==================== uart_tx_arbiter
Figure 1. Register map, names as in the netlist (uart_tx_arbiter).
Scale bar: 20 µm. Other sequential cells in the stronger grey, the rest of the logic in the fainter grey.
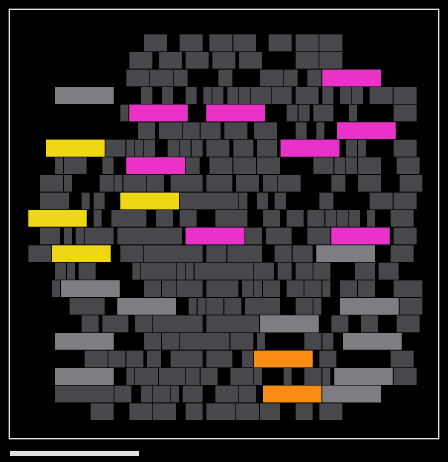
Figure 2. Wiring by layer (uart_tx_arbiter).
Scale bar: 20 µm. Two of the layers only.
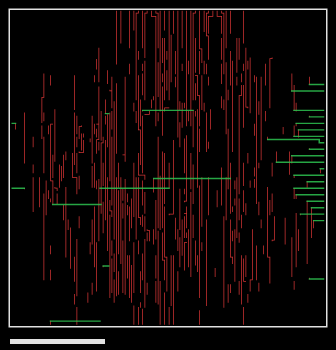
**src/rtl/uart_tx_arbiter.sv**
```systemverilog
// uart_tx_arbiter
// Multiplexes NREQ byte streams onto a single uart_tx. A requester that wins
// arbitration keeps the transmitter (packet lock) until it presents a byte
// flagged last or has sent MAX_BURST bytes. Without a lock, the winner is picked
// round-robin. Each byte walks IDLE -> SEND -> WAIT_BUSY -> WAIT_DONE so that
// exactly one act pulse is issued and the next byte waits for the uart.
module uart_tx_arbiter #(
    parameter int unsigned NREQ      = 4,
    parameter int unsigned MAX_BURST = 4
) (
    input  logic              i_clock,
    input  logic              i_reset_n,
    input  logic [NREQ-1:0]   i_req_valid,
    input  logic [8*NREQ-1:0] i_req_data,
    input  logic [NREQ-1:0]   i_req_last,
    output logic [NREQ-1:0]   o_req_ready,
    output logic [NREQ-1:0]   o_grant,
    output logic [7:0]        o_tx_data,
    output logic              o_tx_act,
    input  logic              i_tx_busy,
    output logic              o_busy
);

    localparam int unsigned IDX_W = (NREQ > 1) ? $clog2(NREQ) : 1;

    typedef enum logic [1:0] {
        IDLE,
        SEND,
        WAIT_BUSY,
        WAIT_DONE
    } state_t;

    state_t            state_q, state_d;
    logic [7:0]        tx_data_q, tx_data_d;
    logic              tx_act_q, tx_act_d;
    logic [NREQ-1:0]   grant_q, grant_d;
    logic              busy_q, busy_d;
    logic              lock_q, lock_d;
    logic [IDX_W-1:0]  owner_q, owner_d;
    logic [3:0]        cnt_q, cnt_d;
    logic [IDX_W-1:0]  ptr_q, ptr_d;

    logic              win_found;
    logic [IDX_W-1:0]  win_idx;
    logic [NREQ-1:0]   win_onehot;
    logic [7:0]        win_byte;
    logic              win_last;
    logic              accept;
    logic [3:0]        cnt_next;
    int unsigned       cand;

    // Winner search: the lock owner alone, or first valid at/after ptr with wrap
    always_comb begin
        win_found = 1'b0;
        win_idx   = '0;
        cand      = 0;
        if (lock_q) begin
            win_found = i_req_valid[owner_q];
            win_idx   = owner_q;
        end else begin
            for (int unsigned i = 0; i < NREQ; i++) begin
                cand = 32'(ptr_q) + i;
                if (cand >= NREQ) begin
                    cand = cand - NREQ;
                end
                if (!win_found && i_req_valid[IDX_W'(cand)]) begin
                    win_found = 1'b1;
                    win_idx   = IDX_W'(cand);
                end
            end
        end
    end

    // Winner's byte, last flag and one-hot select
    always_comb begin
        win_byte   = '0;
        win_last   = 1'b0;
        win_onehot = NREQ'(1) << win_idx;
        for (int unsigned k = 0; k < NREQ; k++) begin
            if (IDX_W'(k) == win_idx) begin
                win_byte = i_req_data[8*k +: 8];
                win_last = i_req_last[k];
            end
        end
    end

    // Accept strobe: only in IDLE with the uart free and someone eligible
    always_comb begin
        accept      = (state_q == IDLE) && !i_tx_busy && win_found;
        o_req_ready = accept ? win_onehot : '0;
    end

    // Next-state, lock/burst bookkeeping and registered output values
    always_comb begin
        state_d   = state_q;
        tx_data_d = tx_data_q;
        grant_d   = grant_q;
        lock_d    = lock_q;
        owner_d   = owner_q;
        cnt_d     = cnt_q;
        ptr_d     = ptr_q;
        cnt_next  = cnt_q + 4'd1;
        case (state_q)
            IDLE: begin
                if (accept) begin
                    state_d   = SEND;
                    tx_data_d = win_byte;
                    grant_d   = win_onehot;
                    if (win_last || (cnt_next == 4'(MAX_BURST))) begin
                        // Release on this byte; grant stays visible until the byte is out
                        lock_d = 1'b0;
                        cnt_d  = '0;
                        ptr_d  = (win_idx == IDX_W'(NREQ - 1)) ? '0 : win_idx + IDX_W'(1);
                    end else begin
                        lock_d  = 1'b1;
                        owner_d = win_idx;
                        cnt_d   = cnt_next;
                    end
                end
            end
            SEND: begin
                state_d = WAIT_BUSY;
            end
            WAIT_BUSY: begin
                if (i_tx_busy) begin
                    state_d = WAIT_DONE;
                end
            end
            WAIT_DONE: begin
                if (!i_tx_busy) begin
                    state_d = IDLE;
                    if (!lock_q) begin
                        grant_d = '0;
                    end
                end
            end
            default: begin
                state_d = IDLE;
            end
        endcase
        tx_act_d = (state_d == SEND);
        busy_d   = (state_d != IDLE);
    end

    // State and output registers with asynchronous active-low reset
    always_ff @(posedge i_clock or negedge i_reset_n) begin
        if (!i_reset_n) begin
            state_q   <= IDLE;
            tx_data_q <= '0;
            tx_act_q  <= 1'b0;
            grant_q   <= '0;
            busy_q    <= 1'b0;
            lock_q    <= 1'b0;
            owner_q   <= '0;
            cnt_q     <= '0;
            ptr_q     <= '0;
        end else begin
            state_q   <= state_d;
            tx_data_q <= tx_data_d;
            tx_act_q  <= tx_act_d;
            grant_q   <= grant_d;
            busy_q    <= busy_d;
            lock_q    <= lock_d;
            owner_q   <= owner_d;
            cnt_q     <= cnt_d;
            ptr_q     <= ptr_d;
        end
    end

    assign o_grant   = grant_q;
    assign o_tx_data = tx_data_q;
    assign o_tx_act  = tx_act_q;
    assign o_busy    = busy_q;

endmodule

```
**config.mk**
```make
export PLATFORM = sky130hd
export DESIGN_NAME = uart_tx_arbiter
export DESIGN_NICKNAME = d
export VERILOG_FILES = /design/src/rtl/uart_tx_arbiter.sv
export SDC_FILE = /design/constraint.sdc
export NUM_CORES = 1
export LEC_CHECK = 0
export CORE_MARGIN = 2
export CORE_UTILIZATION = 39
export DETAILED_ROUTE_END_ITERATION = 8
export PLACE_DENSITY = 0.76
export SYNTH_ARGS = -nofsm -noshare
export SYNTH_HDL_FRONTEND = slang
export SYNTH_SLANG_ARGS = --single-unit
```
**constraint.sdc**
```tcl
create_clock -name i_clock -period 2.7 [get_ports i_clock]
set_input_delay 0.27 -clock i_clock [delete_from_list [all_inputs] [get_ports i_clock]]
set_output_delay 0.27 -clock i_clock [all_outputs]
set_load 0.005 [all_outputs]
```
==> results.cfg <==
; yosys + openroad results
[logic_synthesis]
numSynthFlops = 25
synthSimpleGateAreaFrac_pct = 21.75
top_cells_by_count = 25 x dfrtp_1, 20 x a21oi_1, 15 x nor2_1
yosys_most_used_dff = dfrtp_1

[drt]
wl_met2_um = 2264
drt_pass1_iterations = 4
ant_nets = 0

[sta]
tightestPinTransition_ps = 416.6
whs_ps = 351.6
relSlewSlack_pct = 72.23
clock_skew_ps = 5.762

[critical_path]
r2r_slack_ps = 80
cp-endpoint = owner_q[1]
crit_buf_inv = 2

[layout]
largest_class = combinational gates
clock_area_share_pct = 1.939
fin_util_pct = 68.22
layout_top_cell = clkdlybuf4s50_1
drive_above_1_share_pct = 26.75
nonClkBufAreaFrac_pct = 32.72
seq_share_pct = 24.86

[hold_path]
hp-class = input port to async pin

[outcome]
status = finished clean

[pwr]
ir_worst_vdd_mv = 0.5511
p_int_uw = 1621
powerClk_uw = 230

[die]
ioPinCount = 61

[clock_network]
cts_htree_levels = 1
Notes on Figure 1 above:
[cnt_q] yellow | sequential cells: 4 | where: left middle
[o_tx_data] magenta | sequential cells: 8
[state_q] orange | sequential cells: 2
not coloured: 11

Notes on Figure 2 above:
[metal 3] green | wire length: 173 µm
[metal 2] red | wire length: 2260 µm
drt wl/cell: 15.04 µm
Routed WL: 4377 µm
via count: 1509
Total Routing Usage GR: 18.82%


==================== dac_ad5318_spi_master_flat
Figure 3. Register map, names as in the netlist (dac_ad5318_spi_master_flat).
Scale bar: 20 µm. Other sequential cells in the stronger grey, the rest of the logic in the fainter grey.
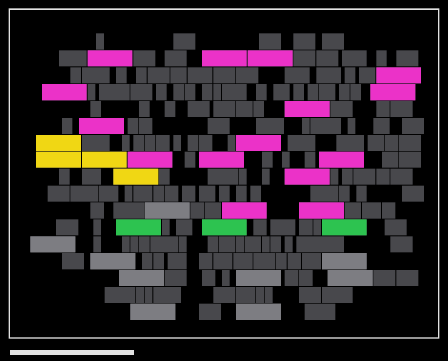
Figure 4. Placement density heat map (dac_ad5318_spi_master_flat).
The die is cut into 7 by 5 equal tiles; black is low, pale yellow is high, 0 to 100% covered.
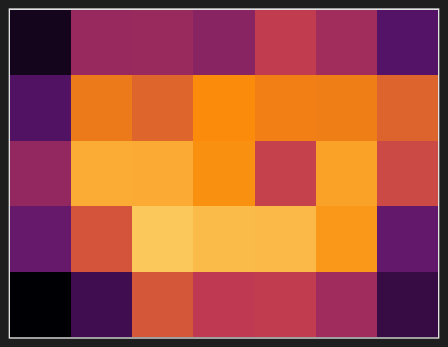
Figure 5. Wiring by layer (dac_ad5318_spi_master_flat).
Scale bar: 20 µm. Two of the layers only.
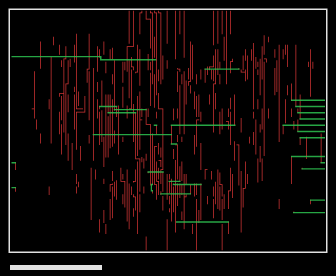
--- config.mk ---
export PLATFORM = sky130hd
export DESIGN_NAME = dac_ad5318_spi_master_flat
export DESIGN_NICKNAME = d
export VERILOG_FILES = /design/src/rtl/dac_ad5318_pkg.sv /design/src/rtl/dac_ad5318_spi_master_if.sv /design/src/rtl/dac_sclk_gen.sv /design/src/rtl/dac_ad5318_spi_master.sv /design/src/flat_wrapper.sv
export SDC_FILE = /design/constraint.sdc
export NUM_CORES = 1
export LEC_CHECK = 0
export ABC_CLOCK_PERIOD_IN_PS = 2800
export CAP_MARGIN = 0
export CORE_ASPECT_RATIO = 0.75
export CORE_MARGIN = 2
export CORE_UTILIZATION = 49
export CTS_CLUSTER_SIZE = 20
export DETAILED_ROUTE_END_ITERATION = 8
export PLACE_DENSITY = 0.78
export SYNTH_ARGS = -nofsm -noshare
export SYNTH_HDL_FRONTEND = slang
export SYNTH_SLANG_ARGS = --single-unit
--- constraint.sdc ---
create_clock -name CLK -period 2.8 [get_ports CLK]
set_clock_uncertainty 0.1 [all_clocks]
set_input_delay 0.42 -clock CLK [delete_from_list [all_inputs] [get_ports CLK]]
set_output_delay 0.42 -clock CLK [all_outputs]
set_load 0.01 [all_outputs]
--- src/rtl/dac_ad5318_pkg.sv ---
// Shared types for the dac_ad5318 command serializer: control modes, master states and
// the 16-bit frame builder used when a command is captured.
package dac_ad5318_pkg;

   localparam int FRAME_BITS = 16;

   typedef enum logic [1:0] {
      CTRL_FUNCS = 2'b00,
      LDAC_CTRL  = 2'b01,
      POWER_DOWN = 2'b10,
      RESET      = 2'b11
   } ctrl_mode_e;

   typedef enum logic [2:0] {
      ST_IDLE,
      ST_SHIFT,
      ST_COMMIT,
      ST_GAP,
      ST_LDAC
   } master_state_e;

   // Data write: {0, addr, data, 00}; control word: {1, mode, 00000, payload}.
   function automatic logic [FRAME_BITS-1:0] build_frame(
      input logic             kind,
      input logic [2:0]       addr,
      input logic [9:0]       data,
      input ctrl_mode_e       mode,
      input logic [7:0]       payload
   );
      if (kind) begin
         return {1'b1, mode, 5'b00000, payload};
      end
      return {1'b0, addr, data, 2'b00};
   endfunction

endpackage

--- src/rtl/dac_ad5318_spi_master_if.sv ---
// Command handshake between the system controller and the serializer; cmd_ready is only
// high while the serializer is idle, busy/done report progress of the captured command.
interface dac_ad5318_spi_master_if;

   logic       cmd_valid;
   logic       cmd_ready;
   logic       cmd_kind;
   logic [2:0] cmd_addr;
   logic [9:0] cmd_data;
   logic [1:0] cmd_mode;
   logic [7:0] cmd_payload;
   logic       cmd_ldac;
   logic       busy;
   logic       done;

   modport master (
      output cmd_valid, cmd_kind, cmd_addr, cmd_data, cmd_mode, cmd_payload, cmd_ldac,
      input  cmd_ready, busy, done
   );

   modport slave (
      input  cmd_valid, cmd_kind, cmd_addr, cmd_data, cmd_mode, cmd_payload, cmd_ldac,
      output cmd_ready, busy, done
   );

endinterface

--- src/rtl/dac_sclk_gen.sv ---
// SCLK half-period generator: registered level toggling every CLK_DIV enabled cycles;
// rise/fall are one-cycle ticks flagging the cycle before SCLK goes high/low.
module dac_sclk_gen #(
   parameter int CLK_DIV = 2
) (
   input  logic CLK,
   input  logic RST,
   input  logic en,
   input  logic clr,
   output logic sclk,
   output logic rise,
   output logic fall
);

   localparam int            CW   = (CLK_DIV > 1) ? $clog2(CLK_DIV) : 1;
   localparam logic [CW-1:0] LAST = CW'(CLK_DIV - 1);

   logic [CW-1:0] cnt;
   logic          wrap;

   assign wrap = en && !clr && (cnt == LAST);
   assign rise = wrap && !sclk;
   assign fall = wrap && sclk;

   always_ff @(posedge CLK) begin
      if (RST || clr) begin
         cnt  <= '0;
         sclk <= 1'b0;
      end else if (en) begin
         if (cnt == LAST) begin
            cnt  <= '0;
            sclk <= !sclk;
         end else begin
            cnt <= cnt + CW'(1);
         end
      end
   end

endmodule

--- src/rtl/dac_ad5318_spi_master.sv ---
// Serializes one DAC command per handshake into a 16-bit SYNC_b-framed word, adds one commit
// SCLK edge, a SYNC_b gap and an optional LDAC_b pulse; no new command is taken until done.
module dac_ad5318_spi_master
   import dac_ad5318_pkg::*;
#(
   parameter int CLK_DIV   = 2,
   parameter int SYNC_GAP  = 4,
   parameter int LDAC_LEN  = 2,
   parameter int MSB_FIRST = 0
) (
   input  logic                          CLK,
   input  logic                          RST,
   dac_ad5318_spi_master_if.slave        bus,
   output logic                          SCLK,
   output logic                          SYNC_b,
   output logic                          DIN,
   output logic                          LDAC_b
);

   localparam int            TMAX      = (SYNC_GAP > LDAC_LEN) ? SYNC_GAP : LDAC_LEN;
   localparam int            TW        = (TMAX > 1) ? $clog2(TMAX) : 1;
   localparam logic [TW-1:0] GAP_LAST  = TW'(SYNC_GAP - 1);
   localparam logic [TW-1:0] LDAC_LAST = TW'(LDAC_LEN - 1);
   localparam logic [3:0]    BIT_LAST  = 4'(FRAME_BITS - 1);
   localparam bit            MSB       = (MSB_FIRST != 0);

   master_state_e         state, state_nxt;
   logic [FRAME_BITS-1:0] frame_in;
   logic [FRAME_BITS-1:0] shreg;
   logic [FRAME_BITS-1:0] shreg_shifted;
   logic [3:0]            bit_cnt;
   logic [TW-1:0]         tcnt;
   logic                  ldac_pend;
   logic                  accept;
   logic                  sclk_en;
   logic                  sclk_rise;
   logic                  sclk_fall;
   logic                  last_bit;
   logic                  din_first;
   logic                  din_next;
   logic                  sync_b_nxt;
   logic                  ldac_b_nxt;
   logic                  done_nxt;

   assign bus.cmd_ready = (state == ST_IDLE) && !RST;
   assign bus.busy      = (state != ST_IDLE);
   assign accept        = bus.cmd_valid && bus.cmd_ready;
   assign sclk_en       = (state == ST_SHIFT) || (state == ST_COMMIT);
   assign last_bit      = (bit_cnt == BIT_LAST);

   assign frame_in = build_frame(bus.cmd_kind, bus.cmd_addr, bus.cmd_data,
                                 ctrl_mode_e'(bus.cmd_mode), bus.cmd_payload);

   assign shreg_shifted = MSB ? {shreg[FRAME_BITS-2:0], 1'b0} : {1'b0, shreg[FRAME_BITS-1:1]};
   assign din_first     = MSB ? frame_in[FRAME_BITS-1] : frame_in[0];
   assign din_next      = MSB ? shreg_shifted[FRAME_BITS-1] : shreg_shifted[0];

   // SCLK keeps running from SHIFT straight into COMMIT so the commit edge has the same period.
   dac_sclk_gen #(
      .CLK_DIV (CLK_DIV)
   ) u_sclk_gen (
      .CLK  (CLK),
      .RST  (RST),
      .en   (sclk_en),
      .clr  (!sclk_en),
      .sclk (SCLK),
      .rise (sclk_rise),
      .fall (sclk_fall)
   );

   always_ff @(posedge CLK) begin
      if (RST) begin
         state <= ST_IDLE;
      end else begin
         state <= state_nxt;
      end
   end

   always_comb begin
      state_nxt  = state;
      sync_b_nxt = 1'b1;
      ldac_b_nxt = 1'b1;
      done_nxt   = 1'b0;
      case (state)
         ST_IDLE:   if (accept) state_nxt = ST_SHIFT;
         ST_SHIFT:  if (sclk_fall && last_bit) state_nxt = ST_COMMIT;
         ST_COMMIT: if (sclk_fall) state_nxt = ST_GAP;
         ST_GAP:    if (tcnt == GAP_LAST) state_nxt = ldac_pend ? ST_LDAC : ST_IDLE;
         ST_LDAC:   if (tcnt == LDAC_LAST) state_nxt = ST_IDLE;
         default:   state_nxt = ST_IDLE;
      endcase
      sync_b_nxt = (state_nxt != ST_SHIFT);
      ldac_b_nxt = (state_nxt != ST_LDAC);
      done_nxt   = (state != ST_IDLE) && (state_nxt == ST_IDLE);
   end

   // DIN only moves on the falling-edge tick, so it is stable across every SCLK rise.
   always_ff @(posedge CLK) begin
      if (RST) begin
         shreg     <= '0;
         bit_cnt   <= '0;
         tcnt      <= '0;
         ldac_pend <= 1'b0;
         DIN       <= 1'b0;
         SYNC_b    <= 1'b1;
         LDAC_b    <= 1'b1;
         bus.done  <= 1'b0;
      end else begin
         SYNC_b   <= sync_b_nxt;
         LDAC_b   <= ldac_b_nxt;
         bus.done <= done_nxt;
         tcnt     <= ((state == ST_GAP || state == ST_LDAC) && state_nxt == state)
                     ? tcnt + TW'(1) : '0;
         if (accept) begin
            shreg     <= frame_in;
            bit_cnt   <= '0;
            ldac_pend <= bus.cmd_ldac;
            DIN       <= din_first;
         end else if (state == ST_SHIFT && sclk_fall) begin
            if (last_bit) begin
               DIN <= 1'b0;
            end else begin
               shreg   <= shreg_shifted;
               bit_cnt <= bit_cnt + 4'd1;
               DIN     <= din_next;
            end
         end
      end
   end

   a_edge_framing: assert property (@(posedge CLK) disable iff (RST)
      sclk_rise |-> (SYNC_b == (state == ST_COMMIT)));

endmodule

--- src/flat_wrapper.sv ---
// flat-port wrapper written by rule: the top's interface ports become plain ports
module dac_ad5318_spi_master_flat import dac_ad5318_pkg::*;
#(
   parameter int CLK_DIV   = 2,
   parameter int SYNC_GAP  = 4,
   parameter int LDAC_LEN  = 2,
   parameter int MSB_FIRST = 0
)
  (CLK, RST, SCLK, SYNC_b, DIN, LDAC_b, bus_cmd_valid, bus_cmd_kind, bus_cmd_addr, bus_cmd_data, bus_cmd_mode, bus_cmd_payload, bus_cmd_ldac, bus_cmd_ready, bus_busy, bus_done);
  dac_ad5318_spi_master_if bus_i ();
  input  logic CLK;
  input  logic RST;
  output logic SCLK;
  output logic SYNC_b;
  output logic DIN;
  output logic LDAC_b;
  input wire logic [$bits(bus_i.cmd_valid)-1:0] bus_cmd_valid;
  input wire logic [$bits(bus_i.cmd_kind)-1:0] bus_cmd_kind;
  input wire logic [$bits(bus_i.cmd_addr)-1:0] bus_cmd_addr;
  input wire logic [$bits(bus_i.cmd_data)-1:0] bus_cmd_data;
  input wire logic [$bits(bus_i.cmd_mode)-1:0] bus_cmd_mode;
  input wire logic [$bits(bus_i.cmd_payload)-1:0] bus_cmd_payload;
  input wire logic [$bits(bus_i.cmd_ldac)-1:0] bus_cmd_ldac;
  output wire logic [$bits(bus_i.cmd_ready)-1:0] bus_cmd_ready;
  output wire logic [$bits(bus_i.busy)-1:0] bus_busy;
  output wire logic [$bits(bus_i.done)-1:0] bus_done;
  assign bus_i.cmd_valid = bus_cmd_valid;
  assign bus_i.cmd_kind = bus_cmd_kind;
  assign bus_i.cmd_addr = bus_cmd_addr;
  assign bus_i.cmd_data = bus_cmd_data;
  assign bus_i.cmd_mode = bus_cmd_mode;
  assign bus_i.cmd_payload = bus_cmd_payload;
  assign bus_i.cmd_ldac = bus_cmd_ldac;
  assign bus_cmd_ready = bus_i.cmd_ready;
  assign bus_busy = bus_i.busy;
  assign bus_done = bus_i.done;
  dac_ad5318_spi_master #(.CLK_DIV(CLK_DIV), .SYNC_GAP(SYNC_GAP), .LDAC_LEN(LDAC_LEN), .MSB_FIRST(MSB_FIRST)) u_core (.CLK(CLK), .RST(RST), .bus(bus_i), .SCLK(SCLK), .SYNC_b(SYNC_b), .DIN(DIN), .LDAC_b(LDAC_b));
endmodule
==> results.cfg <==
; yosys + openroad results
[critical_path]
crit_chain = clkdlybuf4s50_1 > nor4_4 > clkdlybuf4s50_1
r2r-end = u_core.shreg[13]
crit_buf_inv = 2
end_kind = output port

[drt]
wire_per_inst_um = 14.31
ant_nets = 0
drt_pass1_iterations = 5
avgViaCountPerCell = 5.615

[grt]
grt_first_pass_wirelength_um = 5561

[logic_synthesis]
top_area_share_pct = 40.10
synth.comb.largest_family = simple AND/OR/NAND/NOR gates
synthesis.nets = 203

[pwr]
seqPwrFrac_pct = 47.7
clockPowerShare_pct = 39.5
p_int_uw = 757.9

[sta]
setup_viol = 0
rsz0062_at_grt = no

[die]
core_area_mm2 = 0.002978
die_h_um = 52.67

[outcome]
status = finished clean

[clock_network]
cts_tree = done
cts_made_buffers = 5

[layout]
clockBufferCount = 8
About Figure 3:
[u_core.shreg] magenta | sequential cells: 15
[u_core.state] green | sequential cells: 3
[u_core.bit_cnt] yellow | sequential cells: 4 | where: left middle
Seq. pwr: 473 µW
final core utilization: 65.34%

About Figure 4:
fullest tile: 88%
densest ninth of the die: middle
tiles over 75% full: 23%

About Figure 5:
[metal 3] green | wire length: 187 µm
[metal 2] red | wire length: 1500 µm


==================== traffic_controller_ndir_flat
Figure 6. Register map, names as in the netlist (traffic_controller_ndir_flat).
Scale bar: 20 µm. Other sequential cells in the stronger grey, the rest of the logic in the fainter grey.
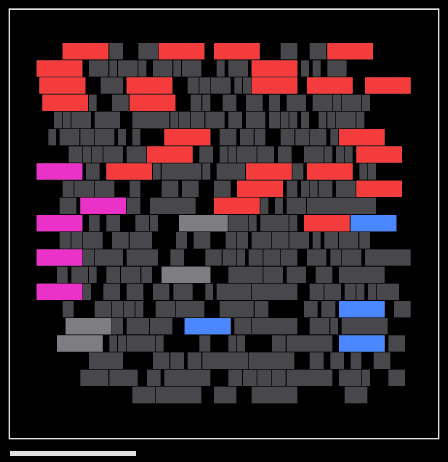
Figure 7. Placement by cell class (traffic_controller_ndir_flat).
Scale bar: 20 µm. Fill, decap, tap and diode cells in grey.
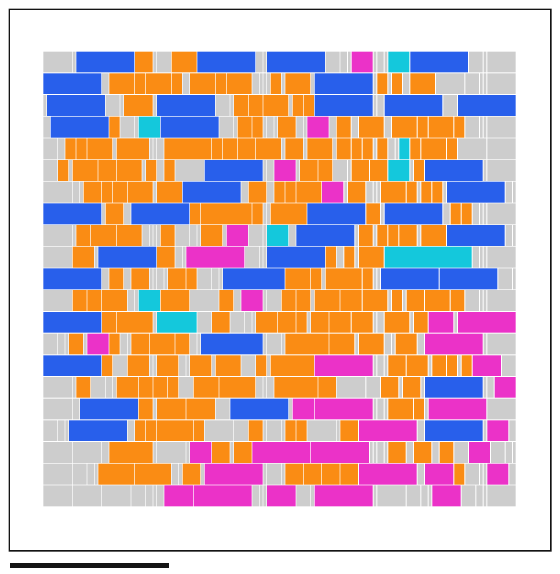
**src/rtl/traffic_controller_ndir_if.sv**
```systemverilog
// traffic_controller_ndir_if: demand/flash inputs and lamp/status outputs of the N-direction traffic controller
// Signals: req, flash (towards controller); red, yellow, green, active_dir, pending (from controller).
// Modports: master (stimulus side), slave (controller side).
interface traffic_controller_ndir_if #(
  parameter int NUM_DIR = 4
) ();
  logic [NUM_DIR-1:0]         req;
  logic                       flash;
  logic [NUM_DIR-1:0]         red;
  logic [NUM_DIR-1:0]         yellow;
  logic [NUM_DIR-1:0]         green;
  logic [$clog2(NUM_DIR)-1:0] active_dir;
  logic [NUM_DIR-1:0]         pending;
  modport master (output req, flash, input red, yellow, green, active_dir, pending);
  modport slave  (input req, flash, output red, yellow, green, active_dir, pending);
endinterface

```
**src/rtl/traffic_controller_ndir.sv**
```systemverilog
// traffic_controller_ndir: tick-timed ALL_RED/GREEN/YELLOW controller serving NUM_DIR directions on demand
// Ports: clk, reset (sync, active-high); bus (slave): req/flash in, red/yellow/green/active_dir/pending out.
// Option: define TRAFFIC_FLASH_EN to add the FLASH state (all yellow lamps blink per tick while flash=1).
module traffic_controller_ndir #(
  parameter int NUM_DIR      = 4,
  parameter int TICK_DIV     = 10_000_000,
  parameter int GREEN_TICKS  = 30,
  parameter int YELLOW_TICKS = 3,
  parameter int ALLRED_TICKS = 1
) (
  input logic                    clk,
  input logic                    reset,
  traffic_controller_ndir_if.slave bus
);
  localparam int DW   = $clog2(NUM_DIR);
  localparam int PW   = (TICK_DIV > 1) ? $clog2(TICK_DIV) : 1;
  localparam int MAXD = (GREEN_TICKS > YELLOW_TICKS) ?
                        ((GREEN_TICKS > ALLRED_TICKS) ? GREEN_TICKS : ALLRED_TICKS) :
                        ((YELLOW_TICKS > ALLRED_TICKS) ? YELLOW_TICKS : ALLRED_TICKS);
  localparam int CW   = (MAXD > 1) ? $clog2(MAXD) : 1;
  localparam logic [CW-1:0] G_M1 = CW'(GREEN_TICKS - 1);
  localparam logic [CW-1:0] Y_M1 = CW'(YELLOW_TICKS - 1);
  localparam logic [CW-1:0] A_M1 = CW'(ALLRED_TICKS - 1);

  typedef enum logic [1:0] {
    ST_ALL_RED,
    ST_GREEN,
    ST_YELLOW
`ifdef TRAFFIC_FLASH_EN
    , ST_FLASH
`endif
  } state_t;

  state_t             r_state, w_state_nxt;
  logic [PW-1:0]      r_presc;
  logic [CW-1:0]      r_phase, w_phase_nxt, w_dur_m1;
  logic [DW-1:0]      r_dir, w_dir_nxt, w_sel;
  logic [NUM_DIR-1:0] r_pending, w_pending_nxt, w_onehot;
  logic               w_tick, w_other, w_flash, w_tog;

  function automatic logic [DW-1:0] f_wrap(input logic [DW-1:0] d, input int k);
    return DW'((int'(d) + k) % NUM_DIR);
  endfunction

  assign w_tick   = r_presc == PW'(TICK_DIV - 1);
  assign w_onehot = NUM_DIR'(1) << r_dir;
  assign w_other  = |(r_pending & ~w_onehot);
  assign w_dur_m1 = (r_state == ST_GREEN) ? G_M1 : (r_state == ST_YELLOW) ? Y_M1 : A_M1;
  // Serving clears the active direction's demand; the clear beats a same-cycle request.
  assign w_pending_nxt = (r_pending | bus.req) & ~((r_state == ST_GREEN) ? w_onehot : '0);

  // Circular search from active_dir+1 through active_dir; descending k lets the nearest hit win.
  always_comb begin
    w_sel = f_wrap(r_dir, 1);
    for (int k = NUM_DIR; k >= 1; k--)
      if (|(r_pending & (NUM_DIR'(1) << f_wrap(r_dir, k)))) w_sel = f_wrap(r_dir, k);
  end

`ifdef TRAFFIC_FLASH_EN
  logic r_tog, w_tog_nxt;
  assign w_flash = r_state == ST_FLASH;
  assign w_tog   = r_tog;
`else
  logic w_unused_flash;
  assign w_unused_flash = bus.flash;
  assign w_flash = 1'b0;
  assign w_tog   = 1'b0;
`endif

  always_comb begin
    w_state_nxt = r_state;
    w_phase_nxt = r_phase;
    w_dir_nxt   = r_dir;
    if (w_tick) begin
      if (r_phase != w_dur_m1) w_phase_nxt = r_phase + 1'b1;
      else begin
        w_phase_nxt = '0;
        case (r_state)
          ST_ALL_RED: begin
            w_state_nxt = ST_GREEN;
            w_dir_nxt   = w_sel;
          end
          ST_GREEN:  w_state_nxt = w_other ? ST_YELLOW : ST_GREEN;
          ST_YELLOW: w_state_nxt = ST_ALL_RED;
          default:   w_state_nxt = r_state;
        endcase
      end
    end
`ifdef TRAFFIC_FLASH_EN
    w_tog_nxt = r_tog ^ w_tick;
    if (r_state == ST_FLASH) begin
      w_state_nxt = bus.flash ? ST_FLASH : ST_ALL_RED;
      w_phase_nxt = '0;
      w_dir_nxt   = r_dir;
    end else if (bus.flash) begin
      w_state_nxt = ST_FLASH;
      w_phase_nxt = '0;
      w_dir_nxt   = r_dir;
      w_tog_nxt   = 1'b0;
    end
`endif
  end

  always_ff @(posedge clk) begin
    if (reset) begin
      r_state   <= ST_ALL_RED;
      r_presc   <= '0;
      r_phase   <= '0;
      r_dir     <= DW'(NUM_DIR - 1);
      r_pending <= '0;
    end else begin
      r_state   <= w_state_nxt;
      r_presc   <= w_tick ? '0 : r_presc + 1'b1;
      r_phase   <= w_phase_nxt;
      r_dir     <= w_dir_nxt;
      r_pending <= w_pending_nxt;
    end
  end

`ifdef TRAFFIC_FLASH_EN
  always_ff @(posedge clk) r_tog <= reset ? 1'b0 : w_tog_nxt;
`endif

  assign bus.green      = (r_state == ST_GREEN) ? w_onehot : '0;
  assign bus.yellow     = w_flash ? {NUM_DIR{w_tog}} : (r_state == ST_YELLOW) ? w_onehot : '0;
  assign bus.red        = w_flash ? '0 : (r_state == ST_ALL_RED) ? '1 : ~w_onehot;
  assign bus.active_dir = r_dir;
  assign bus.pending    = r_pending;
endmodule

```
**src/flat_wrapper.sv**
```systemverilog
// flat-port wrapper written by rule: the top's interface ports become plain ports
module traffic_controller_ndir_flat 
#(
  parameter int NUM_DIR      = 4,
  parameter int TICK_DIV     = 10_000_000,
  parameter int GREEN_TICKS  = 30,
  parameter int YELLOW_TICKS = 3,
  parameter int ALLRED_TICKS = 1
)
  (clk, reset, bus_req, bus_flash, bus_red, bus_yellow, bus_green, bus_active_dir, bus_pending);
  traffic_controller_ndir_if #(.NUM_DIR(NUM_DIR)) bus_i ();
  input logic clk;
  input logic reset;
  input wire logic [$bits(bus_i.req)-1:0] bus_req;
  input wire logic [$bits(bus_i.flash)-1:0] bus_flash;
  output wire logic [$bits(bus_i.red)-1:0] bus_red;
  output wire logic [$bits(bus_i.yellow)-1:0] bus_yellow;
  output wire logic [$bits(bus_i.green)-1:0] bus_green;
  output wire logic [$bits(bus_i.active_dir)-1:0] bus_active_dir;
  output wire logic [$bits(bus_i.pending)-1:0] bus_pending;
  assign bus_i.req = bus_req;
  assign bus_i.flash = bus_flash;
  assign bus_red = bus_i.red;
  assign bus_yellow = bus_i.yellow;
  assign bus_green = bus_i.green;
  assign bus_active_dir = bus_i.active_dir;
  assign bus_pending = bus_i.pending;
  traffic_controller_ndir #(.NUM_DIR(NUM_DIR), .TICK_DIV(TICK_DIV), .GREEN_TICKS(GREEN_TICKS), .YELLOW_TICKS(YELLOW_TICKS), .ALLRED_TICKS(ALLRED_TICKS)) u_core (.clk(clk), .reset(reset), .bus(bus_i));
endmodule
```
**config.mk**
```make
export PLATFORM = sky130hd
export DESIGN_NAME = traffic_controller_ndir_flat
export DESIGN_NICKNAME = d
export VERILOG_FILES = /design/src/rtl/traffic_controller_ndir_if.sv /design/src/rtl/traffic_controller_ndir.sv /design/src/flat_wrapper.sv
export SDC_FILE = /design/constraint.sdc
export NUM_CORES = 1
export LEC_CHECK = 0
export CORE_MARGIN = 4
export CORE_UTILIZATION = 55
export CTS_CLUSTER_SIZE = 12
export DETAILED_ROUTE_END_ITERATION = 10
export HOLD_SLACK_MARGIN = 0.02
export PLACE_DENSITY = 0.79
export SYNTH_ARGS = -nofsm -noshare
export SYNTH_HDL_FRONTEND = slang
export SYNTH_SLANG_ARGS = --single-unit
```
**constraint.sdc**
```tcl
create_clock -name clk -period 2.2 [get_ports clk]
set_input_delay 0.66 -clock clk [delete_from_list [all_inputs] [get_ports clk]]
set_output_delay 0.66 -clock clk [all_outputs]
set_load 0.05 [all_outputs]
```
==> results.cfg <==
; yosys + openroad results
[critical_path]
startpoint_type = flip-flop
cp-endpoint = bus_green[2]
end_kind = output port

[logic_synthesis]
async_flop_share_pct = 0

[pwr]
p_int_uw = 988.0
p_total_uw = 1274
powerComb_uw = 86.9
power.group.top = registers

[clock_network]
cts_tree = done
cts_made_buffers = 5
cts_buffer_depth = 2
clk_pin_slew_worst_paths_ps = 110

[grt]
grt.busiest_layer = met2

[layout]
combAreaFraction_pct = 47.45

[drt]
drt-total-wl_um = 4480

[sta]
whs_ps = 479.4

[outcome]
status = finished clean
About Figure 6:
[u_core.bus.pending] blue | sequential cells: 4 | where: bottom right
[u_core.r_phase] magenta | sequential cells: 5 | where: left middle
[u_core.r_presc] red | sequential cells: 24
final core utilization: 74.60%
FF+latch area: 743.2 µm²

About Figure 7:
[clock drivers and dummy loads] cyan | cells: 8 | share of their area: 3.4%
[remaining buffers and delay cells] magenta | cells: 32 | share of their area: 17%
[sequential cells] blue | cells: 37 | share of their area: 30%
[combinational and other logic] orange | cells: 188 | share of their area: 50%
Row Count: 21
post-route cell area: 0.002529 mm²
fraction of area in registers: 29.39%
core area: 0.003390 mm²


==================== bbox_raster_scanner_flat
Figure 8. Wiring by layer (bbox_raster_scanner_flat).
Scale bar: 50 µm. Two of the layers only.
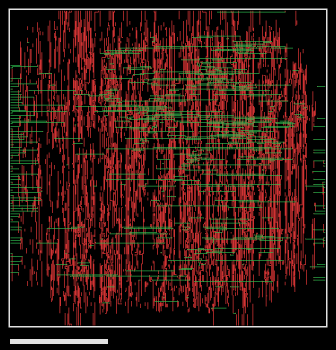
Figure 9. Placement density heat map (bbox_raster_scanner_flat).
The die is cut into 16 by 16 equal tiles; black is low, pale yellow is high, 0 to 100% covered.
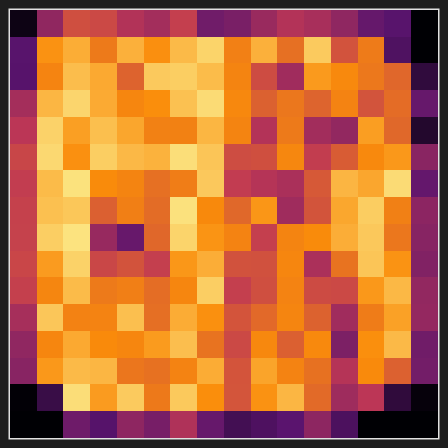
Figure 10. Placement by cell class (bbox_raster_scanner_flat).
Scale bar: 50 µm. Fill, decap, tap and diode cells in grey.
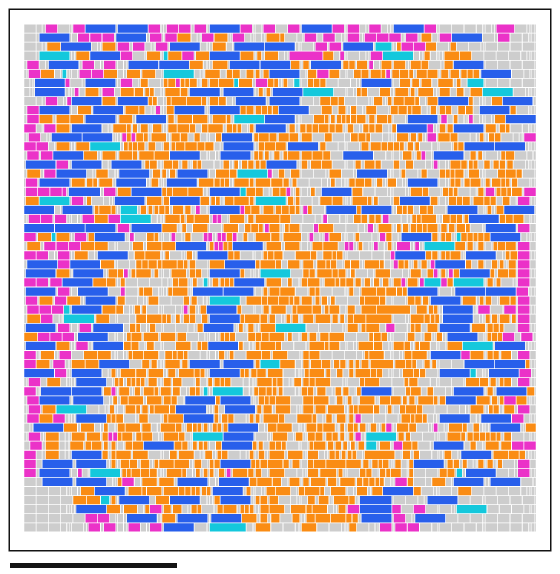
<file path="config.mk">
export PLATFORM = sky130hd
export DESIGN_NAME = bbox_raster_scanner_flat
export DESIGN_NICKNAME = d
export VERILOG_FILES = /design/src/rtl/bbox_raster_scanner_if.sv /design/src/rtl/bbox_raster_scanner.sv /design/src/flat_wrapper.sv
export SDC_FILE = /design/constraint.sdc
export NUM_CORES = 1
export LEC_CHECK = 0
export CORE_MARGIN = 4
export CORE_UTILIZATION = 58
export DETAILED_ROUTE_END_ITERATION = 10
export GPL_TIMING_DRIVEN = 0
export HOLD_SLACK_MARGIN = 0.05
export PLACE_DENSITY = 0.82
export SYNTH_ARGS = -nofsm -noshare
export SYNTH_HDL_FRONTEND = slang
export SYNTH_SLANG_ARGS = --single-unit
</file>
<file path="constraint.sdc">
create_clock -name clk -period 6.85 [get_ports clk]
set_clock_uncertainty 0.1 [all_clocks]
set_input_delay 0.685 -clock clk [delete_from_list [all_inputs] [get_ports clk]]
set_output_delay 0.685 -clock clk [all_outputs]
set_load 0.05 [all_outputs]
</file>
<file path="src/rtl/bbox_raster_scanner_if.sv">
// Job and pixel-stream bundle for bbox_raster_scanner.
// The master modport is the scanner side; slave is the job source / pixel sink.
interface bbox_raster_scanner_if #(
    parameter int COORD_BITS  = 16,
    parameter int ADDR_BITS   = 18,
    parameter int LANES       = 1,
    parameter int COLOR_WIDTH = 16
);
    logic                          job_valid;
    logic                          job_ready;
    logic                          job_clear;
    logic signed [COORD_BITS-1:0]  job_xmin;
    logic signed [COORD_BITS-1:0]  job_xmax;
    logic signed [COORD_BITS-1:0]  job_ymin;
    logic signed [COORD_BITS-1:0]  job_ymax;
    logic [COLOR_WIDTH-1:0]        job_color;

    logic                          px_valid;
    logic                          px_ready;
    logic [COORD_BITS-1:0]         px_x;
    logic [COORD_BITS-1:0]         px_y;
    logic [ADDR_BITS-1:0]          px_addr;
    logic [LANES-1:0]              px_mask;
    logic [COLOR_WIDTH-1:0]        px_color;
    logic                          px_clear;
    logic                          px_last;

    logic                          done;
    logic                          busy;

    modport master (
        input  job_valid, job_clear, job_xmin, job_xmax, job_ymin, job_ymax, job_color,
        input  px_ready,
        output job_ready,
        output px_valid, px_x, px_y, px_addr, px_mask, px_color, px_clear, px_last,
        output done, busy
    );

    modport slave (
        output job_valid, job_clear, job_xmin, job_xmax, job_ymin, job_ymax, job_color,
        output px_ready,
        input  job_ready,
        input  px_valid, px_x, px_y, px_addr, px_mask, px_color, px_clear, px_last,
        input  done, busy
    );
endinterface

</file>
<file path="src/rtl/bbox_raster_scanner.sv">
// Bounding-box pixel sweep: clips a job box to the frame and streams LANES-wide
// pixel groups with coordinates, BRAM address and lane mask.
module bbox_raster_scanner #(
    parameter int FRAME_WIDTH  = 512,
    parameter int FRAME_HEIGHT = 384,
    parameter int COORD_BITS   = 16,
    parameter int ADDR_BITS    = 18,
    parameter int LANES        = 1,
    parameter int COLOR_WIDTH  = 16
) (
    input  logic                   clk,
    input  logic                   rst_n,
    bbox_raster_scanner_if.master  bus
);

    localparam int CB = COORD_BITS;
    localparam logic signed [CB-1:0] XMAX_S     = CB'(FRAME_WIDTH - 1);
    localparam logic signed [CB-1:0] YMAX_S     = CB'(FRAME_HEIGHT - 1);
    localparam logic [CB:0]          LANES_W    = (CB+1)'(LANES);
    localparam logic [CB-1:0]        ALIGN_MASK = ~CB'(LANES - 1);

    typedef enum logic [1:0] {IDLE, SETUP, SCAN, DONE} state_t;

    state_t                 state_q;
    logic                   job_clear_q;
    logic signed [CB-1:0]   job_xmin_q, job_xmax_q, job_ymin_q, job_ymax_q;
    logic [COLOR_WIDTH-1:0] job_color_q;

    logic [CB-1:0]          cx0_q, cx1_q, cy1_q, cx0a_q;
    logic [ADDR_BITS-1:0]   row_q;
    logic [CB-1:0]          x_q, y_q;
    logic [ADDR_BITS-1:0]   addr_q;
    logic [LANES-1:0]       mask_q;
    logic                   valid_q, last_q, done_q, busy_q, ready_q;

    function automatic logic [LANES-1:0] mask_of(input logic [CB-1:0] x,
                                                 input logic [CB-1:0] lo,
                                                 input logic [CB-1:0] hi,
                                                 input logic          clr);
        logic [LANES-1:0] m;
        logic [CB:0]      xi;
        m = '0;
        for (int unsigned i = 0; i < LANES; i++) begin
            xi   = {1'b0, x} + (CB+1)'(i);
            m[i] = clr || ((xi >= {1'b0, lo}) && (xi <= {1'b0, hi}));
        end
        return m;
    endfunction

    function automatic logic last_of(input logic [CB-1:0] x, input logic [CB-1:0] y,
                                     input logic [CB-1:0] hi, input logic [CB-1:0] ylast);
        return (y == ylast) && (({1'b0, x} + LANES_W) > {1'b0, hi});
    endfunction

    // Clipped box from the registered job; signed compares catch off-screen and inverted input
    logic signed [CB-1:0]  clx0, clx1, cly0, cly1;
    logic                  box_empty;
    logic [CB-1:0]         clx0a;
    logic [ADDR_BITS-1:0]  start_addr;

    always_comb begin
        if (job_clear_q) begin
            clx0 = '0;
            clx1 = XMAX_S;
            cly0 = '0;
            cly1 = YMAX_S;
        end else begin
            clx0 = job_xmin_q[CB-1] ? '0 : job_xmin_q;
            clx1 = (job_xmax_q > XMAX_S) ? XMAX_S : job_xmax_q;
            cly0 = job_ymin_q[CB-1] ? '0 : job_ymin_q;
            cly1 = (job_ymax_q > YMAX_S) ? YMAX_S : job_ymax_q;
        end
        box_empty  = (clx0 > clx1) || (cly0 > cly1);
        clx0a      = $unsigned(clx0) & ALIGN_MASK;
        start_addr = ADDR_BITS'($unsigned(cly0)) * ADDR_BITS'(FRAME_WIDTH)
                   + ADDR_BITS'(clx0a);
    end

    // Next beat position; the address steps incrementally and the row base carries the wrap
    logic [CB:0]           step_x;
    logic                  row_end;
    logic [CB-1:0]         nx, ny;
    logic [ADDR_BITS-1:0]  naddr, nrow;
    logic [LANES-1:0]      nmask;
    logic                  nlast;

    always_comb begin
        step_x  = {1'b0, x_q} + LANES_W;
        row_end = step_x > {1'b0, cx1_q};
        if (row_end) begin
            nx    = cx0a_q;
            ny    = y_q + 1'b1;
            nrow  = row_q + ADDR_BITS'(FRAME_WIDTH);
            naddr = row_q + ADDR_BITS'(FRAME_WIDTH);
        end else begin
            nx    = step_x[CB-1:0];
            ny    = y_q;
            nrow  = row_q;
            naddr = addr_q + ADDR_BITS'(LANES);
        end
        nmask = mask_of(nx, cx0_q, cx1_q, job_clear_q);
        nlast = last_of(nx, ny, cx1_q, cy1_q);
    end

    always_ff @(posedge clk or negedge rst_n) begin
        if (!rst_n) begin
            state_q     <= IDLE;
            job_clear_q <= 1'b0;
            job_xmin_q  <= '0;
            job_xmax_q  <= '0;
            job_ymin_q  <= '0;
            job_ymax_q  <= '0;
            job_color_q <= '0;
            cx0_q       <= '0;
            cx1_q       <= '0;
            cy1_q       <= '0;
            cx0a_q      <= '0;
            row_q       <= '0;
            x_q         <= '0;
            y_q         <= '0;
            addr_q      <= '0;
            mask_q      <= '0;
            valid_q     <= 1'b0;
            last_q      <= 1'b0;
            done_q      <= 1'b0;
            busy_q      <= 1'b0;
            ready_q     <= 1'b1;
        end else begin
            case (state_q)
                IDLE: begin
                    if (bus.job_valid) begin
                        job_clear_q <= bus.job_clear;
                        job_xmin_q  <= bus.job_xmin;
                        job_xmax_q  <= bus.job_xmax;
                        job_ymin_q  <= bus.job_ymin;
                        job_ymax_q  <= bus.job_ymax;
                        job_color_q <= bus.job_color;
                        ready_q     <= 1'b0;
                        busy_q      <= 1'b1;
                        state_q     <= SETUP;
                    end
                end
                SETUP: begin
                    cx0_q  <= $unsigned(clx0);
                    cx1_q  <= $unsigned(clx1);
                    cy1_q  <= $unsigned(cly1);
                    cx0a_q <= clx0a;
                    if (box_empty) begin
                        done_q  <= 1'b1;
                        state_q <= DONE;
                    end else begin
                        x_q     <= clx0a;
                        y_q     <= $unsigned(cly0);
                        addr_q  <= start_addr;
                        row_q   <= start_addr;
                        mask_q  <= mask_of(clx0a, $unsigned(clx0), $unsigned(clx1), job_clear_q);
                        last_q  <= last_of(clx0a, $unsigned(cly0), $unsigned(clx1), $unsigned(cly1));
                        valid_q <= 1'b1;
                        state_q <= SCAN;
                    end
                end
                SCAN: begin
                    if (bus.px_ready) begin
                        if (last_q) begin
                            valid_q <= 1'b0;
                            last_q  <= 1'b0;
                            done_q  <= 1'b1;
                            state_q <= DONE;
                        end else begin
                            x_q    <= nx;
                            y_q    <= ny;
                            addr_q <= naddr;
                            row_q  <= nrow;
                            mask_q <= nmask;
                            last_q <= nlast;
                        end
                    end
                end
                DONE: begin
                    done_q  <= 1'b0;
                    busy_q  <= 1'b0;
                    ready_q <= 1'b1;
                    state_q <= IDLE;
                end
                default: state_q <= IDLE;
            endcase
        end
    end

    assign bus.job_ready = ready_q;
    assign bus.px_valid  = valid_q;
    assign bus.px_x      = x_q;
    assign bus.px_y      = y_q;
    assign bus.px_addr   = addr_q;
    assign bus.px_mask   = mask_q;
    assign bus.px_color  = job_color_q;
    assign bus.px_clear  = job_clear_q;
    assign bus.px_last   = last_q;
    assign bus.done      = done_q;
    assign bus.busy      = busy_q;

endmodule

</file>
<file path="src/flat_wrapper.sv">
// flat-port wrapper written by rule: the top's interface ports become plain ports
module bbox_raster_scanner_flat 
#(
    parameter int FRAME_WIDTH  = 512,
    parameter int FRAME_HEIGHT = 384,
    parameter int COORD_BITS   = 16,
    parameter int ADDR_BITS    = 18,
    parameter int LANES        = 1,
    parameter int COLOR_WIDTH  = 16
)
  (clk, rst_n, bus_job_valid, bus_job_clear, bus_job_xmin, bus_job_xmax, bus_job_ymin, bus_job_ymax, bus_job_color, bus_px_ready, bus_job_ready, bus_px_valid, bus_px_x, bus_px_y, bus_px_addr, bus_px_mask, bus_px_color, bus_px_clear, bus_px_last, bus_done, bus_busy);
  bbox_raster_scanner_if #(.COORD_BITS(COORD_BITS), .ADDR_BITS(ADDR_BITS), .LANES(LANES), .COLOR_WIDTH(COLOR_WIDTH)) bus_i ();
  input  logic clk;
  input  logic rst_n;
  input wire logic [$bits(bus_i.job_valid)-1:0] bus_job_valid;
  input wire logic [$bits(bus_i.job_clear)-1:0] bus_job_clear;
  input wire logic [$bits(bus_i.job_xmin)-1:0] bus_job_xmin;
  input wire logic [$bits(bus_i.job_xmax)-1:0] bus_job_xmax;
  input wire logic [$bits(bus_i.job_ymin)-1:0] bus_job_ymin;
  input wire logic [$bits(bus_i.job_ymax)-1:0] bus_job_ymax;
  input wire logic [$bits(bus_i.job_color)-1:0] bus_job_color;
  input wire logic [$bits(bus_i.px_ready)-1:0] bus_px_ready;
  output wire logic [$bits(bus_i.job_ready)-1:0] bus_job_ready;
  output wire logic [$bits(bus_i.px_valid)-1:0] bus_px_valid;
  output wire logic [$bits(bus_i.px_x)-1:0] bus_px_x;
  output wire logic [$bits(bus_i.px_y)-1:0] bus_px_y;
  output wire logic [$bits(bus_i.px_addr)-1:0] bus_px_addr;
  output wire logic [$bits(bus_i.px_mask)-1:0] bus_px_mask;
  output wire logic [$bits(bus_i.px_color)-1:0] bus_px_color;
  output wire logic [$bits(bus_i.px_clear)-1:0] bus_px_clear;
  output wire logic [$bits(bus_i.px_last)-1:0] bus_px_last;
  output wire logic [$bits(bus_i.done)-1:0] bus_done;
  output wire logic [$bits(bus_i.busy)-1:0] bus_busy;
  assign bus_i.job_valid = bus_job_valid;
  assign bus_i.job_clear = bus_job_clear;
  assign bus_i.job_xmin = bus_job_xmin;
  assign bus_i.job_xmax = bus_job_xmax;
  assign bus_i.job_ymin = bus_job_ymin;
  assign bus_i.job_ymax = bus_job_ymax;
  assign bus_i.job_color = bus_job_color;
  assign bus_i.px_ready = bus_px_ready;
  assign bus_job_ready = bus_i.job_ready;
  assign bus_px_valid = bus_i.px_valid;
  assign bus_px_x = bus_i.px_x;
  assign bus_px_y = bus_i.px_y;
  assign bus_px_addr = bus_i.px_addr;
  assign bus_px_mask = bus_i.px_mask;
  assign bus_px_color = bus_i.px_color;
  assign bus_px_clear = bus_i.px_clear;
  assign bus_px_last = bus_i.px_last;
  assign bus_done = bus_i.done;
  assign bus_busy = bus_i.busy;
  bbox_raster_scanner #(.FRAME_WIDTH(FRAME_WIDTH), .FRAME_HEIGHT(FRAME_HEIGHT), .COORD_BITS(COORD_BITS), .ADDR_BITS(ADDR_BITS), .LANES(LANES), .COLOR_WIDTH(COLOR_WIDTH)) u_core (.clk(clk), .rst_n(rst_n), .bus(bus_i));
endmodule
</file>
==> results.cfg <==
; yosys + openroad results
[layout]
combAreaFraction_pct = 49.04
flops = 204
drive_above_1_share_pct = 10.59
largest_class = combinational gates

[logic_synthesis]
yosys_cells = 1513
yosys_area_mm2 = 0.01375

[grt]
use_met1_pct = 45.17

[critical_path]
worst-path-stages = 24
crit_family = AND-OR/OR-AND gates

[outcome]
status = finished clean

[clock_network]
insertion_delay_ps = 540
cts_htree_levels = 1

[pwr]
power.group.top = combinational logic

[drt]
drt_iter0_drc = 1332

[placement]
dp_hpwl_um = 32610

[die]
rows = 56
Notes on Figure 8 above:
[metal 2] red | wire length: 19200 µm
[metal 3] green | wire length: 4350 µm
drt wl/cell: 21.11 µm
Total Routing Usage GR: 32.42%
via count: 12528
Routed WL: 43030 µm

Notes on Figure 9 above:
mean over tiles: 62%
nearly empty tiles: 3.5%
tiles over 75% full: 33%
fullest tile: 94%

Notes on Figure 10 above:
[combinational and other logic] orange | cells: 1241 | share of their area: 52%
[sequential cells] blue | cells: 204 | share of their area: 31%
[clock drivers and dummy loads] cyan | cells: 44 | share of their area: 4.7%
[remaining buffers and delay cells] magenta | cells: 230 | share of their area: 12%
fraction of area in registers: 30.73%
final core utilization: 71.04%
post-route cell area: 0.01663 mm²


==================== ecc_secded_rx_decoder
Figure 11. Congestion heat map (ecc_secded_rx_decoder).
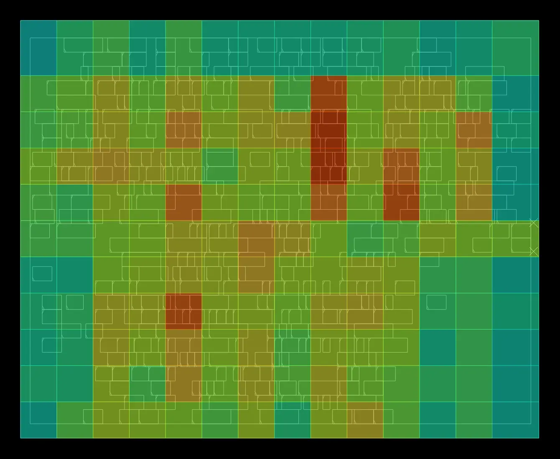
Figure 12. Placement density heat map (ecc_secded_rx_decoder).
The die is cut into 10 by 8 equal tiles; black is low, pale yellow is high, 0 to 100% covered.
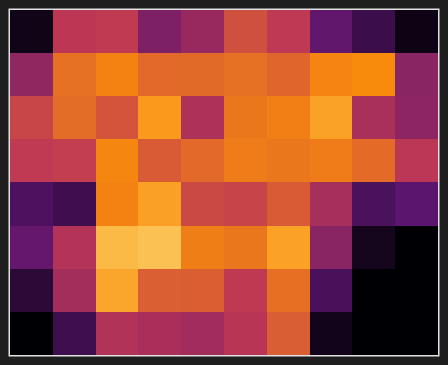
Figure 13. Placement by cell class (ecc_secded_rx_decoder).
Scale bar: 20 µm. Fill, decap, tap and diode cells in grey.
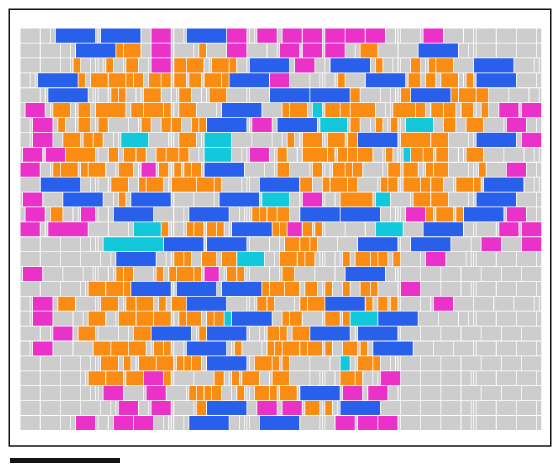
--- src/rtl/ecc_secded_rx_decoder.sv ---
// Receive-side SECDED Hamming(13,8) decoder with a 2-stage valid/ready pipeline.
// Ports:
//   clk, rst (sync, active-high)
//   in_codeword/in_valid/in_ready  : codeword input (bit i = Hamming position i)
//   out_data/out_corrected/out_uncorr/out_syndrome/out_valid/out_ready : result output
//   cnt_clr, corr_count, uncorr_count : saturating error event counters
module ecc_secded_rx_decoder #(
    parameter int CNT_W = 16
) (
    input  logic             clk,
    input  logic             rst,
    input  logic [12:0]      in_codeword,
    input  logic             in_valid,
    output logic             in_ready,
    output logic [7:0]       out_data,
    output logic             out_corrected,
    output logic             out_uncorr,
    output logic [3:0]       out_syndrome,
    output logic             out_valid,
    input  logic             out_ready,
    input  logic             cnt_clr,
    output logic [CNT_W-1:0] corr_count,
    output logic [CNT_W-1:0] uncorr_count
);

    logic [12:0] s1_cw;
    logic [3:0]  s1_syn;
    logic        s1_par;
    logic        s1_valid;

    logic [3:0]  syn_c;
    logic        par_c;
    logic        s2_adv;

    logic [12:0] fix_cw;
    logic [7:0]  data_c;
    logic        corr_c;
    logic        uncorr_c;
    logic        out_xfer;

    assign s2_adv   = !out_valid || out_ready;
    assign in_ready = !s1_valid || s2_adv;
    assign out_xfer = out_valid && out_ready;

    always_comb begin
        syn_c[0] = in_codeword[1] ^ in_codeword[3] ^ in_codeword[5]
                 ^ in_codeword[7] ^ in_codeword[9] ^ in_codeword[11];
        syn_c[1] = in_codeword[2] ^ in_codeword[3] ^ in_codeword[6]
                 ^ in_codeword[7] ^ in_codeword[10] ^ in_codeword[11];
        syn_c[2] = in_codeword[4] ^ in_codeword[5] ^ in_codeword[6]
                 ^ in_codeword[7] ^ in_codeword[12];
        syn_c[3] = in_codeword[8] ^ in_codeword[9] ^ in_codeword[10]
                 ^ in_codeword[11] ^ in_codeword[12];
        par_c    = ^in_codeword;
    end

    // Odd overall parity with a syndrome inside the codeword is a single
    // error; syndrome 0 means bit 0 itself flipped, so nothing to repair.
    always_comb begin
        corr_c   = s1_par && (s1_syn <= 4'd12);
        uncorr_c = (s1_par && (s1_syn > 4'd12))
                || (!s1_par && (s1_syn != 4'd0));
        fix_cw   = s1_cw;
        if (corr_c && (s1_syn != 4'd0))
            fix_cw = s1_cw ^ (13'd1 << s1_syn);
        data_c   = {fix_cw[12], fix_cw[11], fix_cw[10], fix_cw[9],
                    fix_cw[7], fix_cw[6], fix_cw[5], fix_cw[3]};
    end

    always_ff @(posedge clk) begin
        if (rst) begin
            s1_valid <= 1'b0;
            s1_cw    <= '0;
            s1_syn   <= '0;
            s1_par   <= 1'b0;
        end else if (in_ready) begin
            s1_valid <= in_valid;
            if (in_valid) begin
                s1_cw  <= in_codeword;
                s1_syn <= syn_c;
                s1_par <= par_c;
            end
        end
    end

    always_ff @(posedge clk) begin
        if (rst) begin
            out_valid     <= 1'b0;
            out_data      <= '0;
            out_corrected <= 1'b0;
            out_uncorr    <= 1'b0;
            out_syndrome  <= '0;
        end else if (s2_adv) begin
            out_valid <= s1_valid;
            if (s1_valid) begin
                out_data      <= data_c;
                out_corrected <= corr_c;
                out_uncorr    <= uncorr_c;
                out_syndrome  <= s1_syn;
            end
        end
    end

    always_ff @(posedge clk) begin
        if (rst || cnt_clr) begin
            corr_count   <= '0;
            uncorr_count <= '0;
        end else if (out_xfer) begin
            if (out_corrected && (corr_count != '1))
                corr_count <= corr_count + 1'b1;
            if (out_uncorr && (uncorr_count != '1))
                uncorr_count <= uncorr_count + 1'b1;
        end
    end

endmodule

--- config.mk ---
export PLATFORM = sky130hd
export DESIGN_NAME = ecc_secded_rx_decoder
export DESIGN_NICKNAME = d
export VERILOG_FILES = /design/src/rtl/ecc_secded_rx_decoder.sv
export SDC_FILE = /design/constraint.sdc
export NUM_CORES = 1
export LEC_CHECK = 0
export CORE_ASPECT_RATIO = 0.8
export CORE_MARGIN = 1.5
export CORE_UTILIZATION = 40
export DETAILED_ROUTE_END_ITERATION = 16
export GPL_TIMING_DRIVEN = 1
export HOLD_SLACK_MARGIN = 0.12
export PLACE_DENSITY = 0.7
export SLEW_MARGIN = 0
export SYNTH_ARGS = -nofsm -noshare
export SYNTH_HDL_FRONTEND = slang
export SYNTH_SLANG_ARGS = --single-unit
--- constraint.sdc ---
create_clock -name clk -period 2.75 [get_ports clk]
set_input_delay 0.55 -clock clk [delete_from_list [all_inputs] [get_ports clk]]
set_output_delay 0.55 -clock clk [all_outputs]
set_load 0.05 [all_outputs]
==> results.cfg <==
; yosys + openroad results
[layout]
clock_area_share_pct = 5.020
seq_share_pct = 31.81
final-seq-area_mm2 = 0.001221
buffers = 69

[clock_network]
ctsHoldBuffers = 0
cts_resized = 0

[pwr]
swShare_pct = 25.91
seqPwrFrac_pct = 47.8
p_seq_uw = 949
ir_worst_vdd_mv = 0.3460

[critical_path]
setup.worst_path.start = out_ready
r2r_slack_ps = 820
cp_max_fo = 5
end_kind = output port
r2r-end = uncorr_count[2]

[logic_synthesis]
synth_area_leader_cell = dfxtp_1
synth_cells = 348
edf_count = 0

[drt]
vias = 2519
drcViolationCount = 2

[outcome]
violations = design-rule violations
status = finished with violations

[sta]
relSlewSlack_pct = 59.46

[grt]
grt.busiest_layer = met2
use_met1_pct = 23.11

[placement]
gp_congestion = 0.7900
portBuffers = 65
## Picture notes: Figure 11
met3 Use GR: 5.079%
drt wl/cell: 12.28 µm
Total Routing Usage GR: 16.72%

## Picture notes: Figure 12
emptiest ninth of the die: bottom right
tiles over 75% full: 8.7%
mean over tiles: 48%

## Picture notes: Figure 13
[sequential cells] blue | cells: 61 | share of their area: 33%
[combinational and other logic] orange | cells: 270 | share of their area: 44%
[remaining buffers and delay cells] magenta | cells: 69 | share of their area: 19%
[clock drivers and dummy loads] cyan | cells: 16 | share of their area: 5.2%


==================== mem_arbiter_flat
**config.mk**
```make
export PLATFORM = sky130hd
export DESIGN_NAME = mem_arbiter_flat
export DESIGN_NICKNAME = d
export VERILOG_FILES = /design/src/rtl/mem_arbiter_if.sv /design/src/rtl/mem_arbiter.sv /design/src/flat_wrapper.sv
export SDC_FILE = /design/constraint.sdc
export NUM_CORES = 1
export LEC_CHECK = 0
export CORE_AREA = 2 2 63 65
export CTS_CLUSTER_DIAMETER = 100
export DETAILED_ROUTE_END_ITERATION = 16
export DIE_AREA = 0 0 65 67
export GPL_TIMING_DRIVEN = 1
export PLACE_DENSITY = 0.81
export SYNTH_ARGS = -nofsm -noshare
export SYNTH_HDL_FRONTEND = slang
export SYNTH_SLANG_ARGS = --single-unit
```
**constraint.sdc**
```tcl
create_clock -name clk -period 4.18 [get_ports clk]
set_clock_uncertainty 0.1 [all_clocks]
set_input_delay 0.418 -clock clk [delete_from_list [all_inputs] [get_ports clk]]
set_output_delay 0.418 -clock clk [all_outputs]
set_load 0.01 [all_outputs]
```
**src/rtl/mem_arbiter_if.sv**
```systemverilog
`default_nettype none
// ============================================================================
// Module   : mem_arbiter_if
// Brief    : CPU, probe and RAM command bundle around the two-master arbiter.
// Revision : 1.0  initial release
// ============================================================================
interface mem_arbiter_if #(
    parameter int ADDR_W = 8,
    parameter int DATA_W = 8
);
    logic              cpu_req;
    logic              cpu_we;
    logic [ADDR_W-1:0] cpu_addr;
    logic [DATA_W-1:0] cpu_wdata;
    logic              cpu_gnt;
    logic              cpu_rvalid;
    logic [DATA_W-1:0] cpu_rdata;

    logic              dbg_req;
    logic              dbg_we;
    logic [ADDR_W-1:0] dbg_addr;
    logic [DATA_W-1:0] dbg_wdata;
    logic              dbg_gnt;
    logic              dbg_rvalid;
    logic [DATA_W-1:0] dbg_rdata;

    logic              hold_cpu;
    logic              owner;

    logic              mem_cs;
    logic              mem_we;
    logic [ADDR_W-1:0] mem_addr;
    logic [DATA_W-1:0] mem_wdata;
    logic [DATA_W-1:0] mem_rdata;

    // Requesters and the RAM model sit on the master side.
    modport master (
        output cpu_req, cpu_we, cpu_addr, cpu_wdata,
        output dbg_req, dbg_we, dbg_addr, dbg_wdata,
        output hold_cpu, mem_rdata,
        input  cpu_gnt, cpu_rvalid, cpu_rdata,
        input  dbg_gnt, dbg_rvalid, dbg_rdata,
        input  owner, mem_cs, mem_we, mem_addr, mem_wdata
    );

    modport slave (
        input  cpu_req, cpu_we, cpu_addr, cpu_wdata,
        input  dbg_req, dbg_we, dbg_addr, dbg_wdata,
        input  hold_cpu, mem_rdata,
        output cpu_gnt, cpu_rvalid, cpu_rdata,
        output dbg_gnt, dbg_rvalid, dbg_rdata,
        output owner, mem_cs, mem_we, mem_addr, mem_wdata
    );
endinterface
`default_nettype wire

```
**src/rtl/mem_arbiter.sv**
```systemverilog
`default_nettype none
// ============================================================================
// Module   : mem_arbiter
// Brief    : Shares one synchronous RAM between a CPU and a debug probe.
// Revision : 1.0  initial release
// ============================================================================
module mem_arbiter #(
    parameter int ADDR_W        = 8,
    parameter int DATA_W        = 8,
    parameter int DBG_MAX_BURST = 4
) (
    input  wire logic      clk,
    input  wire logic      rst,
    mem_arbiter_if.slave   bus
);
    localparam int                    c_STREAK_W   = $clog2(DBG_MAX_BURST + 1);
    localparam logic [c_STREAK_W-1:0] c_STREAK_MAX = c_STREAK_W'(DBG_MAX_BURST);

    typedef enum logic [1:0] {
        IDLE   = 2'd0,
        ACCESS = 2'd1,
        RESP   = 2'd2
    } state_t;

    state_t                r_state;
    state_t                w_state_nx;
    logic [c_STREAK_W-1:0] r_streak;
    logic                  r_cmd_we;
    logic                  r_owner;
    logic                  r_mem_cs;
    logic                  r_mem_we;
    logic [ADDR_W-1:0]     r_mem_addr;
    logic [DATA_W-1:0]     r_mem_wdata;
    logic                  r_cpu_gnt;
    logic                  r_dbg_gnt;
    logic                  r_cpu_rvalid;
    logic                  r_dbg_rvalid;

    logic                  w_cpu_elig;
    logic                  w_cpu_win;
    logic                  w_take;
    logic                  w_we_sel;

    always_comb begin
        w_cpu_elig = bus.cpu_req & ~bus.hold_cpu;
        // The probe normally wins; a saturated streak hands one slot to the CPU.
        w_cpu_win  = w_cpu_elig & (~bus.dbg_req | (r_streak == c_STREAK_MAX));
        w_take     = (r_state == IDLE) & (bus.dbg_req | w_cpu_elig);
        w_we_sel   = w_cpu_win ? bus.cpu_we : bus.dbg_we;
        w_state_nx = r_state;
        case (r_state)
            IDLE:    if (w_take) w_state_nx = ACCESS;
            ACCESS:  w_state_nx = r_cmd_we ? IDLE : RESP;
            RESP:    w_state_nx = IDLE;
            default: w_state_nx = IDLE;
        endcase
    end

    always_ff @(posedge clk or negedge rst) begin
        if (!rst) r_state <= IDLE;
        else      r_state <= w_state_nx;
    end

    always_ff @(posedge clk or negedge rst) begin
        if (!rst) begin
            r_streak     <= '0;
            r_cmd_we     <= 1'b0;
            r_owner      <= 1'b0;
            r_mem_cs     <= 1'b0;
            r_mem_we     <= 1'b0;
            r_mem_addr   <= '0;
            r_mem_wdata  <= '0;
            r_cpu_gnt    <= 1'b0;
            r_dbg_gnt    <= 1'b0;
            r_cpu_rvalid <= 1'b0;
            r_dbg_rvalid <= 1'b0;
        end else begin
            r_mem_cs     <= 1'b0;
            r_mem_we     <= 1'b0;
            r_cpu_gnt    <= 1'b0;
            r_dbg_gnt    <= 1'b0;
            r_cpu_rvalid <= 1'b0;
            r_dbg_rvalid <= 1'b0;
            if (w_take) begin
                r_mem_cs    <= 1'b1;
                r_mem_we    <= w_we_sel;
                r_cmd_we    <= w_we_sel;
                r_owner     <= ~w_cpu_win;
                r_cpu_gnt   <= w_cpu_win;
                r_dbg_gnt   <= ~w_cpu_win;
                r_mem_addr  <= w_cpu_win ? bus.cpu_addr  : bus.dbg_addr;
                r_mem_wdata <= w_cpu_win ? bus.cpu_wdata : bus.dbg_wdata;
                if (w_cpu_win)
                    r_streak <= '0;
                else if (w_cpu_elig && (r_streak != c_STREAK_MAX))
                    r_streak <= r_streak + 1'b1;
            end
            // RAM data arrives in the cycle after cs, so rvalid lines up with RESP.
            if ((r_state == ACCESS) && !r_cmd_we) begin
                r_cpu_rvalid <= ~r_owner;
                r_dbg_rvalid <= r_owner;
            end
        end
    end

    assign bus.cpu_gnt    = r_cpu_gnt;
    assign bus.dbg_gnt    = r_dbg_gnt;
    assign bus.cpu_rvalid = r_cpu_rvalid;
    assign bus.dbg_rvalid = r_dbg_rvalid;
    assign bus.cpu_rdata  = bus.mem_rdata;
    assign bus.dbg_rdata  = bus.mem_rdata;
    assign bus.owner      = r_owner;
    assign bus.mem_cs     = r_mem_cs;
    assign bus.mem_we     = r_mem_we;
    assign bus.mem_addr   = r_mem_addr;
    assign bus.mem_wdata  = r_mem_wdata;
endmodule
`default_nettype wire

```
**src/flat_wrapper.sv**
```systemverilog
// flat-port wrapper written by rule: the top's interface ports become plain ports
module mem_arbiter_flat 
#(
    parameter int ADDR_W        = 8,
    parameter int DATA_W        = 8,
    parameter int DBG_MAX_BURST = 4
)
  (clk, rst, bus_cpu_req, bus_cpu_we, bus_cpu_addr, bus_cpu_wdata, bus_dbg_req, bus_dbg_we, bus_dbg_addr, bus_dbg_wdata, bus_hold_cpu, bus_mem_rdata, bus_cpu_gnt, bus_cpu_rvalid, bus_cpu_rdata, bus_dbg_gnt, bus_dbg_rvalid, bus_dbg_rdata, bus_owner, bus_mem_cs, bus_mem_we, bus_mem_addr, bus_mem_wdata);
  mem_arbiter_if #(.ADDR_W(ADDR_W), .DATA_W(DATA_W)) bus_i ();
  input  wire logic clk;
  input  wire logic rst;
  input wire logic [$bits(bus_i.cpu_req)-1:0] bus_cpu_req;
  input wire logic [$bits(bus_i.cpu_we)-1:0] bus_cpu_we;
  input wire logic [$bits(bus_i.cpu_addr)-1:0] bus_cpu_addr;
  input wire logic [$bits(bus_i.cpu_wdata)-1:0] bus_cpu_wdata;
  input wire logic [$bits(bus_i.dbg_req)-1:0] bus_dbg_req;
  input wire logic [$bits(bus_i.dbg_we)-1:0] bus_dbg_we;
  input wire logic [$bits(bus_i.dbg_addr)-1:0] bus_dbg_addr;
  input wire logic [$bits(bus_i.dbg_wdata)-1:0] bus_dbg_wdata;
  input wire logic [$bits(bus_i.hold_cpu)-1:0] bus_hold_cpu;
  input wire logic [$bits(bus_i.mem_rdata)-1:0] bus_mem_rdata;
  output wire logic [$bits(bus_i.cpu_gnt)-1:0] bus_cpu_gnt;
  output wire logic [$bits(bus_i.cpu_rvalid)-1:0] bus_cpu_rvalid;
  output wire logic [$bits(bus_i.cpu_rdata)-1:0] bus_cpu_rdata;
  output wire logic [$bits(bus_i.dbg_gnt)-1:0] bus_dbg_gnt;
  output wire logic [$bits(bus_i.dbg_rvalid)-1:0] bus_dbg_rvalid;
  output wire logic [$bits(bus_i.dbg_rdata)-1:0] bus_dbg_rdata;
  output wire logic [$bits(bus_i.owner)-1:0] bus_owner;
  output wire logic [$bits(bus_i.mem_cs)-1:0] bus_mem_cs;
  output wire logic [$bits(bus_i.mem_we)-1:0] bus_mem_we;
  output wire logic [$bits(bus_i.mem_addr)-1:0] bus_mem_addr;
  output wire logic [$bits(bus_i.mem_wdata)-1:0] bus_mem_wdata;
  assign bus_i.cpu_req = bus_cpu_req;
  assign bus_i.cpu_we = bus_cpu_we;
  assign bus_i.cpu_addr = bus_cpu_addr;
  assign bus_i.cpu_wdata = bus_cpu_wdata;
  assign bus_i.dbg_req = bus_dbg_req;
  assign bus_i.dbg_we = bus_dbg_we;
  assign bus_i.dbg_addr = bus_dbg_addr;
  assign bus_i.dbg_wdata = bus_dbg_wdata;
  assign bus_i.hold_cpu = bus_hold_cpu;
  assign bus_i.mem_rdata = bus_mem_rdata;
  assign bus_cpu_gnt = bus_i.cpu_gnt;
  assign bus_cpu_rvalid = bus_i.cpu_rvalid;
  assign bus_cpu_rdata = bus_i.cpu_rdata;
  assign bus_dbg_gnt = bus_i.dbg_gnt;
  assign bus_dbg_rvalid = bus_i.dbg_rvalid;
  assign bus_dbg_rdata = bus_i.dbg_rdata;
  assign bus_owner = bus_i.owner;
  assign bus_mem_cs = bus_i.mem_cs;
  assign bus_mem_we = bus_i.mem_we;
  assign bus_mem_addr = bus_i.mem_addr;
  assign bus_mem_wdata = bus_i.mem_wdata;
  mem_arbiter #(.ADDR_W(ADDR_W), .DATA_W(DATA_W), .DBG_MAX_BURST(DBG_MAX_BURST)) u_core (.clk(clk), .rst(rst), .bus(bus_i));
endmodule
```
Figure 14. Wiring by layer (mem_arbiter_flat).
Scale bar: 20 µm. Two of the layers only.
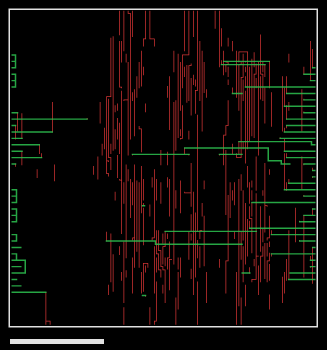
[metal 3] green | wire length: 380 µm
[metal 2] red | wire length: 1680 µm
Total Routing Usage GR: 18.29%
drt wl/cell: 17.20 µm

Figure 15. Placement density heat map (mem_arbiter_flat).
The die is cut into 6 by 7 equal tiles; black is low, pale yellow is high, 0 to 100% covered.
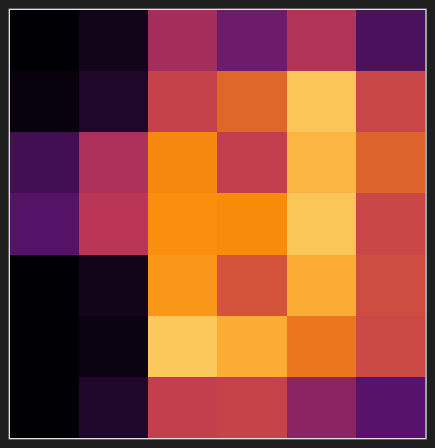
mean over tiles: 45%
emptiest ninth of the die: bottom left
fullest tile: 88%
tiles over 75% full: 19%
nearly empty tiles: 9.5%
final core utilization: 55.45%
core area: 0.003606 mm²
Core Util at FP: 38.79%

==> results.cfg <==
; yosys + openroad results
[clock_network]
cts_htree_levels = 2
clk_pin_slew_worst_paths_ps = 60

[pwr]
powerClk_uw = 235
power.group.top = combinational logic

[logic_synthesis]
synth_area_leader_cell = dfrtp_1
synth.comb.largest_family = AND-OR/OR-AND gates
top_area_share_pct = 51.88

[drt]
drt-met1-wl_um = 1456

[hold_path]
worstHoldPathCells = 1

[outcome]
status = finished clean

[layout]
buffers = 63

[sta]
slew_viol_final = 0

[critical_path]
cpMaxStageDelayCell = a21boi_2
startpoint_type = flip-flop

[job]
cap_violations = 0

[placement]
placed_area_mm2 = 0.001913

[grt]
grt_pass1_vias = 1154

==================== multiplier_datapath
$ cat config.mk
export PLATFORM = sky130hd
export DESIGN_NAME = multiplier_datapath
export DESIGN_NICKNAME = d
export VERILOG_FILES = /design/src/rtl/multiplier_datapath.sv
export SDC_FILE = /design/constraint.sdc
export NUM_CORES = 1
export LEC_CHECK = 0
export ABC_AREA = 1
export CORE_MARGIN = 2
export CORE_UTILIZATION = 55
export DETAILED_ROUTE_END_ITERATION = 16
export GPL_TIMING_DRIVEN = 0
export PLACE_DENSITY_LB_ADDON = 0.2
export SETUP_SLACK_MARGIN = 0.2
export SYNTH_ARGS = -nofsm -noshare
export SYNTH_HDL_FRONTEND = slang
export SYNTH_SLANG_ARGS = --single-unit
$ cat constraint.sdc
create_clock -name clk -period 5.4 [get_ports clk]
set_clock_uncertainty 0.15 [all_clocks]
set_input_delay 1.08 -clock clk [delete_from_list [all_inputs] [get_ports clk]]
set_output_delay 1.08 -clock clk [all_outputs]
set_load 0.02 [all_outputs]
$ cat src/rtl/multiplier_datapath.sv
// Shift-and-add datapath for the sequential multiplier: one partial product per clock, fixed WORD_LENGTH-cycle latency.
// Optional two's-complement operand support is enabled by defining SIGNED_MULT_EN.
module multiplier_datapath #(
    parameter int WORD_LENGTH = 16
) (
    input  logic                       clk,
    input  logic                       rst,
    input  logic                       force_reset,
    input  logic [WORD_LENGTH-1:0]     multiplicand,
    input  logic [WORD_LENGTH-1:0]     multiplier,
    output logic [2*WORD_LENGTH-1:0]   product,
    output logic                       counter_flag,
    output logic                       busy
);

    localparam int W  = WORD_LENGTH;
    localparam int PW = 2 * WORD_LENGTH;
    localparam int CW = $clog2(WORD_LENGTH) + 1;
    localparam logic [CW-1:0] LAST = CW'(W - 1);

    typedef enum logic [1:0] {
        LOAD,
        RUN,
        DONE
    } state_t;

    state_t          state_r, state_nxt;
    logic [PW-1:0]   mcand_r, mcand_nxt;
    logic [PW-1:0]   acc_r, acc_nxt;
    logic [PW-1:0]   acc_sum, final_val, product_nxt;
    logic [W-1:0]    mplier_r, mplier_nxt;
    logic [W-1:0]    op_a, op_b;
    logic [CW-1:0]   cnt_r, cnt_nxt;
    logic            flag_nxt, busy_nxt;

    assign acc_sum = mplier_r[0] ? (acc_r + mcand_r) : acc_r;

`ifdef SIGNED_MULT_EN
    logic sign_r, sign_nxt;

    // Magnitude of -2^(W-1) is 2^(W-1), which still fits in W unsigned bits.
    assign op_a      = multiplicand[W-1] ? -multiplicand : multiplicand;
    assign op_b      = multiplier[W-1]   ? -multiplier   : multiplier;
    assign final_val = sign_r ? -acc_sum : acc_sum;
`else
    assign op_a      = multiplicand;
    assign op_b      = multiplier;
    assign final_val = acc_sum;
`endif

    always_comb begin
        state_nxt   = state_r;
        mcand_nxt   = mcand_r;
        mplier_nxt  = mplier_r;
        acc_nxt     = acc_r;
        cnt_nxt     = cnt_r;
        flag_nxt    = counter_flag;
        busy_nxt    = busy;
        product_nxt = product;
`ifdef SIGNED_MULT_EN
        sign_nxt    = sign_r;
`endif
        if (force_reset) begin
            state_nxt  = LOAD;
            mcand_nxt  = {{W{1'b0}}, op_a};
            mplier_nxt = op_b;
            acc_nxt    = '0;
            cnt_nxt    = '0;
            flag_nxt   = 1'b0;
            busy_nxt   = 1'b0;
`ifdef SIGNED_MULT_EN
            sign_nxt   = multiplicand[W-1] ^ multiplier[W-1];
`endif
        end else begin
            case (state_r)
                LOAD, RUN: begin
                    // LOAD performs the first iteration on the same edge it moves to RUN.
                    acc_nxt    = acc_sum;
                    mcand_nxt  = mcand_r << 1;
                    mplier_nxt = mplier_r >> 1;
                    cnt_nxt    = cnt_r + CW'(1);
                    if (cnt_r == LAST) begin
                        state_nxt   = DONE;
                        flag_nxt    = 1'b1;
                        busy_nxt    = 1'b0;
                        product_nxt = final_val;
                    end else begin
                        state_nxt = RUN;
                        busy_nxt  = 1'b1;
                    end
                end
                DONE: begin
                    state_nxt = DONE;
                end
                default: begin
                    state_nxt = LOAD;
                end
            endcase
        end
    end

    always_ff @(posedge clk) begin
        if (rst) begin
            state_r      <= LOAD;
            mcand_r      <= '0;
            mplier_r     <= '0;
            acc_r        <= '0;
            cnt_r        <= '0;
            product      <= '0;
            counter_flag <= 1'b0;
            busy         <= 1'b0;
`ifdef SIGNED_MULT_EN
            sign_r       <= 1'b0;
`endif
        end else begin
            state_r      <= state_nxt;
            mcand_r      <= mcand_nxt;
            mplier_r     <= mplier_nxt;
            acc_r        <= acc_nxt;
            cnt_r        <= cnt_nxt;
            product      <= product_nxt;
            counter_flag <= flag_nxt;
            busy         <= busy_nxt;
`ifdef SIGNED_MULT_EN
            sign_r       <= sign_nxt;
`endif
        end
    end

endmodule

Figure 16. Placement density heat map (multiplier_datapath).
The die is cut into 12 by 12 equal tiles; black is low, pale yellow is high, 0 to 100% covered.
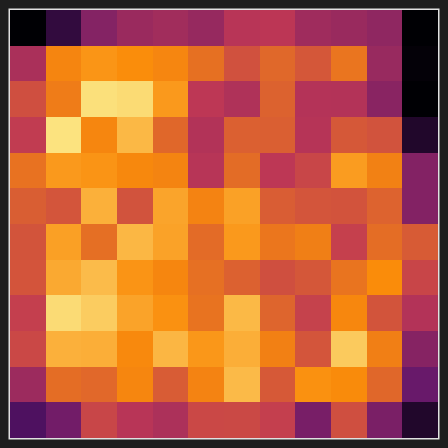
emptiest ninth of the die: top right
mean over tiles: 60%
fullest tile: 94%
tiles over 75% full: 24%
nearly empty tiles: 2.8%

==> results.cfg <==
; yosys + openroad results
[sta]
max_freq_mhz = 361.9
slew_viol_final = 0
setup_viol = 0
relSlewSlack_pct = 48.22

[logic_synthesis]
fa_ha_area_share_pct = 5.797
synth_cells = 1176
synth_area_leader_cell = dfxtp_1
yosys_cells = 1176
most_common_cell = nand2_1
numSynthFlops = 121
synthesis.nets = 1245
mux_area_share_pct = 0
yosys_area_mm2 = 0.007468

[clock_network]
clock-sinks = 121
cts_tree = done
ctsHoldBuffers = 0
clk_pin_slew_worst_paths_ps = 60

[layout]
comb_area_mm2 = 0.004006
seq_share_pct = 27.10
flops = 121

[outcome]
status = finished clean

[critical_path]
cpMaxStageDelayCell = clkdlybuf4s50_1
crit_chain = clkdlybuf4s50_1 > inv_1 > buf_2 > clkbuf_1 > o221ai_1 > nor2_1

[drt]
drcViolationCount = 0
routed-wl-met3_um = 2108
avgViaCountPerCell = 5.353

[pwr]
p_seq_uw = 928
comb_power_share_pct = 7.2

==================== inst_fetch_unit
Figure 17. Congestion heat map (inst_fetch_unit).
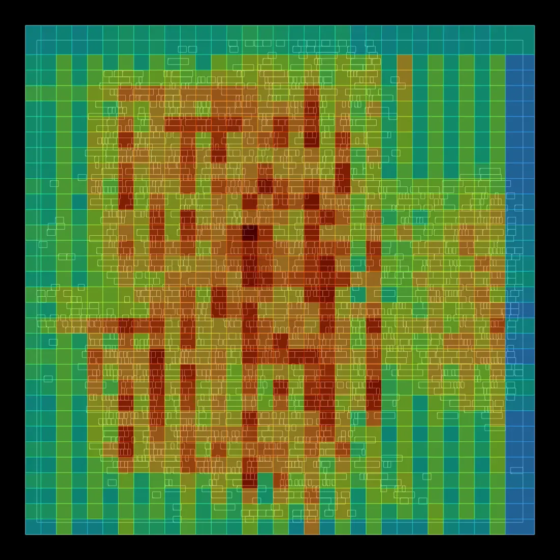
Figure 18. Wiring by layer (inst_fetch_unit).
Scale bar: 50 µm. Two of the layers only.
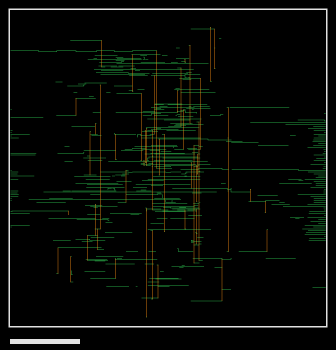
`config.mk`:
```
export PLATFORM = sky130hd
export DESIGN_NAME = inst_fetch_unit
export DESIGN_NICKNAME = d
export VERILOG_FILES = /design/src/rtl/inst_fetch_unit.sv
export SDC_FILE = /design/constraint.sdc
export NUM_CORES = 1
export LEC_CHECK = 0
export CAP_MARGIN = 20
export CORE_MARGIN = 5
export CORE_UTILIZATION = 33
export CTS_CLUSTER_DIAMETER = 30
export CTS_CLUSTER_SIZE = 10
export DETAILED_ROUTE_END_ITERATION = 16
export GPL_ROUTABILITY_DRIVEN = 0
export SKIP_CTS_REPAIR_TIMING = 1
export SLEW_MARGIN = 20
export SYNTH_ARGS = -nofsm -noshare
export SYNTH_HDL_FRONTEND = slang
export SYNTH_SLANG_ARGS = --single-unit
```
`constraint.sdc`:
```
create_clock -name clk -period 5.64 [get_ports clk]
set_input_delay 1.128 -clock clk [delete_from_list [all_inputs] [get_ports clk]]
set_output_delay 1.128 -clock clk [all_outputs]
set_load 0.02 [all_outputs]
```
`src/rtl/inst_fetch_unit.sv`:
```
// inst_fetch_unit: multithreaded instruction fetch engine.
//
// Keeps one PC per hardware thread and picks threads round-robin. For each
// instruction it reads four consecutive bytes from a byte-wide ROM with one
// cycle of read latency. The bytes are assembled little-endian into a
// 32-bit word, which is offered to decode over a valid/ready handshake.
// Execute can redirect any thread's PC at any time.
//
// Ports:
//   clk, reset_n        clock, asynchronous active-low reset
//   InstByteAddress     byte address to the ROM (held while InstRead is low)
//   InstRead            ROM read enable; data is returned on InstIn one cycle later
//   InstIn              ROM read data
//   thread_enable       per-thread fetch enable
//   redirect_valid      PC redirect strobe
//   redirect_thread     thread being redirected
//   redirect_pc         new PC for that thread
//   inst_valid          inst_word/inst_pc/inst_thread are valid
//   inst_ready          decode accepts the instruction
//   inst_word           assembled instruction
//   inst_pc             byte address of byte 0 of inst_word
//   inst_thread         thread that owns inst_word
module inst_fetch_unit #(
  parameter int unsigned NUM_THREADS = 4,
  parameter int unsigned TID_W       = $clog2(NUM_THREADS),
  parameter logic [31:0] RESET_PC    = 32'h0
) (
  input  logic                   clk,
  input  logic                   reset_n,
  output logic [31:0]            InstByteAddress,
  output logic                   InstRead,
  input  logic [7:0]             InstIn,
  input  logic [NUM_THREADS-1:0] thread_enable,
  input  logic                   redirect_valid,
  input  logic [TID_W-1:0]       redirect_thread,
  input  logic [31:0]            redirect_pc,
  output logic                   inst_valid,
  input  logic                   inst_ready,
  output logic [31:0]            inst_word,
  output logic [31:0]            inst_pc,
  output logic [TID_W-1:0]       inst_thread
);

  typedef enum logic [1:0] {StIdle, StFetch, StHold} state_e;

  state_e           state_q;
  logic [31:0]      pc_q [NUM_THREADS];
  logic [TID_W-1:0] last_q;
  logic [TID_W-1:0] cur_tid_q;
  logic [31:0]      cur_pc_q;
  logic [2:0]       cnt_q;
  logic [23:0]      bytes_q;

  // Round-robin pick: scan from last_q+1 upward, wrapping back to last_q.
  logic             sel_found;
  logic [TID_W-1:0] sel_tid;
  logic [TID_W-1:0] cand;
  logic [31:0]      sel_pc;
  logic             redirect_hit;

  always_comb begin
    sel_found = 1'b0;
    sel_tid   = '0;
    cand      = '0;
    for (int unsigned i = 1; i <= NUM_THREADS; i++) begin
      cand = last_q + TID_W'(i);
      if (!sel_found && thread_enable[cand]) begin
        sel_found = 1'b1;
        sel_tid   = cand;
      end
    end
  end

  // A redirect that lands in the same cycle as the thread's selection must be
  // seen by the new fetch. Otherwise the fetch would run from a stale PC, and
  // its +4 would then overwrite the redirect target.
  assign sel_pc = (redirect_valid && (redirect_thread == sel_tid)) ? redirect_pc
                                                                   : pc_q[sel_tid];

  assign redirect_hit = redirect_valid && (redirect_thread == cur_tid_q);

  always_ff @(posedge clk or negedge reset_n) begin
    if (!reset_n) begin
      state_q         <= StIdle;
      for (int i = 0; i < NUM_THREADS; i++) pc_q[i] <= RESET_PC;
      last_q          <= TID_W'(NUM_THREADS - 1);
      cur_tid_q       <= '0;
      cur_pc_q        <= '0;
      cnt_q           <= '0;
      bytes_q         <= '0;
      InstRead        <= 1'b0;
      InstByteAddress <= '0;
      inst_valid      <= 1'b0;
      inst_word       <= '0;
      inst_pc         <= '0;
      inst_thread     <= '0;
    end else begin
      unique case (state_q)
        StIdle: begin
          if (sel_found) begin
            cur_tid_q       <= sel_tid;
            cur_pc_q        <= sel_pc;
            cnt_q           <= '0;
            InstRead        <= 1'b1;
            InstByteAddress <= sel_pc;
            state_q         <= StFetch;
          end
        end
        StFetch: begin
          if (redirect_hit) begin
            InstRead <= 1'b0;
            state_q  <= StIdle;
          end else begin
            cnt_q <= cnt_q + 3'd1;
            // Reads occupy c=0..3; the address for c+1 is set up at the end of c.
            if (cnt_q < 3'd3) begin
              InstByteAddress <= cur_pc_q + 32'(cnt_q) + 32'd1;
            end else begin
              InstRead <= 1'b0;
            end
            // Byte c-1 arrives during c. After three shifts bytes_q = {b2,b1,b0}.
            if (cnt_q == 3'd4) begin
              inst_word   <= {InstIn, bytes_q};
              inst_pc     <= cur_pc_q;
              inst_thread <= cur_tid_q;
              inst_valid  <= 1'b1;
              state_q     <= StHold;
            end else if (cnt_q != 3'd0) begin
              bytes_q <= {InstIn, bytes_q[23:8]};
            end
          end
        end
        StHold: begin
          if (redirect_hit) begin
            // A same-thread redirect discards the instruction even if ready is high.
            inst_valid <= 1'b0;
            state_q    <= StIdle;
          end else if (inst_ready) begin
            inst_valid       <= 1'b0;
            pc_q[cur_tid_q]  <= cur_pc_q + 32'd4;
            last_q           <= cur_tid_q;
            state_q          <= StIdle;
          end
        end
        default: state_q <= StIdle;
      endcase

      // Placed after the +4 update so that a redirect always wins.
      if (redirect_valid) pc_q[redirect_thread] <= redirect_pc;
    end
  end

endmodule

```
==> results.cfg <==
; yosys + openroad results
[outcome]
status = finished clean

[logic_synthesis]
synth_area_leader_cell = dfrtp_1
async_flop_share_pct = 100.0
top_area_share_pct = 46.91

[sta]
clock_skew_ps = 14.27

[placement]
dp_hpwl_um = 34750
placed_area_mm2 = 0.01738

[die]
rows = 79

[hold_path]
hp-start = bytes_q[0]

[critical_path]
critical_path_class = input port to flip-flop
crit_family = AND-OR/OR-AND gates
reg2regPathDepth = 8

[layout]
largest_class = combinational gates
clock_area_share_pct = 14.35

[drt]
drcViolationCount = 0

[grt]
grt_max_degree = 121
About Figure 17:
GR peak layer: met2
drt wl/cell: 21.72 µm
GRT met2 Usage: 31.31%
met3 Use GR: 5.373%
Total Routing Usage GR: 20.93%

About Figure 18:
[metal 4] orange | wire length: 1590 µm
[metal 3] green | wire length: 5010 µm
Routed WL: 54690 µm
via count: 13879


==================== uart_tx
[config.mk]
export PLATFORM = sky130hd
export DESIGN_NAME = uart_tx
export DESIGN_NICKNAME = d
export VERILOG_FILES = /design/src/rtl/uart_tx.sv
export SDC_FILE = /design/constraint.sdc
export NUM_CORES = 1
export LEC_CHECK = 0
export CORE_UTILIZATION = 57
export CTS_CLUSTER_DIAMETER = 100
export CTS_CLUSTER_SIZE = 12
export DETAILED_ROUTE_END_ITERATION = 16
export PLACE_DENSITY_LB_ADDON = 0.1
export SKIP_LAST_GASP = 1
export SYNTH_ARGS = -nofsm -noshare
export SYNTH_HDL_FRONTEND = slang
export SYNTH_SLANG_ARGS = --single-unit
export TNS_END_PERCENT = 30
[constraint.sdc]
create_clock -name clk_i -period 4.7 [get_ports clk_i]
set_input_delay 0.47 -clock clk_i [delete_from_list [all_inputs] [get_ports clk_i]]
set_output_delay 0.47 -clock clk_i [all_outputs]
set_load 0.02 [all_outputs]
[src/rtl/uart_tx.sv]
// uart_tx: byte FIFO feeding an 8N1 serializer (1 start, 8 data LSB-first, 1 stop).
// The line output is registered and idles high; queued bytes go out back-to-back.
module uart_tx #(
   parameter int CLKS_PER_BIT = 868,
   parameter int FIFO_DEPTH   = 4
) (
   input  logic                         clk_i,
   input  logic                         reset_i,
   input  logic                         tx_valid_i,
   input  logic [7:0]                   tx_data_i,
   output logic                         tx_ready_o,
   output logic                         tx_busy_o,
   output logic [$clog2(FIFO_DEPTH):0]  fifo_count_o,
   output logic                         io_tx_o
);

   localparam int PW = $clog2(FIFO_DEPTH);
   localparam int BW = $clog2(CLKS_PER_BIT);
   localparam logic [BW-1:0] BAUD_LAST = BW'(CLKS_PER_BIT - 1);
   localparam logic [PW:0]   FULL_CNT  = (PW+1)'(FIFO_DEPTH);

   localparam logic [1:0] S_IDLE  = 2'd0;
   localparam logic [1:0] S_START = 2'd1;
   localparam logic [1:0] S_DATA  = 2'd2;
   localparam logic [1:0] S_STOP  = 2'd3;

   logic [7:0]    mem_q [FIFO_DEPTH];
   logic [PW-1:0] rd_ptr_q, rd_ptr_d;
   logic [PW-1:0] wr_ptr_q, wr_ptr_d;
   logic [PW:0]   count_q, count_d;
   logic [1:0]    state_q, state_d;
   logic [BW-1:0] baud_q, baud_d;
   logic [2:0]    bit_q, bit_d;
   logic [7:0]    shift_q, shift_d;
   logic          tx_q, tx_d;

   logic full, empty, push, pop, baud_last;
   logic [7:0] head;

   assign full      = (count_q == FULL_CNT);
   assign empty     = (count_q == '0);
   // Readiness comes from the registered count only, so a pop never frees a slot
   // for a write on the same edge.
   assign push      = tx_valid_i && !full;
   assign baud_last = (baud_q == BAUD_LAST);
   assign head      = mem_q[rd_ptr_q];

   assign tx_ready_o   = !full;
   assign tx_busy_o    = (state_q != S_IDLE) || !empty;
   assign fifo_count_o = count_q;
   assign io_tx_o      = tx_q;

   // Serializer next-state: one bit every CLKS_PER_BIT cycles, pop on frame start.
   always_comb begin
      state_d = state_q;
      baud_d  = baud_q;
      bit_d   = bit_q;
      shift_d = shift_q;
      tx_d    = tx_q;
      pop     = 1'b0;
      case (state_q)
         S_IDLE: begin
            tx_d = 1'b1;
            if (!empty) begin
               pop     = 1'b1;
               shift_d = head;
               baud_d  = '0;
               bit_d   = '0;
               tx_d    = 1'b0;
               state_d = S_START;
            end
         end
         S_START: begin
            if (baud_last) begin
               baud_d  = '0;
               tx_d    = shift_q[0];
               state_d = S_DATA;
            end else begin
               baud_d = baud_q + 1'b1;
            end
         end
         S_DATA: begin
            if (baud_last) begin
               baud_d  = '0;
               shift_d = shift_q >> 1;
               bit_d   = bit_q + 3'd1;
               if (bit_q == 3'd7) begin
                  tx_d    = 1'b1;
                  state_d = S_STOP;
               end else begin
                  // shift_q[1] becomes the new LSB after this shift
                  tx_d = shift_q[1];
               end
            end else begin
               baud_d = baud_q + 1'b1;
            end
         end
         S_STOP: begin
            if (baud_last) begin
               baud_d = '0;
               if (!empty) begin
                  // chain the next frame with no idle gap
                  pop     = 1'b1;
                  shift_d = head;
                  bit_d   = '0;
                  tx_d    = 1'b0;
                  state_d = S_START;
               end else begin
                  state_d = S_IDLE;
               end
            end else begin
               baud_d = baud_q + 1'b1;
            end
         end
         default: begin
            tx_d    = 1'b1;
            state_d = S_IDLE;
         end
      endcase
   end

   // FIFO pointer and occupancy next-state; pointers wrap naturally.
   always_comb begin
      wr_ptr_d = push ? wr_ptr_q + 1'b1 : wr_ptr_q;
      rd_ptr_d = pop  ? rd_ptr_q + 1'b1 : rd_ptr_q;
      count_d  = count_q;
      if (push && !pop)      count_d = count_q + 1'b1;
      else if (pop && !push) count_d = count_q - 1'b1;
   end

   // Storage array; stale contents are harmless because pointers reset.
   always_ff @(posedge clk_i) begin
      if (push && !reset_i) mem_q[wr_ptr_q] <= tx_data_i;
   end

   // State registers with synchronous reset; reset drops in-flight and queued bytes.
   always_ff @(posedge clk_i) begin
      if (reset_i) begin
         state_q  <= S_IDLE;
         baud_q   <= '0;
         bit_q    <= '0;
         shift_q  <= '0;
         tx_q     <= 1'b1;
         rd_ptr_q <= '0;
         wr_ptr_q <= '0;
         count_q  <= '0;
      end else begin
         state_q  <= state_d;
         baud_q   <= baud_d;
         bit_q    <= bit_d;
         shift_q  <= shift_d;
         tx_q     <= tx_d;
         rd_ptr_q <= rd_ptr_d;
         wr_ptr_q <= wr_ptr_d;
         count_q  <= count_d;
      end
   end

endmodule

Figure 19. Placement by cell class (uart_tx).
Scale bar: 20 µm. Fill, decap, tap and diode cells in grey.
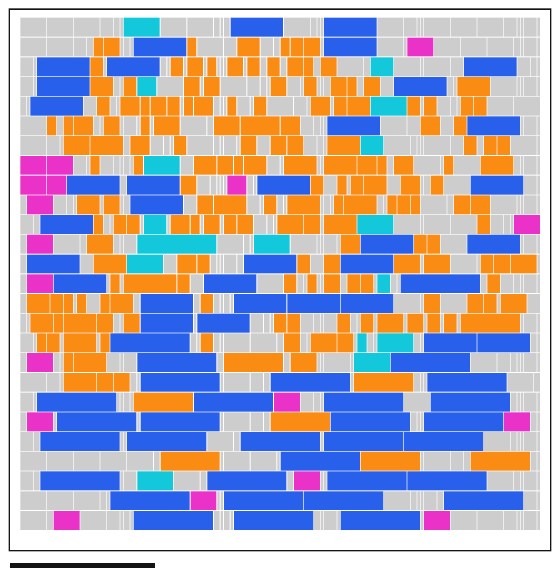
[combinational and other logic] orange | cells: 179 | share of their area: 40%
[clock drivers and dummy loads] cyan | cells: 16 | share of their area: 5.9%
[sequential cells] blue | cells: 65 | share of their area: 49%
[remaining buffers and delay cells] magenta | cells: 18 | share of their area: 5.3%

==> results.cfg <==
; yosys + openroad results
[layout]
clockBufferCount = 10
final-seq-area_mm2 = 0.001622

[logic_synthesis]
ys_seq_share_pct = 54.18
top_area_share_pct = 32.11

[clock_network]
cts_tree = done

[critical_path]
worst-path-stages = 5
critPathRequiredTime_ps = 4230

[placement]
dp_hpwl_um = 3562
place_inst = 332

[sta]
max_freq_mhz = 362.8
fin_ws_ps = 1944

[pwr]
power.group.top = registers

[outcome]
status = finished clean

[grt]
grt_pass1_vias = 1735

[drt]
drt_pass1_iterations = 4

==================== buzzer_seq
## config.mk

```make
export PLATFORM = sky130hd
export DESIGN_NAME = buzzer_seq
export DESIGN_NICKNAME = d
export VERILOG_FILES = /design/src/rtl/buzzer_seq.sv
export SDC_FILE = /design/constraint.sdc
export NUM_CORES = 1
export LEC_CHECK = 0
export CAP_MARGIN = 20
export CORE_MARGIN = 2
export CORE_UTILIZATION = 60
export CTS_CLUSTER_DIAMETER = 50
export DETAILED_ROUTE_END_ITERATION = 10
export GPL_ROUTABILITY_DRIVEN = 1
export HOLD_SLACK_MARGIN = 0.03
export PLACE_DENSITY = 0.81
export SETUP_SLACK_MARGIN = 0.4
export SLEW_MARGIN = 20
export SYNTH_ARGS = -nofsm -noshare
export SYNTH_HDL_FRONTEND = slang
export SYNTH_SLANG_ARGS = --single-unit
```

## constraint.sdc

```tcl
create_clock -name FPGA_CLK -period 9.92 [get_ports FPGA_CLK]
set_input_delay 2.48 -clock FPGA_CLK [delete_from_list [all_inputs] [get_ports FPGA_CLK]]
set_output_delay 2.48 -clock FPGA_CLK [all_outputs]
set_load 0.02 [all_outputs]
```

## src/rtl/buzzer_seq.sv

```systemverilog
// buzzer_seq: plays a 16-entry step table of {rest, dur, note} as timed tones.
// Each step runs LOAD (1 cycle), PLAY ((dur+1)*BEAT_CYCLES cycles), and an
// optional silent GAP (GAP_CYCLES cycles). An end-of-step decision then
// advances to the next step, loops back to step 0, or finishes.
// All outputs are registered from the next-state logic, so each output
// already matches the state it describes in the cycle that state is active.
module buzzer_seq #(
  parameter int unsigned BEAT_CYCLES = 12500000,
  parameter int unsigned GAP_CYCLES  = 1250000
) (
  input  logic       FPGA_CLK,
  input  logic       rst_n,
  input  logic       start,
  input  logic       stop,
  input  logic       loop_en,
  input  logic [3:0] last_step,
  input  logic       wr_en,
  input  logic [3:0] wr_addr,
  input  logic [3:0] wr_note,
  input  logic [3:0] wr_dur,
  input  logic       wr_rest,
  output logic [3:0] note,
  output logic       tone_en,
  output logic       busy,
  output logic       done,
  output logic [3:0] step
);

  typedef enum logic [2:0] {IDLE, LOAD, PLAY, GAP, DONE} state_t;

  // 32 bits covers 16 * (2^24-1) beats-worth of cycles with room to spare.
  localparam logic [31:0] BEAT = 32'(BEAT_CYCLES);
  localparam logic [31:0] GAPC = 32'(GAP_CYCLES);

  state_t      state, state_next;
  logic [8:0]  tbl [16];
  logic [8:0]  entry;
  logic [31:0] cnt, cnt_next;
  logic [3:0]  note_next, step_next;
  logic        rest_q, rest_next;
  logic        end_step;

  assign entry = tbl[step];

  // Step table: synchronous write in any state, cleared by reset.
  always_ff @(posedge FPGA_CLK or negedge rst_n) begin
    if (!rst_n) begin
      for (int i = 0; i < 16; i++) tbl[i] <= '0;
    end else if (wr_en) begin
      tbl[wr_addr] <= {wr_rest, wr_dur, wr_note};
    end
  end

  // Next-state, counter and latch logic; stop overrides everything.
  always_comb begin
    state_next = state;
    cnt_next   = cnt;
    note_next  = note;
    step_next  = step;
    rest_next  = rest_q;
    end_step   = 1'b0;
    case (state)
      IDLE: begin
        if (start) begin
          state_next = LOAD;
          step_next  = 4'd0;
        end
      end
      LOAD: begin
        // Latching here is what shields the playing step from table writes.
        note_next  = entry[3:0];
        rest_next  = entry[8];
        cnt_next   = ({28'd0, entry[7:4]} + 32'd1) * BEAT - 32'd1;
        state_next = PLAY;
      end
      PLAY: begin
        if (cnt == 32'd0) begin
          if (GAPC != 32'd0) begin
            state_next = GAP;
            cnt_next   = GAPC - 32'd1;
          end else begin
            end_step = 1'b1;
          end
        end else begin
          cnt_next = cnt - 32'd1;
        end
      end
      GAP: begin
        if (cnt == 32'd0) end_step = 1'b1;
        else              cnt_next = cnt - 32'd1;
      end
      DONE: begin
        state_next = IDLE;
      end
      default: state_next = IDLE;
    endcase

    // loop_en and last_step only matter at this decision point.
    if (end_step) begin
      cnt_next = 32'd0;
      if (step != last_step) begin
        step_next  = step + 4'd1;
        state_next = LOAD;
      end else if (loop_en) begin
        step_next  = 4'd0;
        state_next = LOAD;
      end else begin
        state_next = DONE;
      end
    end

    // Abort: back to IDLE, note and step keep their last values.
    if (stop) begin
      state_next = IDLE;
      cnt_next   = 32'd0;
      note_next  = note;
      step_next  = step;
      rest_next  = rest_q;
    end
  end

  // State, datapath and registered outputs.
  always_ff @(posedge FPGA_CLK or negedge rst_n) begin
    if (!rst_n) begin
      state   <= IDLE;
      cnt     <= '0;
      note    <= '0;
      step    <= '0;
      rest_q  <= 1'b0;
      tone_en <= 1'b0;
      busy    <= 1'b0;
      done    <= 1'b0;
    end else begin
      state   <= state_next;
      cnt     <= cnt_next;
      note    <= note_next;
      step    <= step_next;
      rest_q  <= rest_next;
      tone_en <= (state_next == PLAY) && !rest_next;
      busy    <= (state_next != IDLE);
      done    <= (state_next == DONE);
    end
  end

endmodule

```

==> results.cfg <==
; yosys + openroad results
[placement]
place_inst = 1236
place_ws_ps = 1869

[job]
log.warning_count = 30

[logic_synthesis]
top_area_share_pct = 42.02
fa_ha_area_share_pct = 6.645
aoi_share_pct = 9.615
yosys_most_used_dff = dfrtp_1
synth_area_mm2 = 0.01137
synth_area_leader_cell = dfrtp_1

[layout]
combAreaFraction_pct = 49.68
multi_input_comb_cells = 719
fin_nets = 1096
nonClkBufAreaFrac_pct = 3.292

[pwr]
p_int_uw = 2482
power.group.top = combinational logic

[outcome]
status = finished clean

[die]
ioPinCount = 34
die_x_um = 141.7
dieArea_mm2 = 0.02007

[critical_path]
crit_family = adder cells
cp-endpoint = cnt[27]
critical_path_class = flip-flop to flip-flop
setup.worst_path.start = step[1]

[sta]
period_minus_slack_ps = 8191
hold_viol_final = 0
Figure 20. Placement density heat map (buzzer_seq).
The die is cut into 14 by 14 equal tiles; black is low, pale yellow is high, 0 to 100% covered.
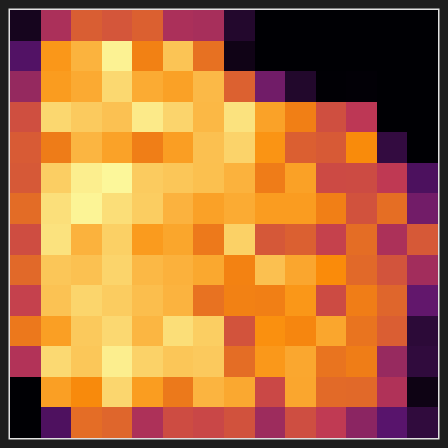
emptiest ninth of the die: top right
tiles over 75% full: 42%
mean over tiles: 61%
nearly empty tiles: 11%
Core Util at FP: 61.01%
core area: 0.01864 mm²
final core utilization: 67.28%

Figure 21. Placement by cell class (buzzer_seq).
Scale bar: 50 µm. Fill, decap, tap and diode cells in grey.
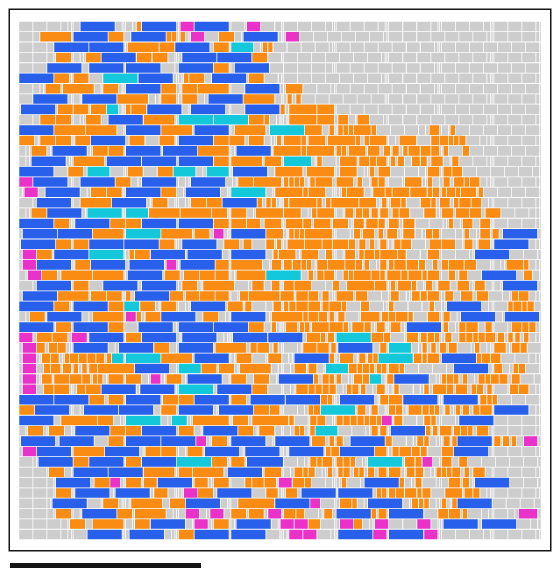
[remaining buffers and delay cells] magenta | cells: 43 | share of their area: 3.4%
[combinational and other logic] orange | cells: 768 | share of their area: 52%
[sequential cells] blue | cells: 191 | share of their area: 39%
[clock drivers and dummy loads] cyan | cells: 32 | share of their area: 5.2%

Figure 22. Congestion heat map (buzzer_seq).
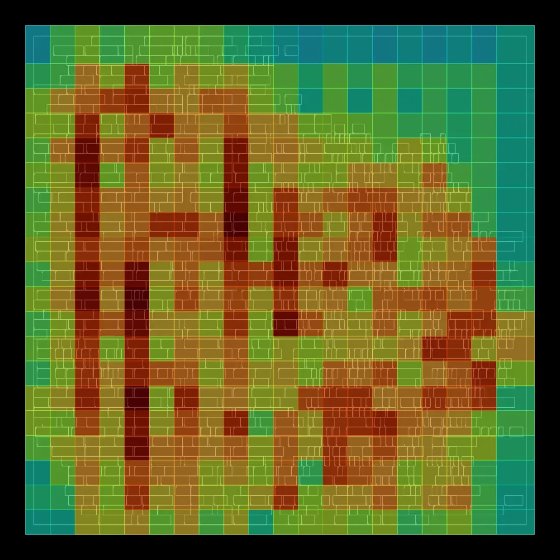
drt wl/cell: 21.68 µm
Total Routing Usage GR: 28.82%


==================== unified_mem_arbiter
### src/rtl/unified_mem_arbiter.sv
// Arbitrates a single-port unified RAM between IF fetches and MEM loads/stores, MEM first.
// Optional ram_ack timeout with sticky err is enabled by defining ARB_TIMEOUT_EN.
module unified_mem_arbiter #(
  parameter int unsigned ADDR_W  = 32,
  parameter int unsigned DATA_W  = 32,
  parameter int unsigned TIMEOUT = 255
) (
  input  logic              clk_i,
  input  logic              rst_ni,
  input  logic              if_req_i,
  input  logic [ADDR_W-1:0] if_addr_i,
  output logic [DATA_W-1:0] if_rdata_o,
  output logic              if_ready_o,
  input  logic              mem_r_en_i,
  input  logic              mem_w_en_i,
  input  logic [ADDR_W-1:0] mem_addr_i,
  input  logic [DATA_W-1:0] mem_wdata_i,
  output logic [DATA_W-1:0] mem_rdata_o,
  output logic              mem_ready_o,
  output logic              ram_req_o,
  output logic              ram_we_o,
  output logic [ADDR_W-1:0] ram_addr_o,
  output logic [DATA_W-1:0] ram_wdata_o,
  input  logic [DATA_W-1:0] ram_rdata_i,
  input  logic              ram_ack_i,
  output logic              if_stall_o,
  output logic              mem_stall_o,
  output logic              err_o
);

  typedef enum logic [1:0] {StIdle, StBusyMem, StBusyIf, StResp} state_e;

  state_e            state_q, state_d;
  logic              ram_req_q, ram_req_d;
  logic              ram_we_q, ram_we_d;
  logic [ADDR_W-1:0] ram_addr_q, ram_addr_d;
  logic [DATA_W-1:0] ram_wdata_q, ram_wdata_d;
  logic [DATA_W-1:0] if_rdata_q, if_rdata_d;
  logic [DATA_W-1:0] mem_rdata_q, mem_rdata_d;
  logic              if_ready_q, if_ready_d;
  logic              mem_ready_q, mem_ready_d;

  logic              mem_req;
  logic              busy;
  logic              timeout_hit;
  logic [DATA_W-1:0] rd_val;

  assign mem_req = mem_r_en_i | mem_w_en_i;
  assign busy    = (state_q == StBusyMem) || (state_q == StBusyIf);

`ifdef ARB_TIMEOUT_EN
  localparam int unsigned CntW = (TIMEOUT > 255) ? $clog2(TIMEOUT + 1) : 8;

  logic [CntW-1:0] cnt_q, cnt_d;
  logic            err_q, err_d;

  // A same-cycle ack always beats the timeout.
  assign timeout_hit = busy & ~ram_ack_i & (cnt_q == CntW'(TIMEOUT - 1));
  assign rd_val      = ram_ack_i ? ram_rdata_i : DATA_W'(32'hDEADBEEF);

  always_comb begin
    cnt_d = busy ? cnt_q + CntW'(1) : '0;
    err_d = err_q | timeout_hit;
  end

  always_ff @(posedge clk_i or negedge rst_ni) begin
    if (!rst_ni) begin
      cnt_q <= '0;
      err_q <= 1'b0;
    end else begin
      cnt_q <= cnt_d;
      err_q <= err_d;
    end
  end

  assign err_o = err_q;
`else
  logic unused_timeout;

  assign unused_timeout = (TIMEOUT != 0);
  assign timeout_hit    = 1'b0;
  assign rd_val         = ram_rdata_i;
  assign err_o          = 1'b0;
`endif

  always_comb begin
    state_d     = state_q;
    ram_req_d   = ram_req_q;
    ram_we_d    = ram_we_q;
    ram_addr_d  = ram_addr_q;
    ram_wdata_d = ram_wdata_q;
    if_rdata_d  = if_rdata_q;
    mem_rdata_d = mem_rdata_q;
    if_ready_d  = 1'b0;
    mem_ready_d = 1'b0;

    case (state_q)
      StIdle: begin
        if (mem_req) begin
          ram_req_d   = 1'b1;
          ram_we_d    = mem_w_en_i;
          ram_addr_d  = mem_addr_i;
          ram_wdata_d = mem_wdata_i;
          state_d     = StBusyMem;
        end else if (if_req_i) begin
          ram_req_d  = 1'b1;
          ram_we_d   = 1'b0;
          ram_addr_d = if_addr_i;
          state_d    = StBusyIf;
        end
      end
      StBusyMem, StBusyIf: begin
        if (ram_ack_i || timeout_hit) begin
          ram_req_d = 1'b0;
          state_d   = StResp;
          if (state_q == StBusyMem) begin
            mem_ready_d = 1'b1;
            if (!ram_we_q) begin
              mem_rdata_d = rd_val;
            end
          end else begin
            if_ready_d = 1'b1;
            if_rdata_d = rd_val;
          end
        end
      end
      // Ready pulses here; no grant so a still-held request is not re-issued.
      StResp: state_d = StIdle;
      default: state_d = StIdle;
    endcase
  end

  always_ff @(posedge clk_i or negedge rst_ni) begin
    if (!rst_ni) begin
      state_q     <= StIdle;
      ram_req_q   <= 1'b0;
      ram_we_q    <= 1'b0;
      ram_addr_q  <= '0;
      ram_wdata_q <= '0;
      if_rdata_q  <= '0;
      mem_rdata_q <= '0;
      if_ready_q  <= 1'b0;
      mem_ready_q <= 1'b0;
    end else begin
      state_q     <= state_d;
      ram_req_q   <= ram_req_d;
      ram_we_q    <= ram_we_d;
      ram_addr_q  <= ram_addr_d;
      ram_wdata_q <= ram_wdata_d;
      if_rdata_q  <= if_rdata_d;
      mem_rdata_q <= mem_rdata_d;
      if_ready_q  <= if_ready_d;
      mem_ready_q <= mem_ready_d;
    end
  end

  assign ram_req_o   = ram_req_q;
  assign ram_we_o    = ram_we_q;
  assign ram_addr_o  = ram_addr_q;
  assign ram_wdata_o = ram_wdata_q;
  assign if_rdata_o  = if_rdata_q;
  assign mem_rdata_o = mem_rdata_q;
  assign if_ready_o  = if_ready_q;
  assign mem_ready_o = mem_ready_q;
  assign if_stall_o  = if_req_i & ~if_ready_q;
  assign mem_stall_o = mem_req & ~mem_ready_q;

endmodule
### config.mk
export PLATFORM = sky130hd
export DESIGN_NAME = unified_mem_arbiter
export DESIGN_NICKNAME = d
export VERILOG_FILES = /design/src/rtl/unified_mem_arbiter.sv
export SDC_FILE = /design/constraint.sdc
export NUM_CORES = 1
export LEC_CHECK = 0
export CORE_ASPECT_RATIO = 1.5
export CORE_MARGIN = 3
export CORE_UTILIZATION = 44
export CTS_BUF_LIST = sky130_fd_sc_hd__clkbuf_8 sky130_fd_sc_hd__clkbuf_16
export DETAILED_ROUTE_END_ITERATION = 8
export PLACE_DENSITY = 0.95
export SLEW_MARGIN = 15
export SYNTH_ARGS = -nofsm -noshare
export SYNTH_HDL_FRONTEND = slang
export SYNTH_SLANG_ARGS = --single-unit
### constraint.sdc
create_clock -name clk_i -period 4.4 [get_ports clk_i]
set_input_delay 0.88 -clock clk_i [delete_from_list [all_inputs] [get_ports clk_i]]
set_output_delay 0.88 -clock clk_i [all_outputs]
set_load 0.03 [all_outputs]
Figure 23. Congestion heat map (unified_mem_arbiter).
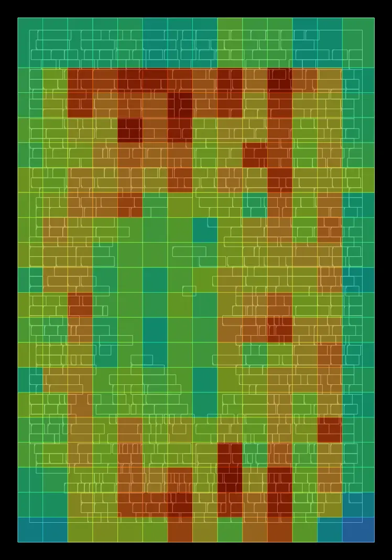
GRT met2 Usage: 40.71%
final core utilization: 71.50%
met1 usage: 22.13%
Total Routing Usage GR: 21.78%

Figure 24. Wiring by layer (unified_mem_arbiter).
Scale bar: 20 µm. Two of the layers only.
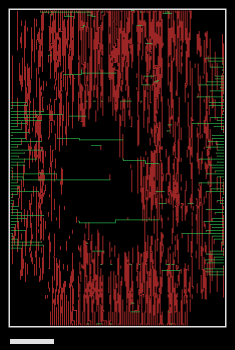
[metal 3] green | wire length: 961 µm
[metal 2] red | wire length: 8950 µm
drt wl/cell: 19.47 µm
via count: 4061
Routed WL: 15830 µm

==> results.cfg <==
; yosys + openroad results
[outcome]
status = finished clean

[grt]
grt_pass1_vias = 4511
grt_max_degree = 77

[pwr]
p_int_uw = 4656
powerDensity_mw_per_mm2 = 868.0

[layout]
clock_area_share_pct = 6.923
final_area_mm2 = 0.008946

[clock_network]
clock-sinks = 134
cts_buffer_depth = 2
postCtsSetupBuffers = 0

[critical_path]
r2r_slack_ps = 2140
crit_path_max_incr_delay_ps = 700
startpoint_type = input port
reg2regPathDepth = 4

[logic_synthesis]
synth_warnings = 0

[drt]
ant_nets = 0
avgViaCountPerCell = 4.995
wl_met2_um = 8946

[die]
die_x_um = 98.56
taps = 156

[sta]
period_minus_slack_ps = 3294


==> notes/layouts.md <==
Pictures saved along the way, in no particular order.

Wiring by layer.
picture 1
Scale bar: 20 µm. Two of the layers only.
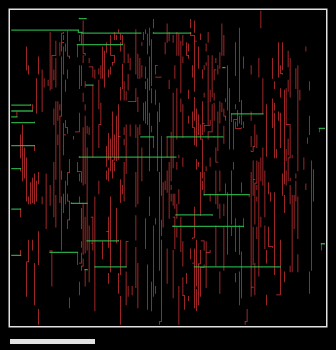
picture 2
Scale bar: 20 µm. Two of the layers only.
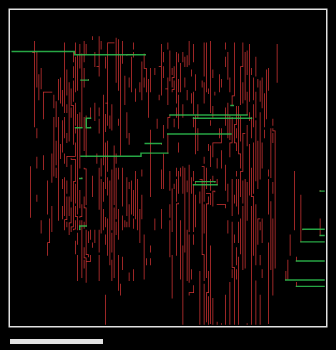
picture 3
Scale bar: 20 µm. Two of the layers only.
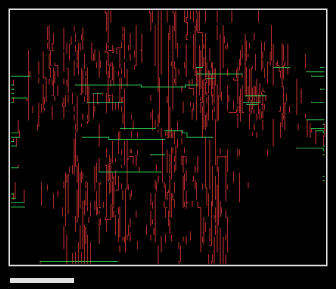
picture 4
Scale bar: 50 µm. Two of the layers only.
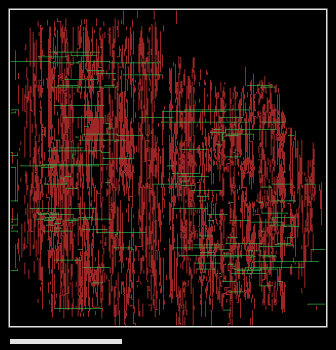
picture 5
Scale bar: 20 µm. Two of the layers only.
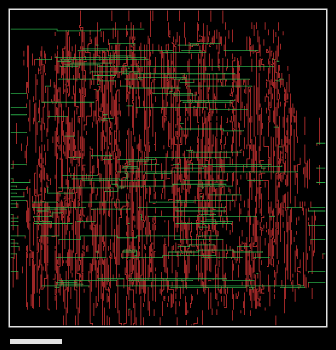
- picture 2 = traffic_controller_ndir_flat
- picture 1 = uart_tx
- picture 5 = multiplier_datapath
- picture 4 = buzzer_seq
- picture 3 = ecc_secded_rx_decoder

Key to picture 4:
[metal 2] red | wire length: 13700 µm
[metal 3] green | wire length: 1450 µm


==> layout pictures side by side <==
Congestion heat map.
panel A
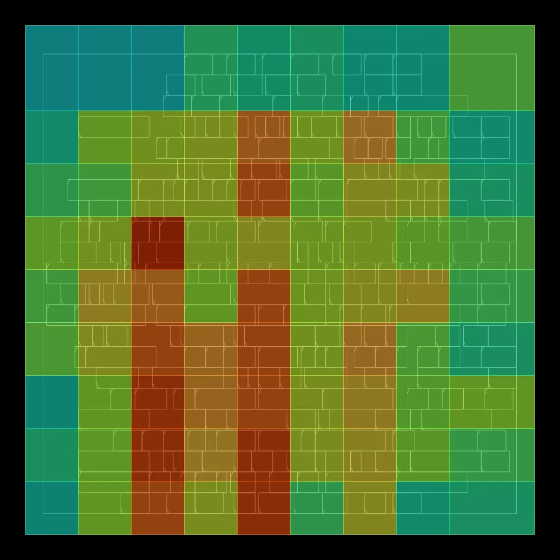
panel B
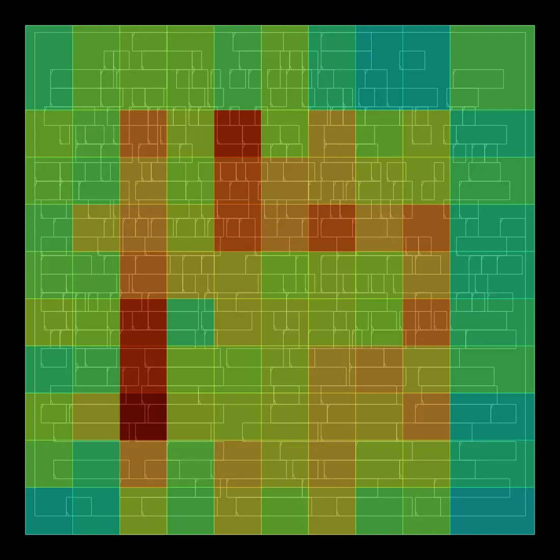
panel C
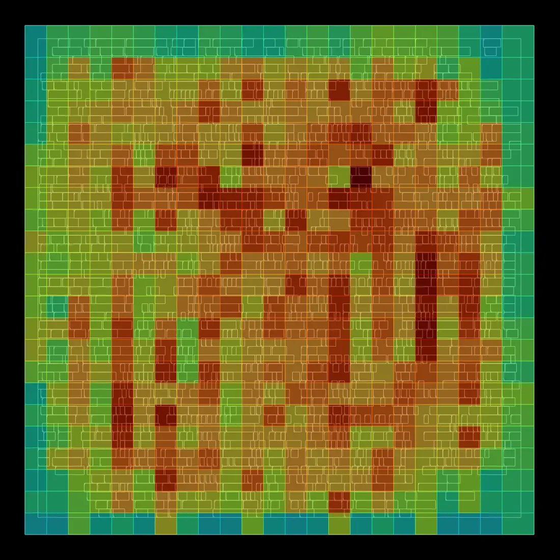
panel D
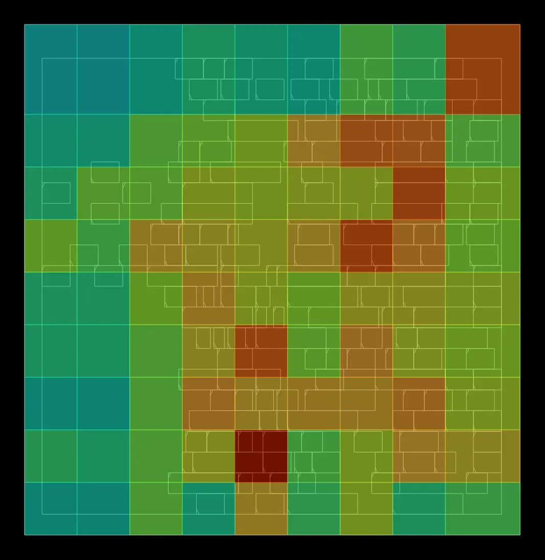
panel E
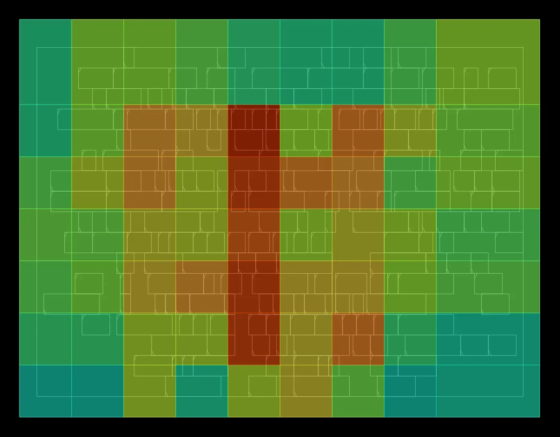
panel F
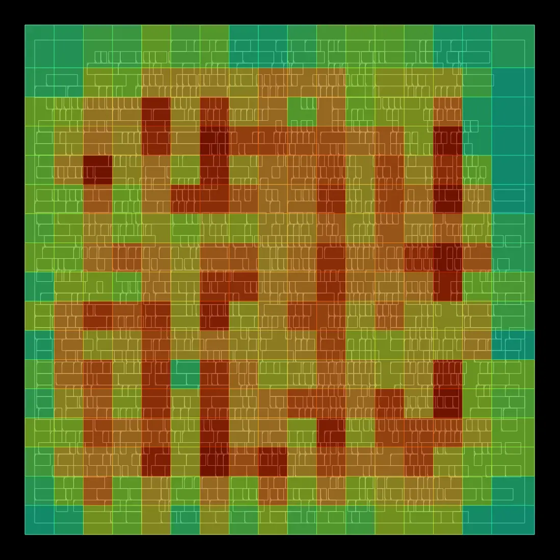
- most wire per cell: panel C
- lowest utilization: panel D
| from | picture |
|---|---|
| uart_tx | panel B |
| mem_arbiter_flat | panel D |
| uart_tx_arbiter | panel A |
| dac_ad5318_spi_master_flat | panel E |
| multiplier_datapath | panel F |
| bbox_raster_scanner_flat | panel C |

Power and IR drop assume default switching activity.
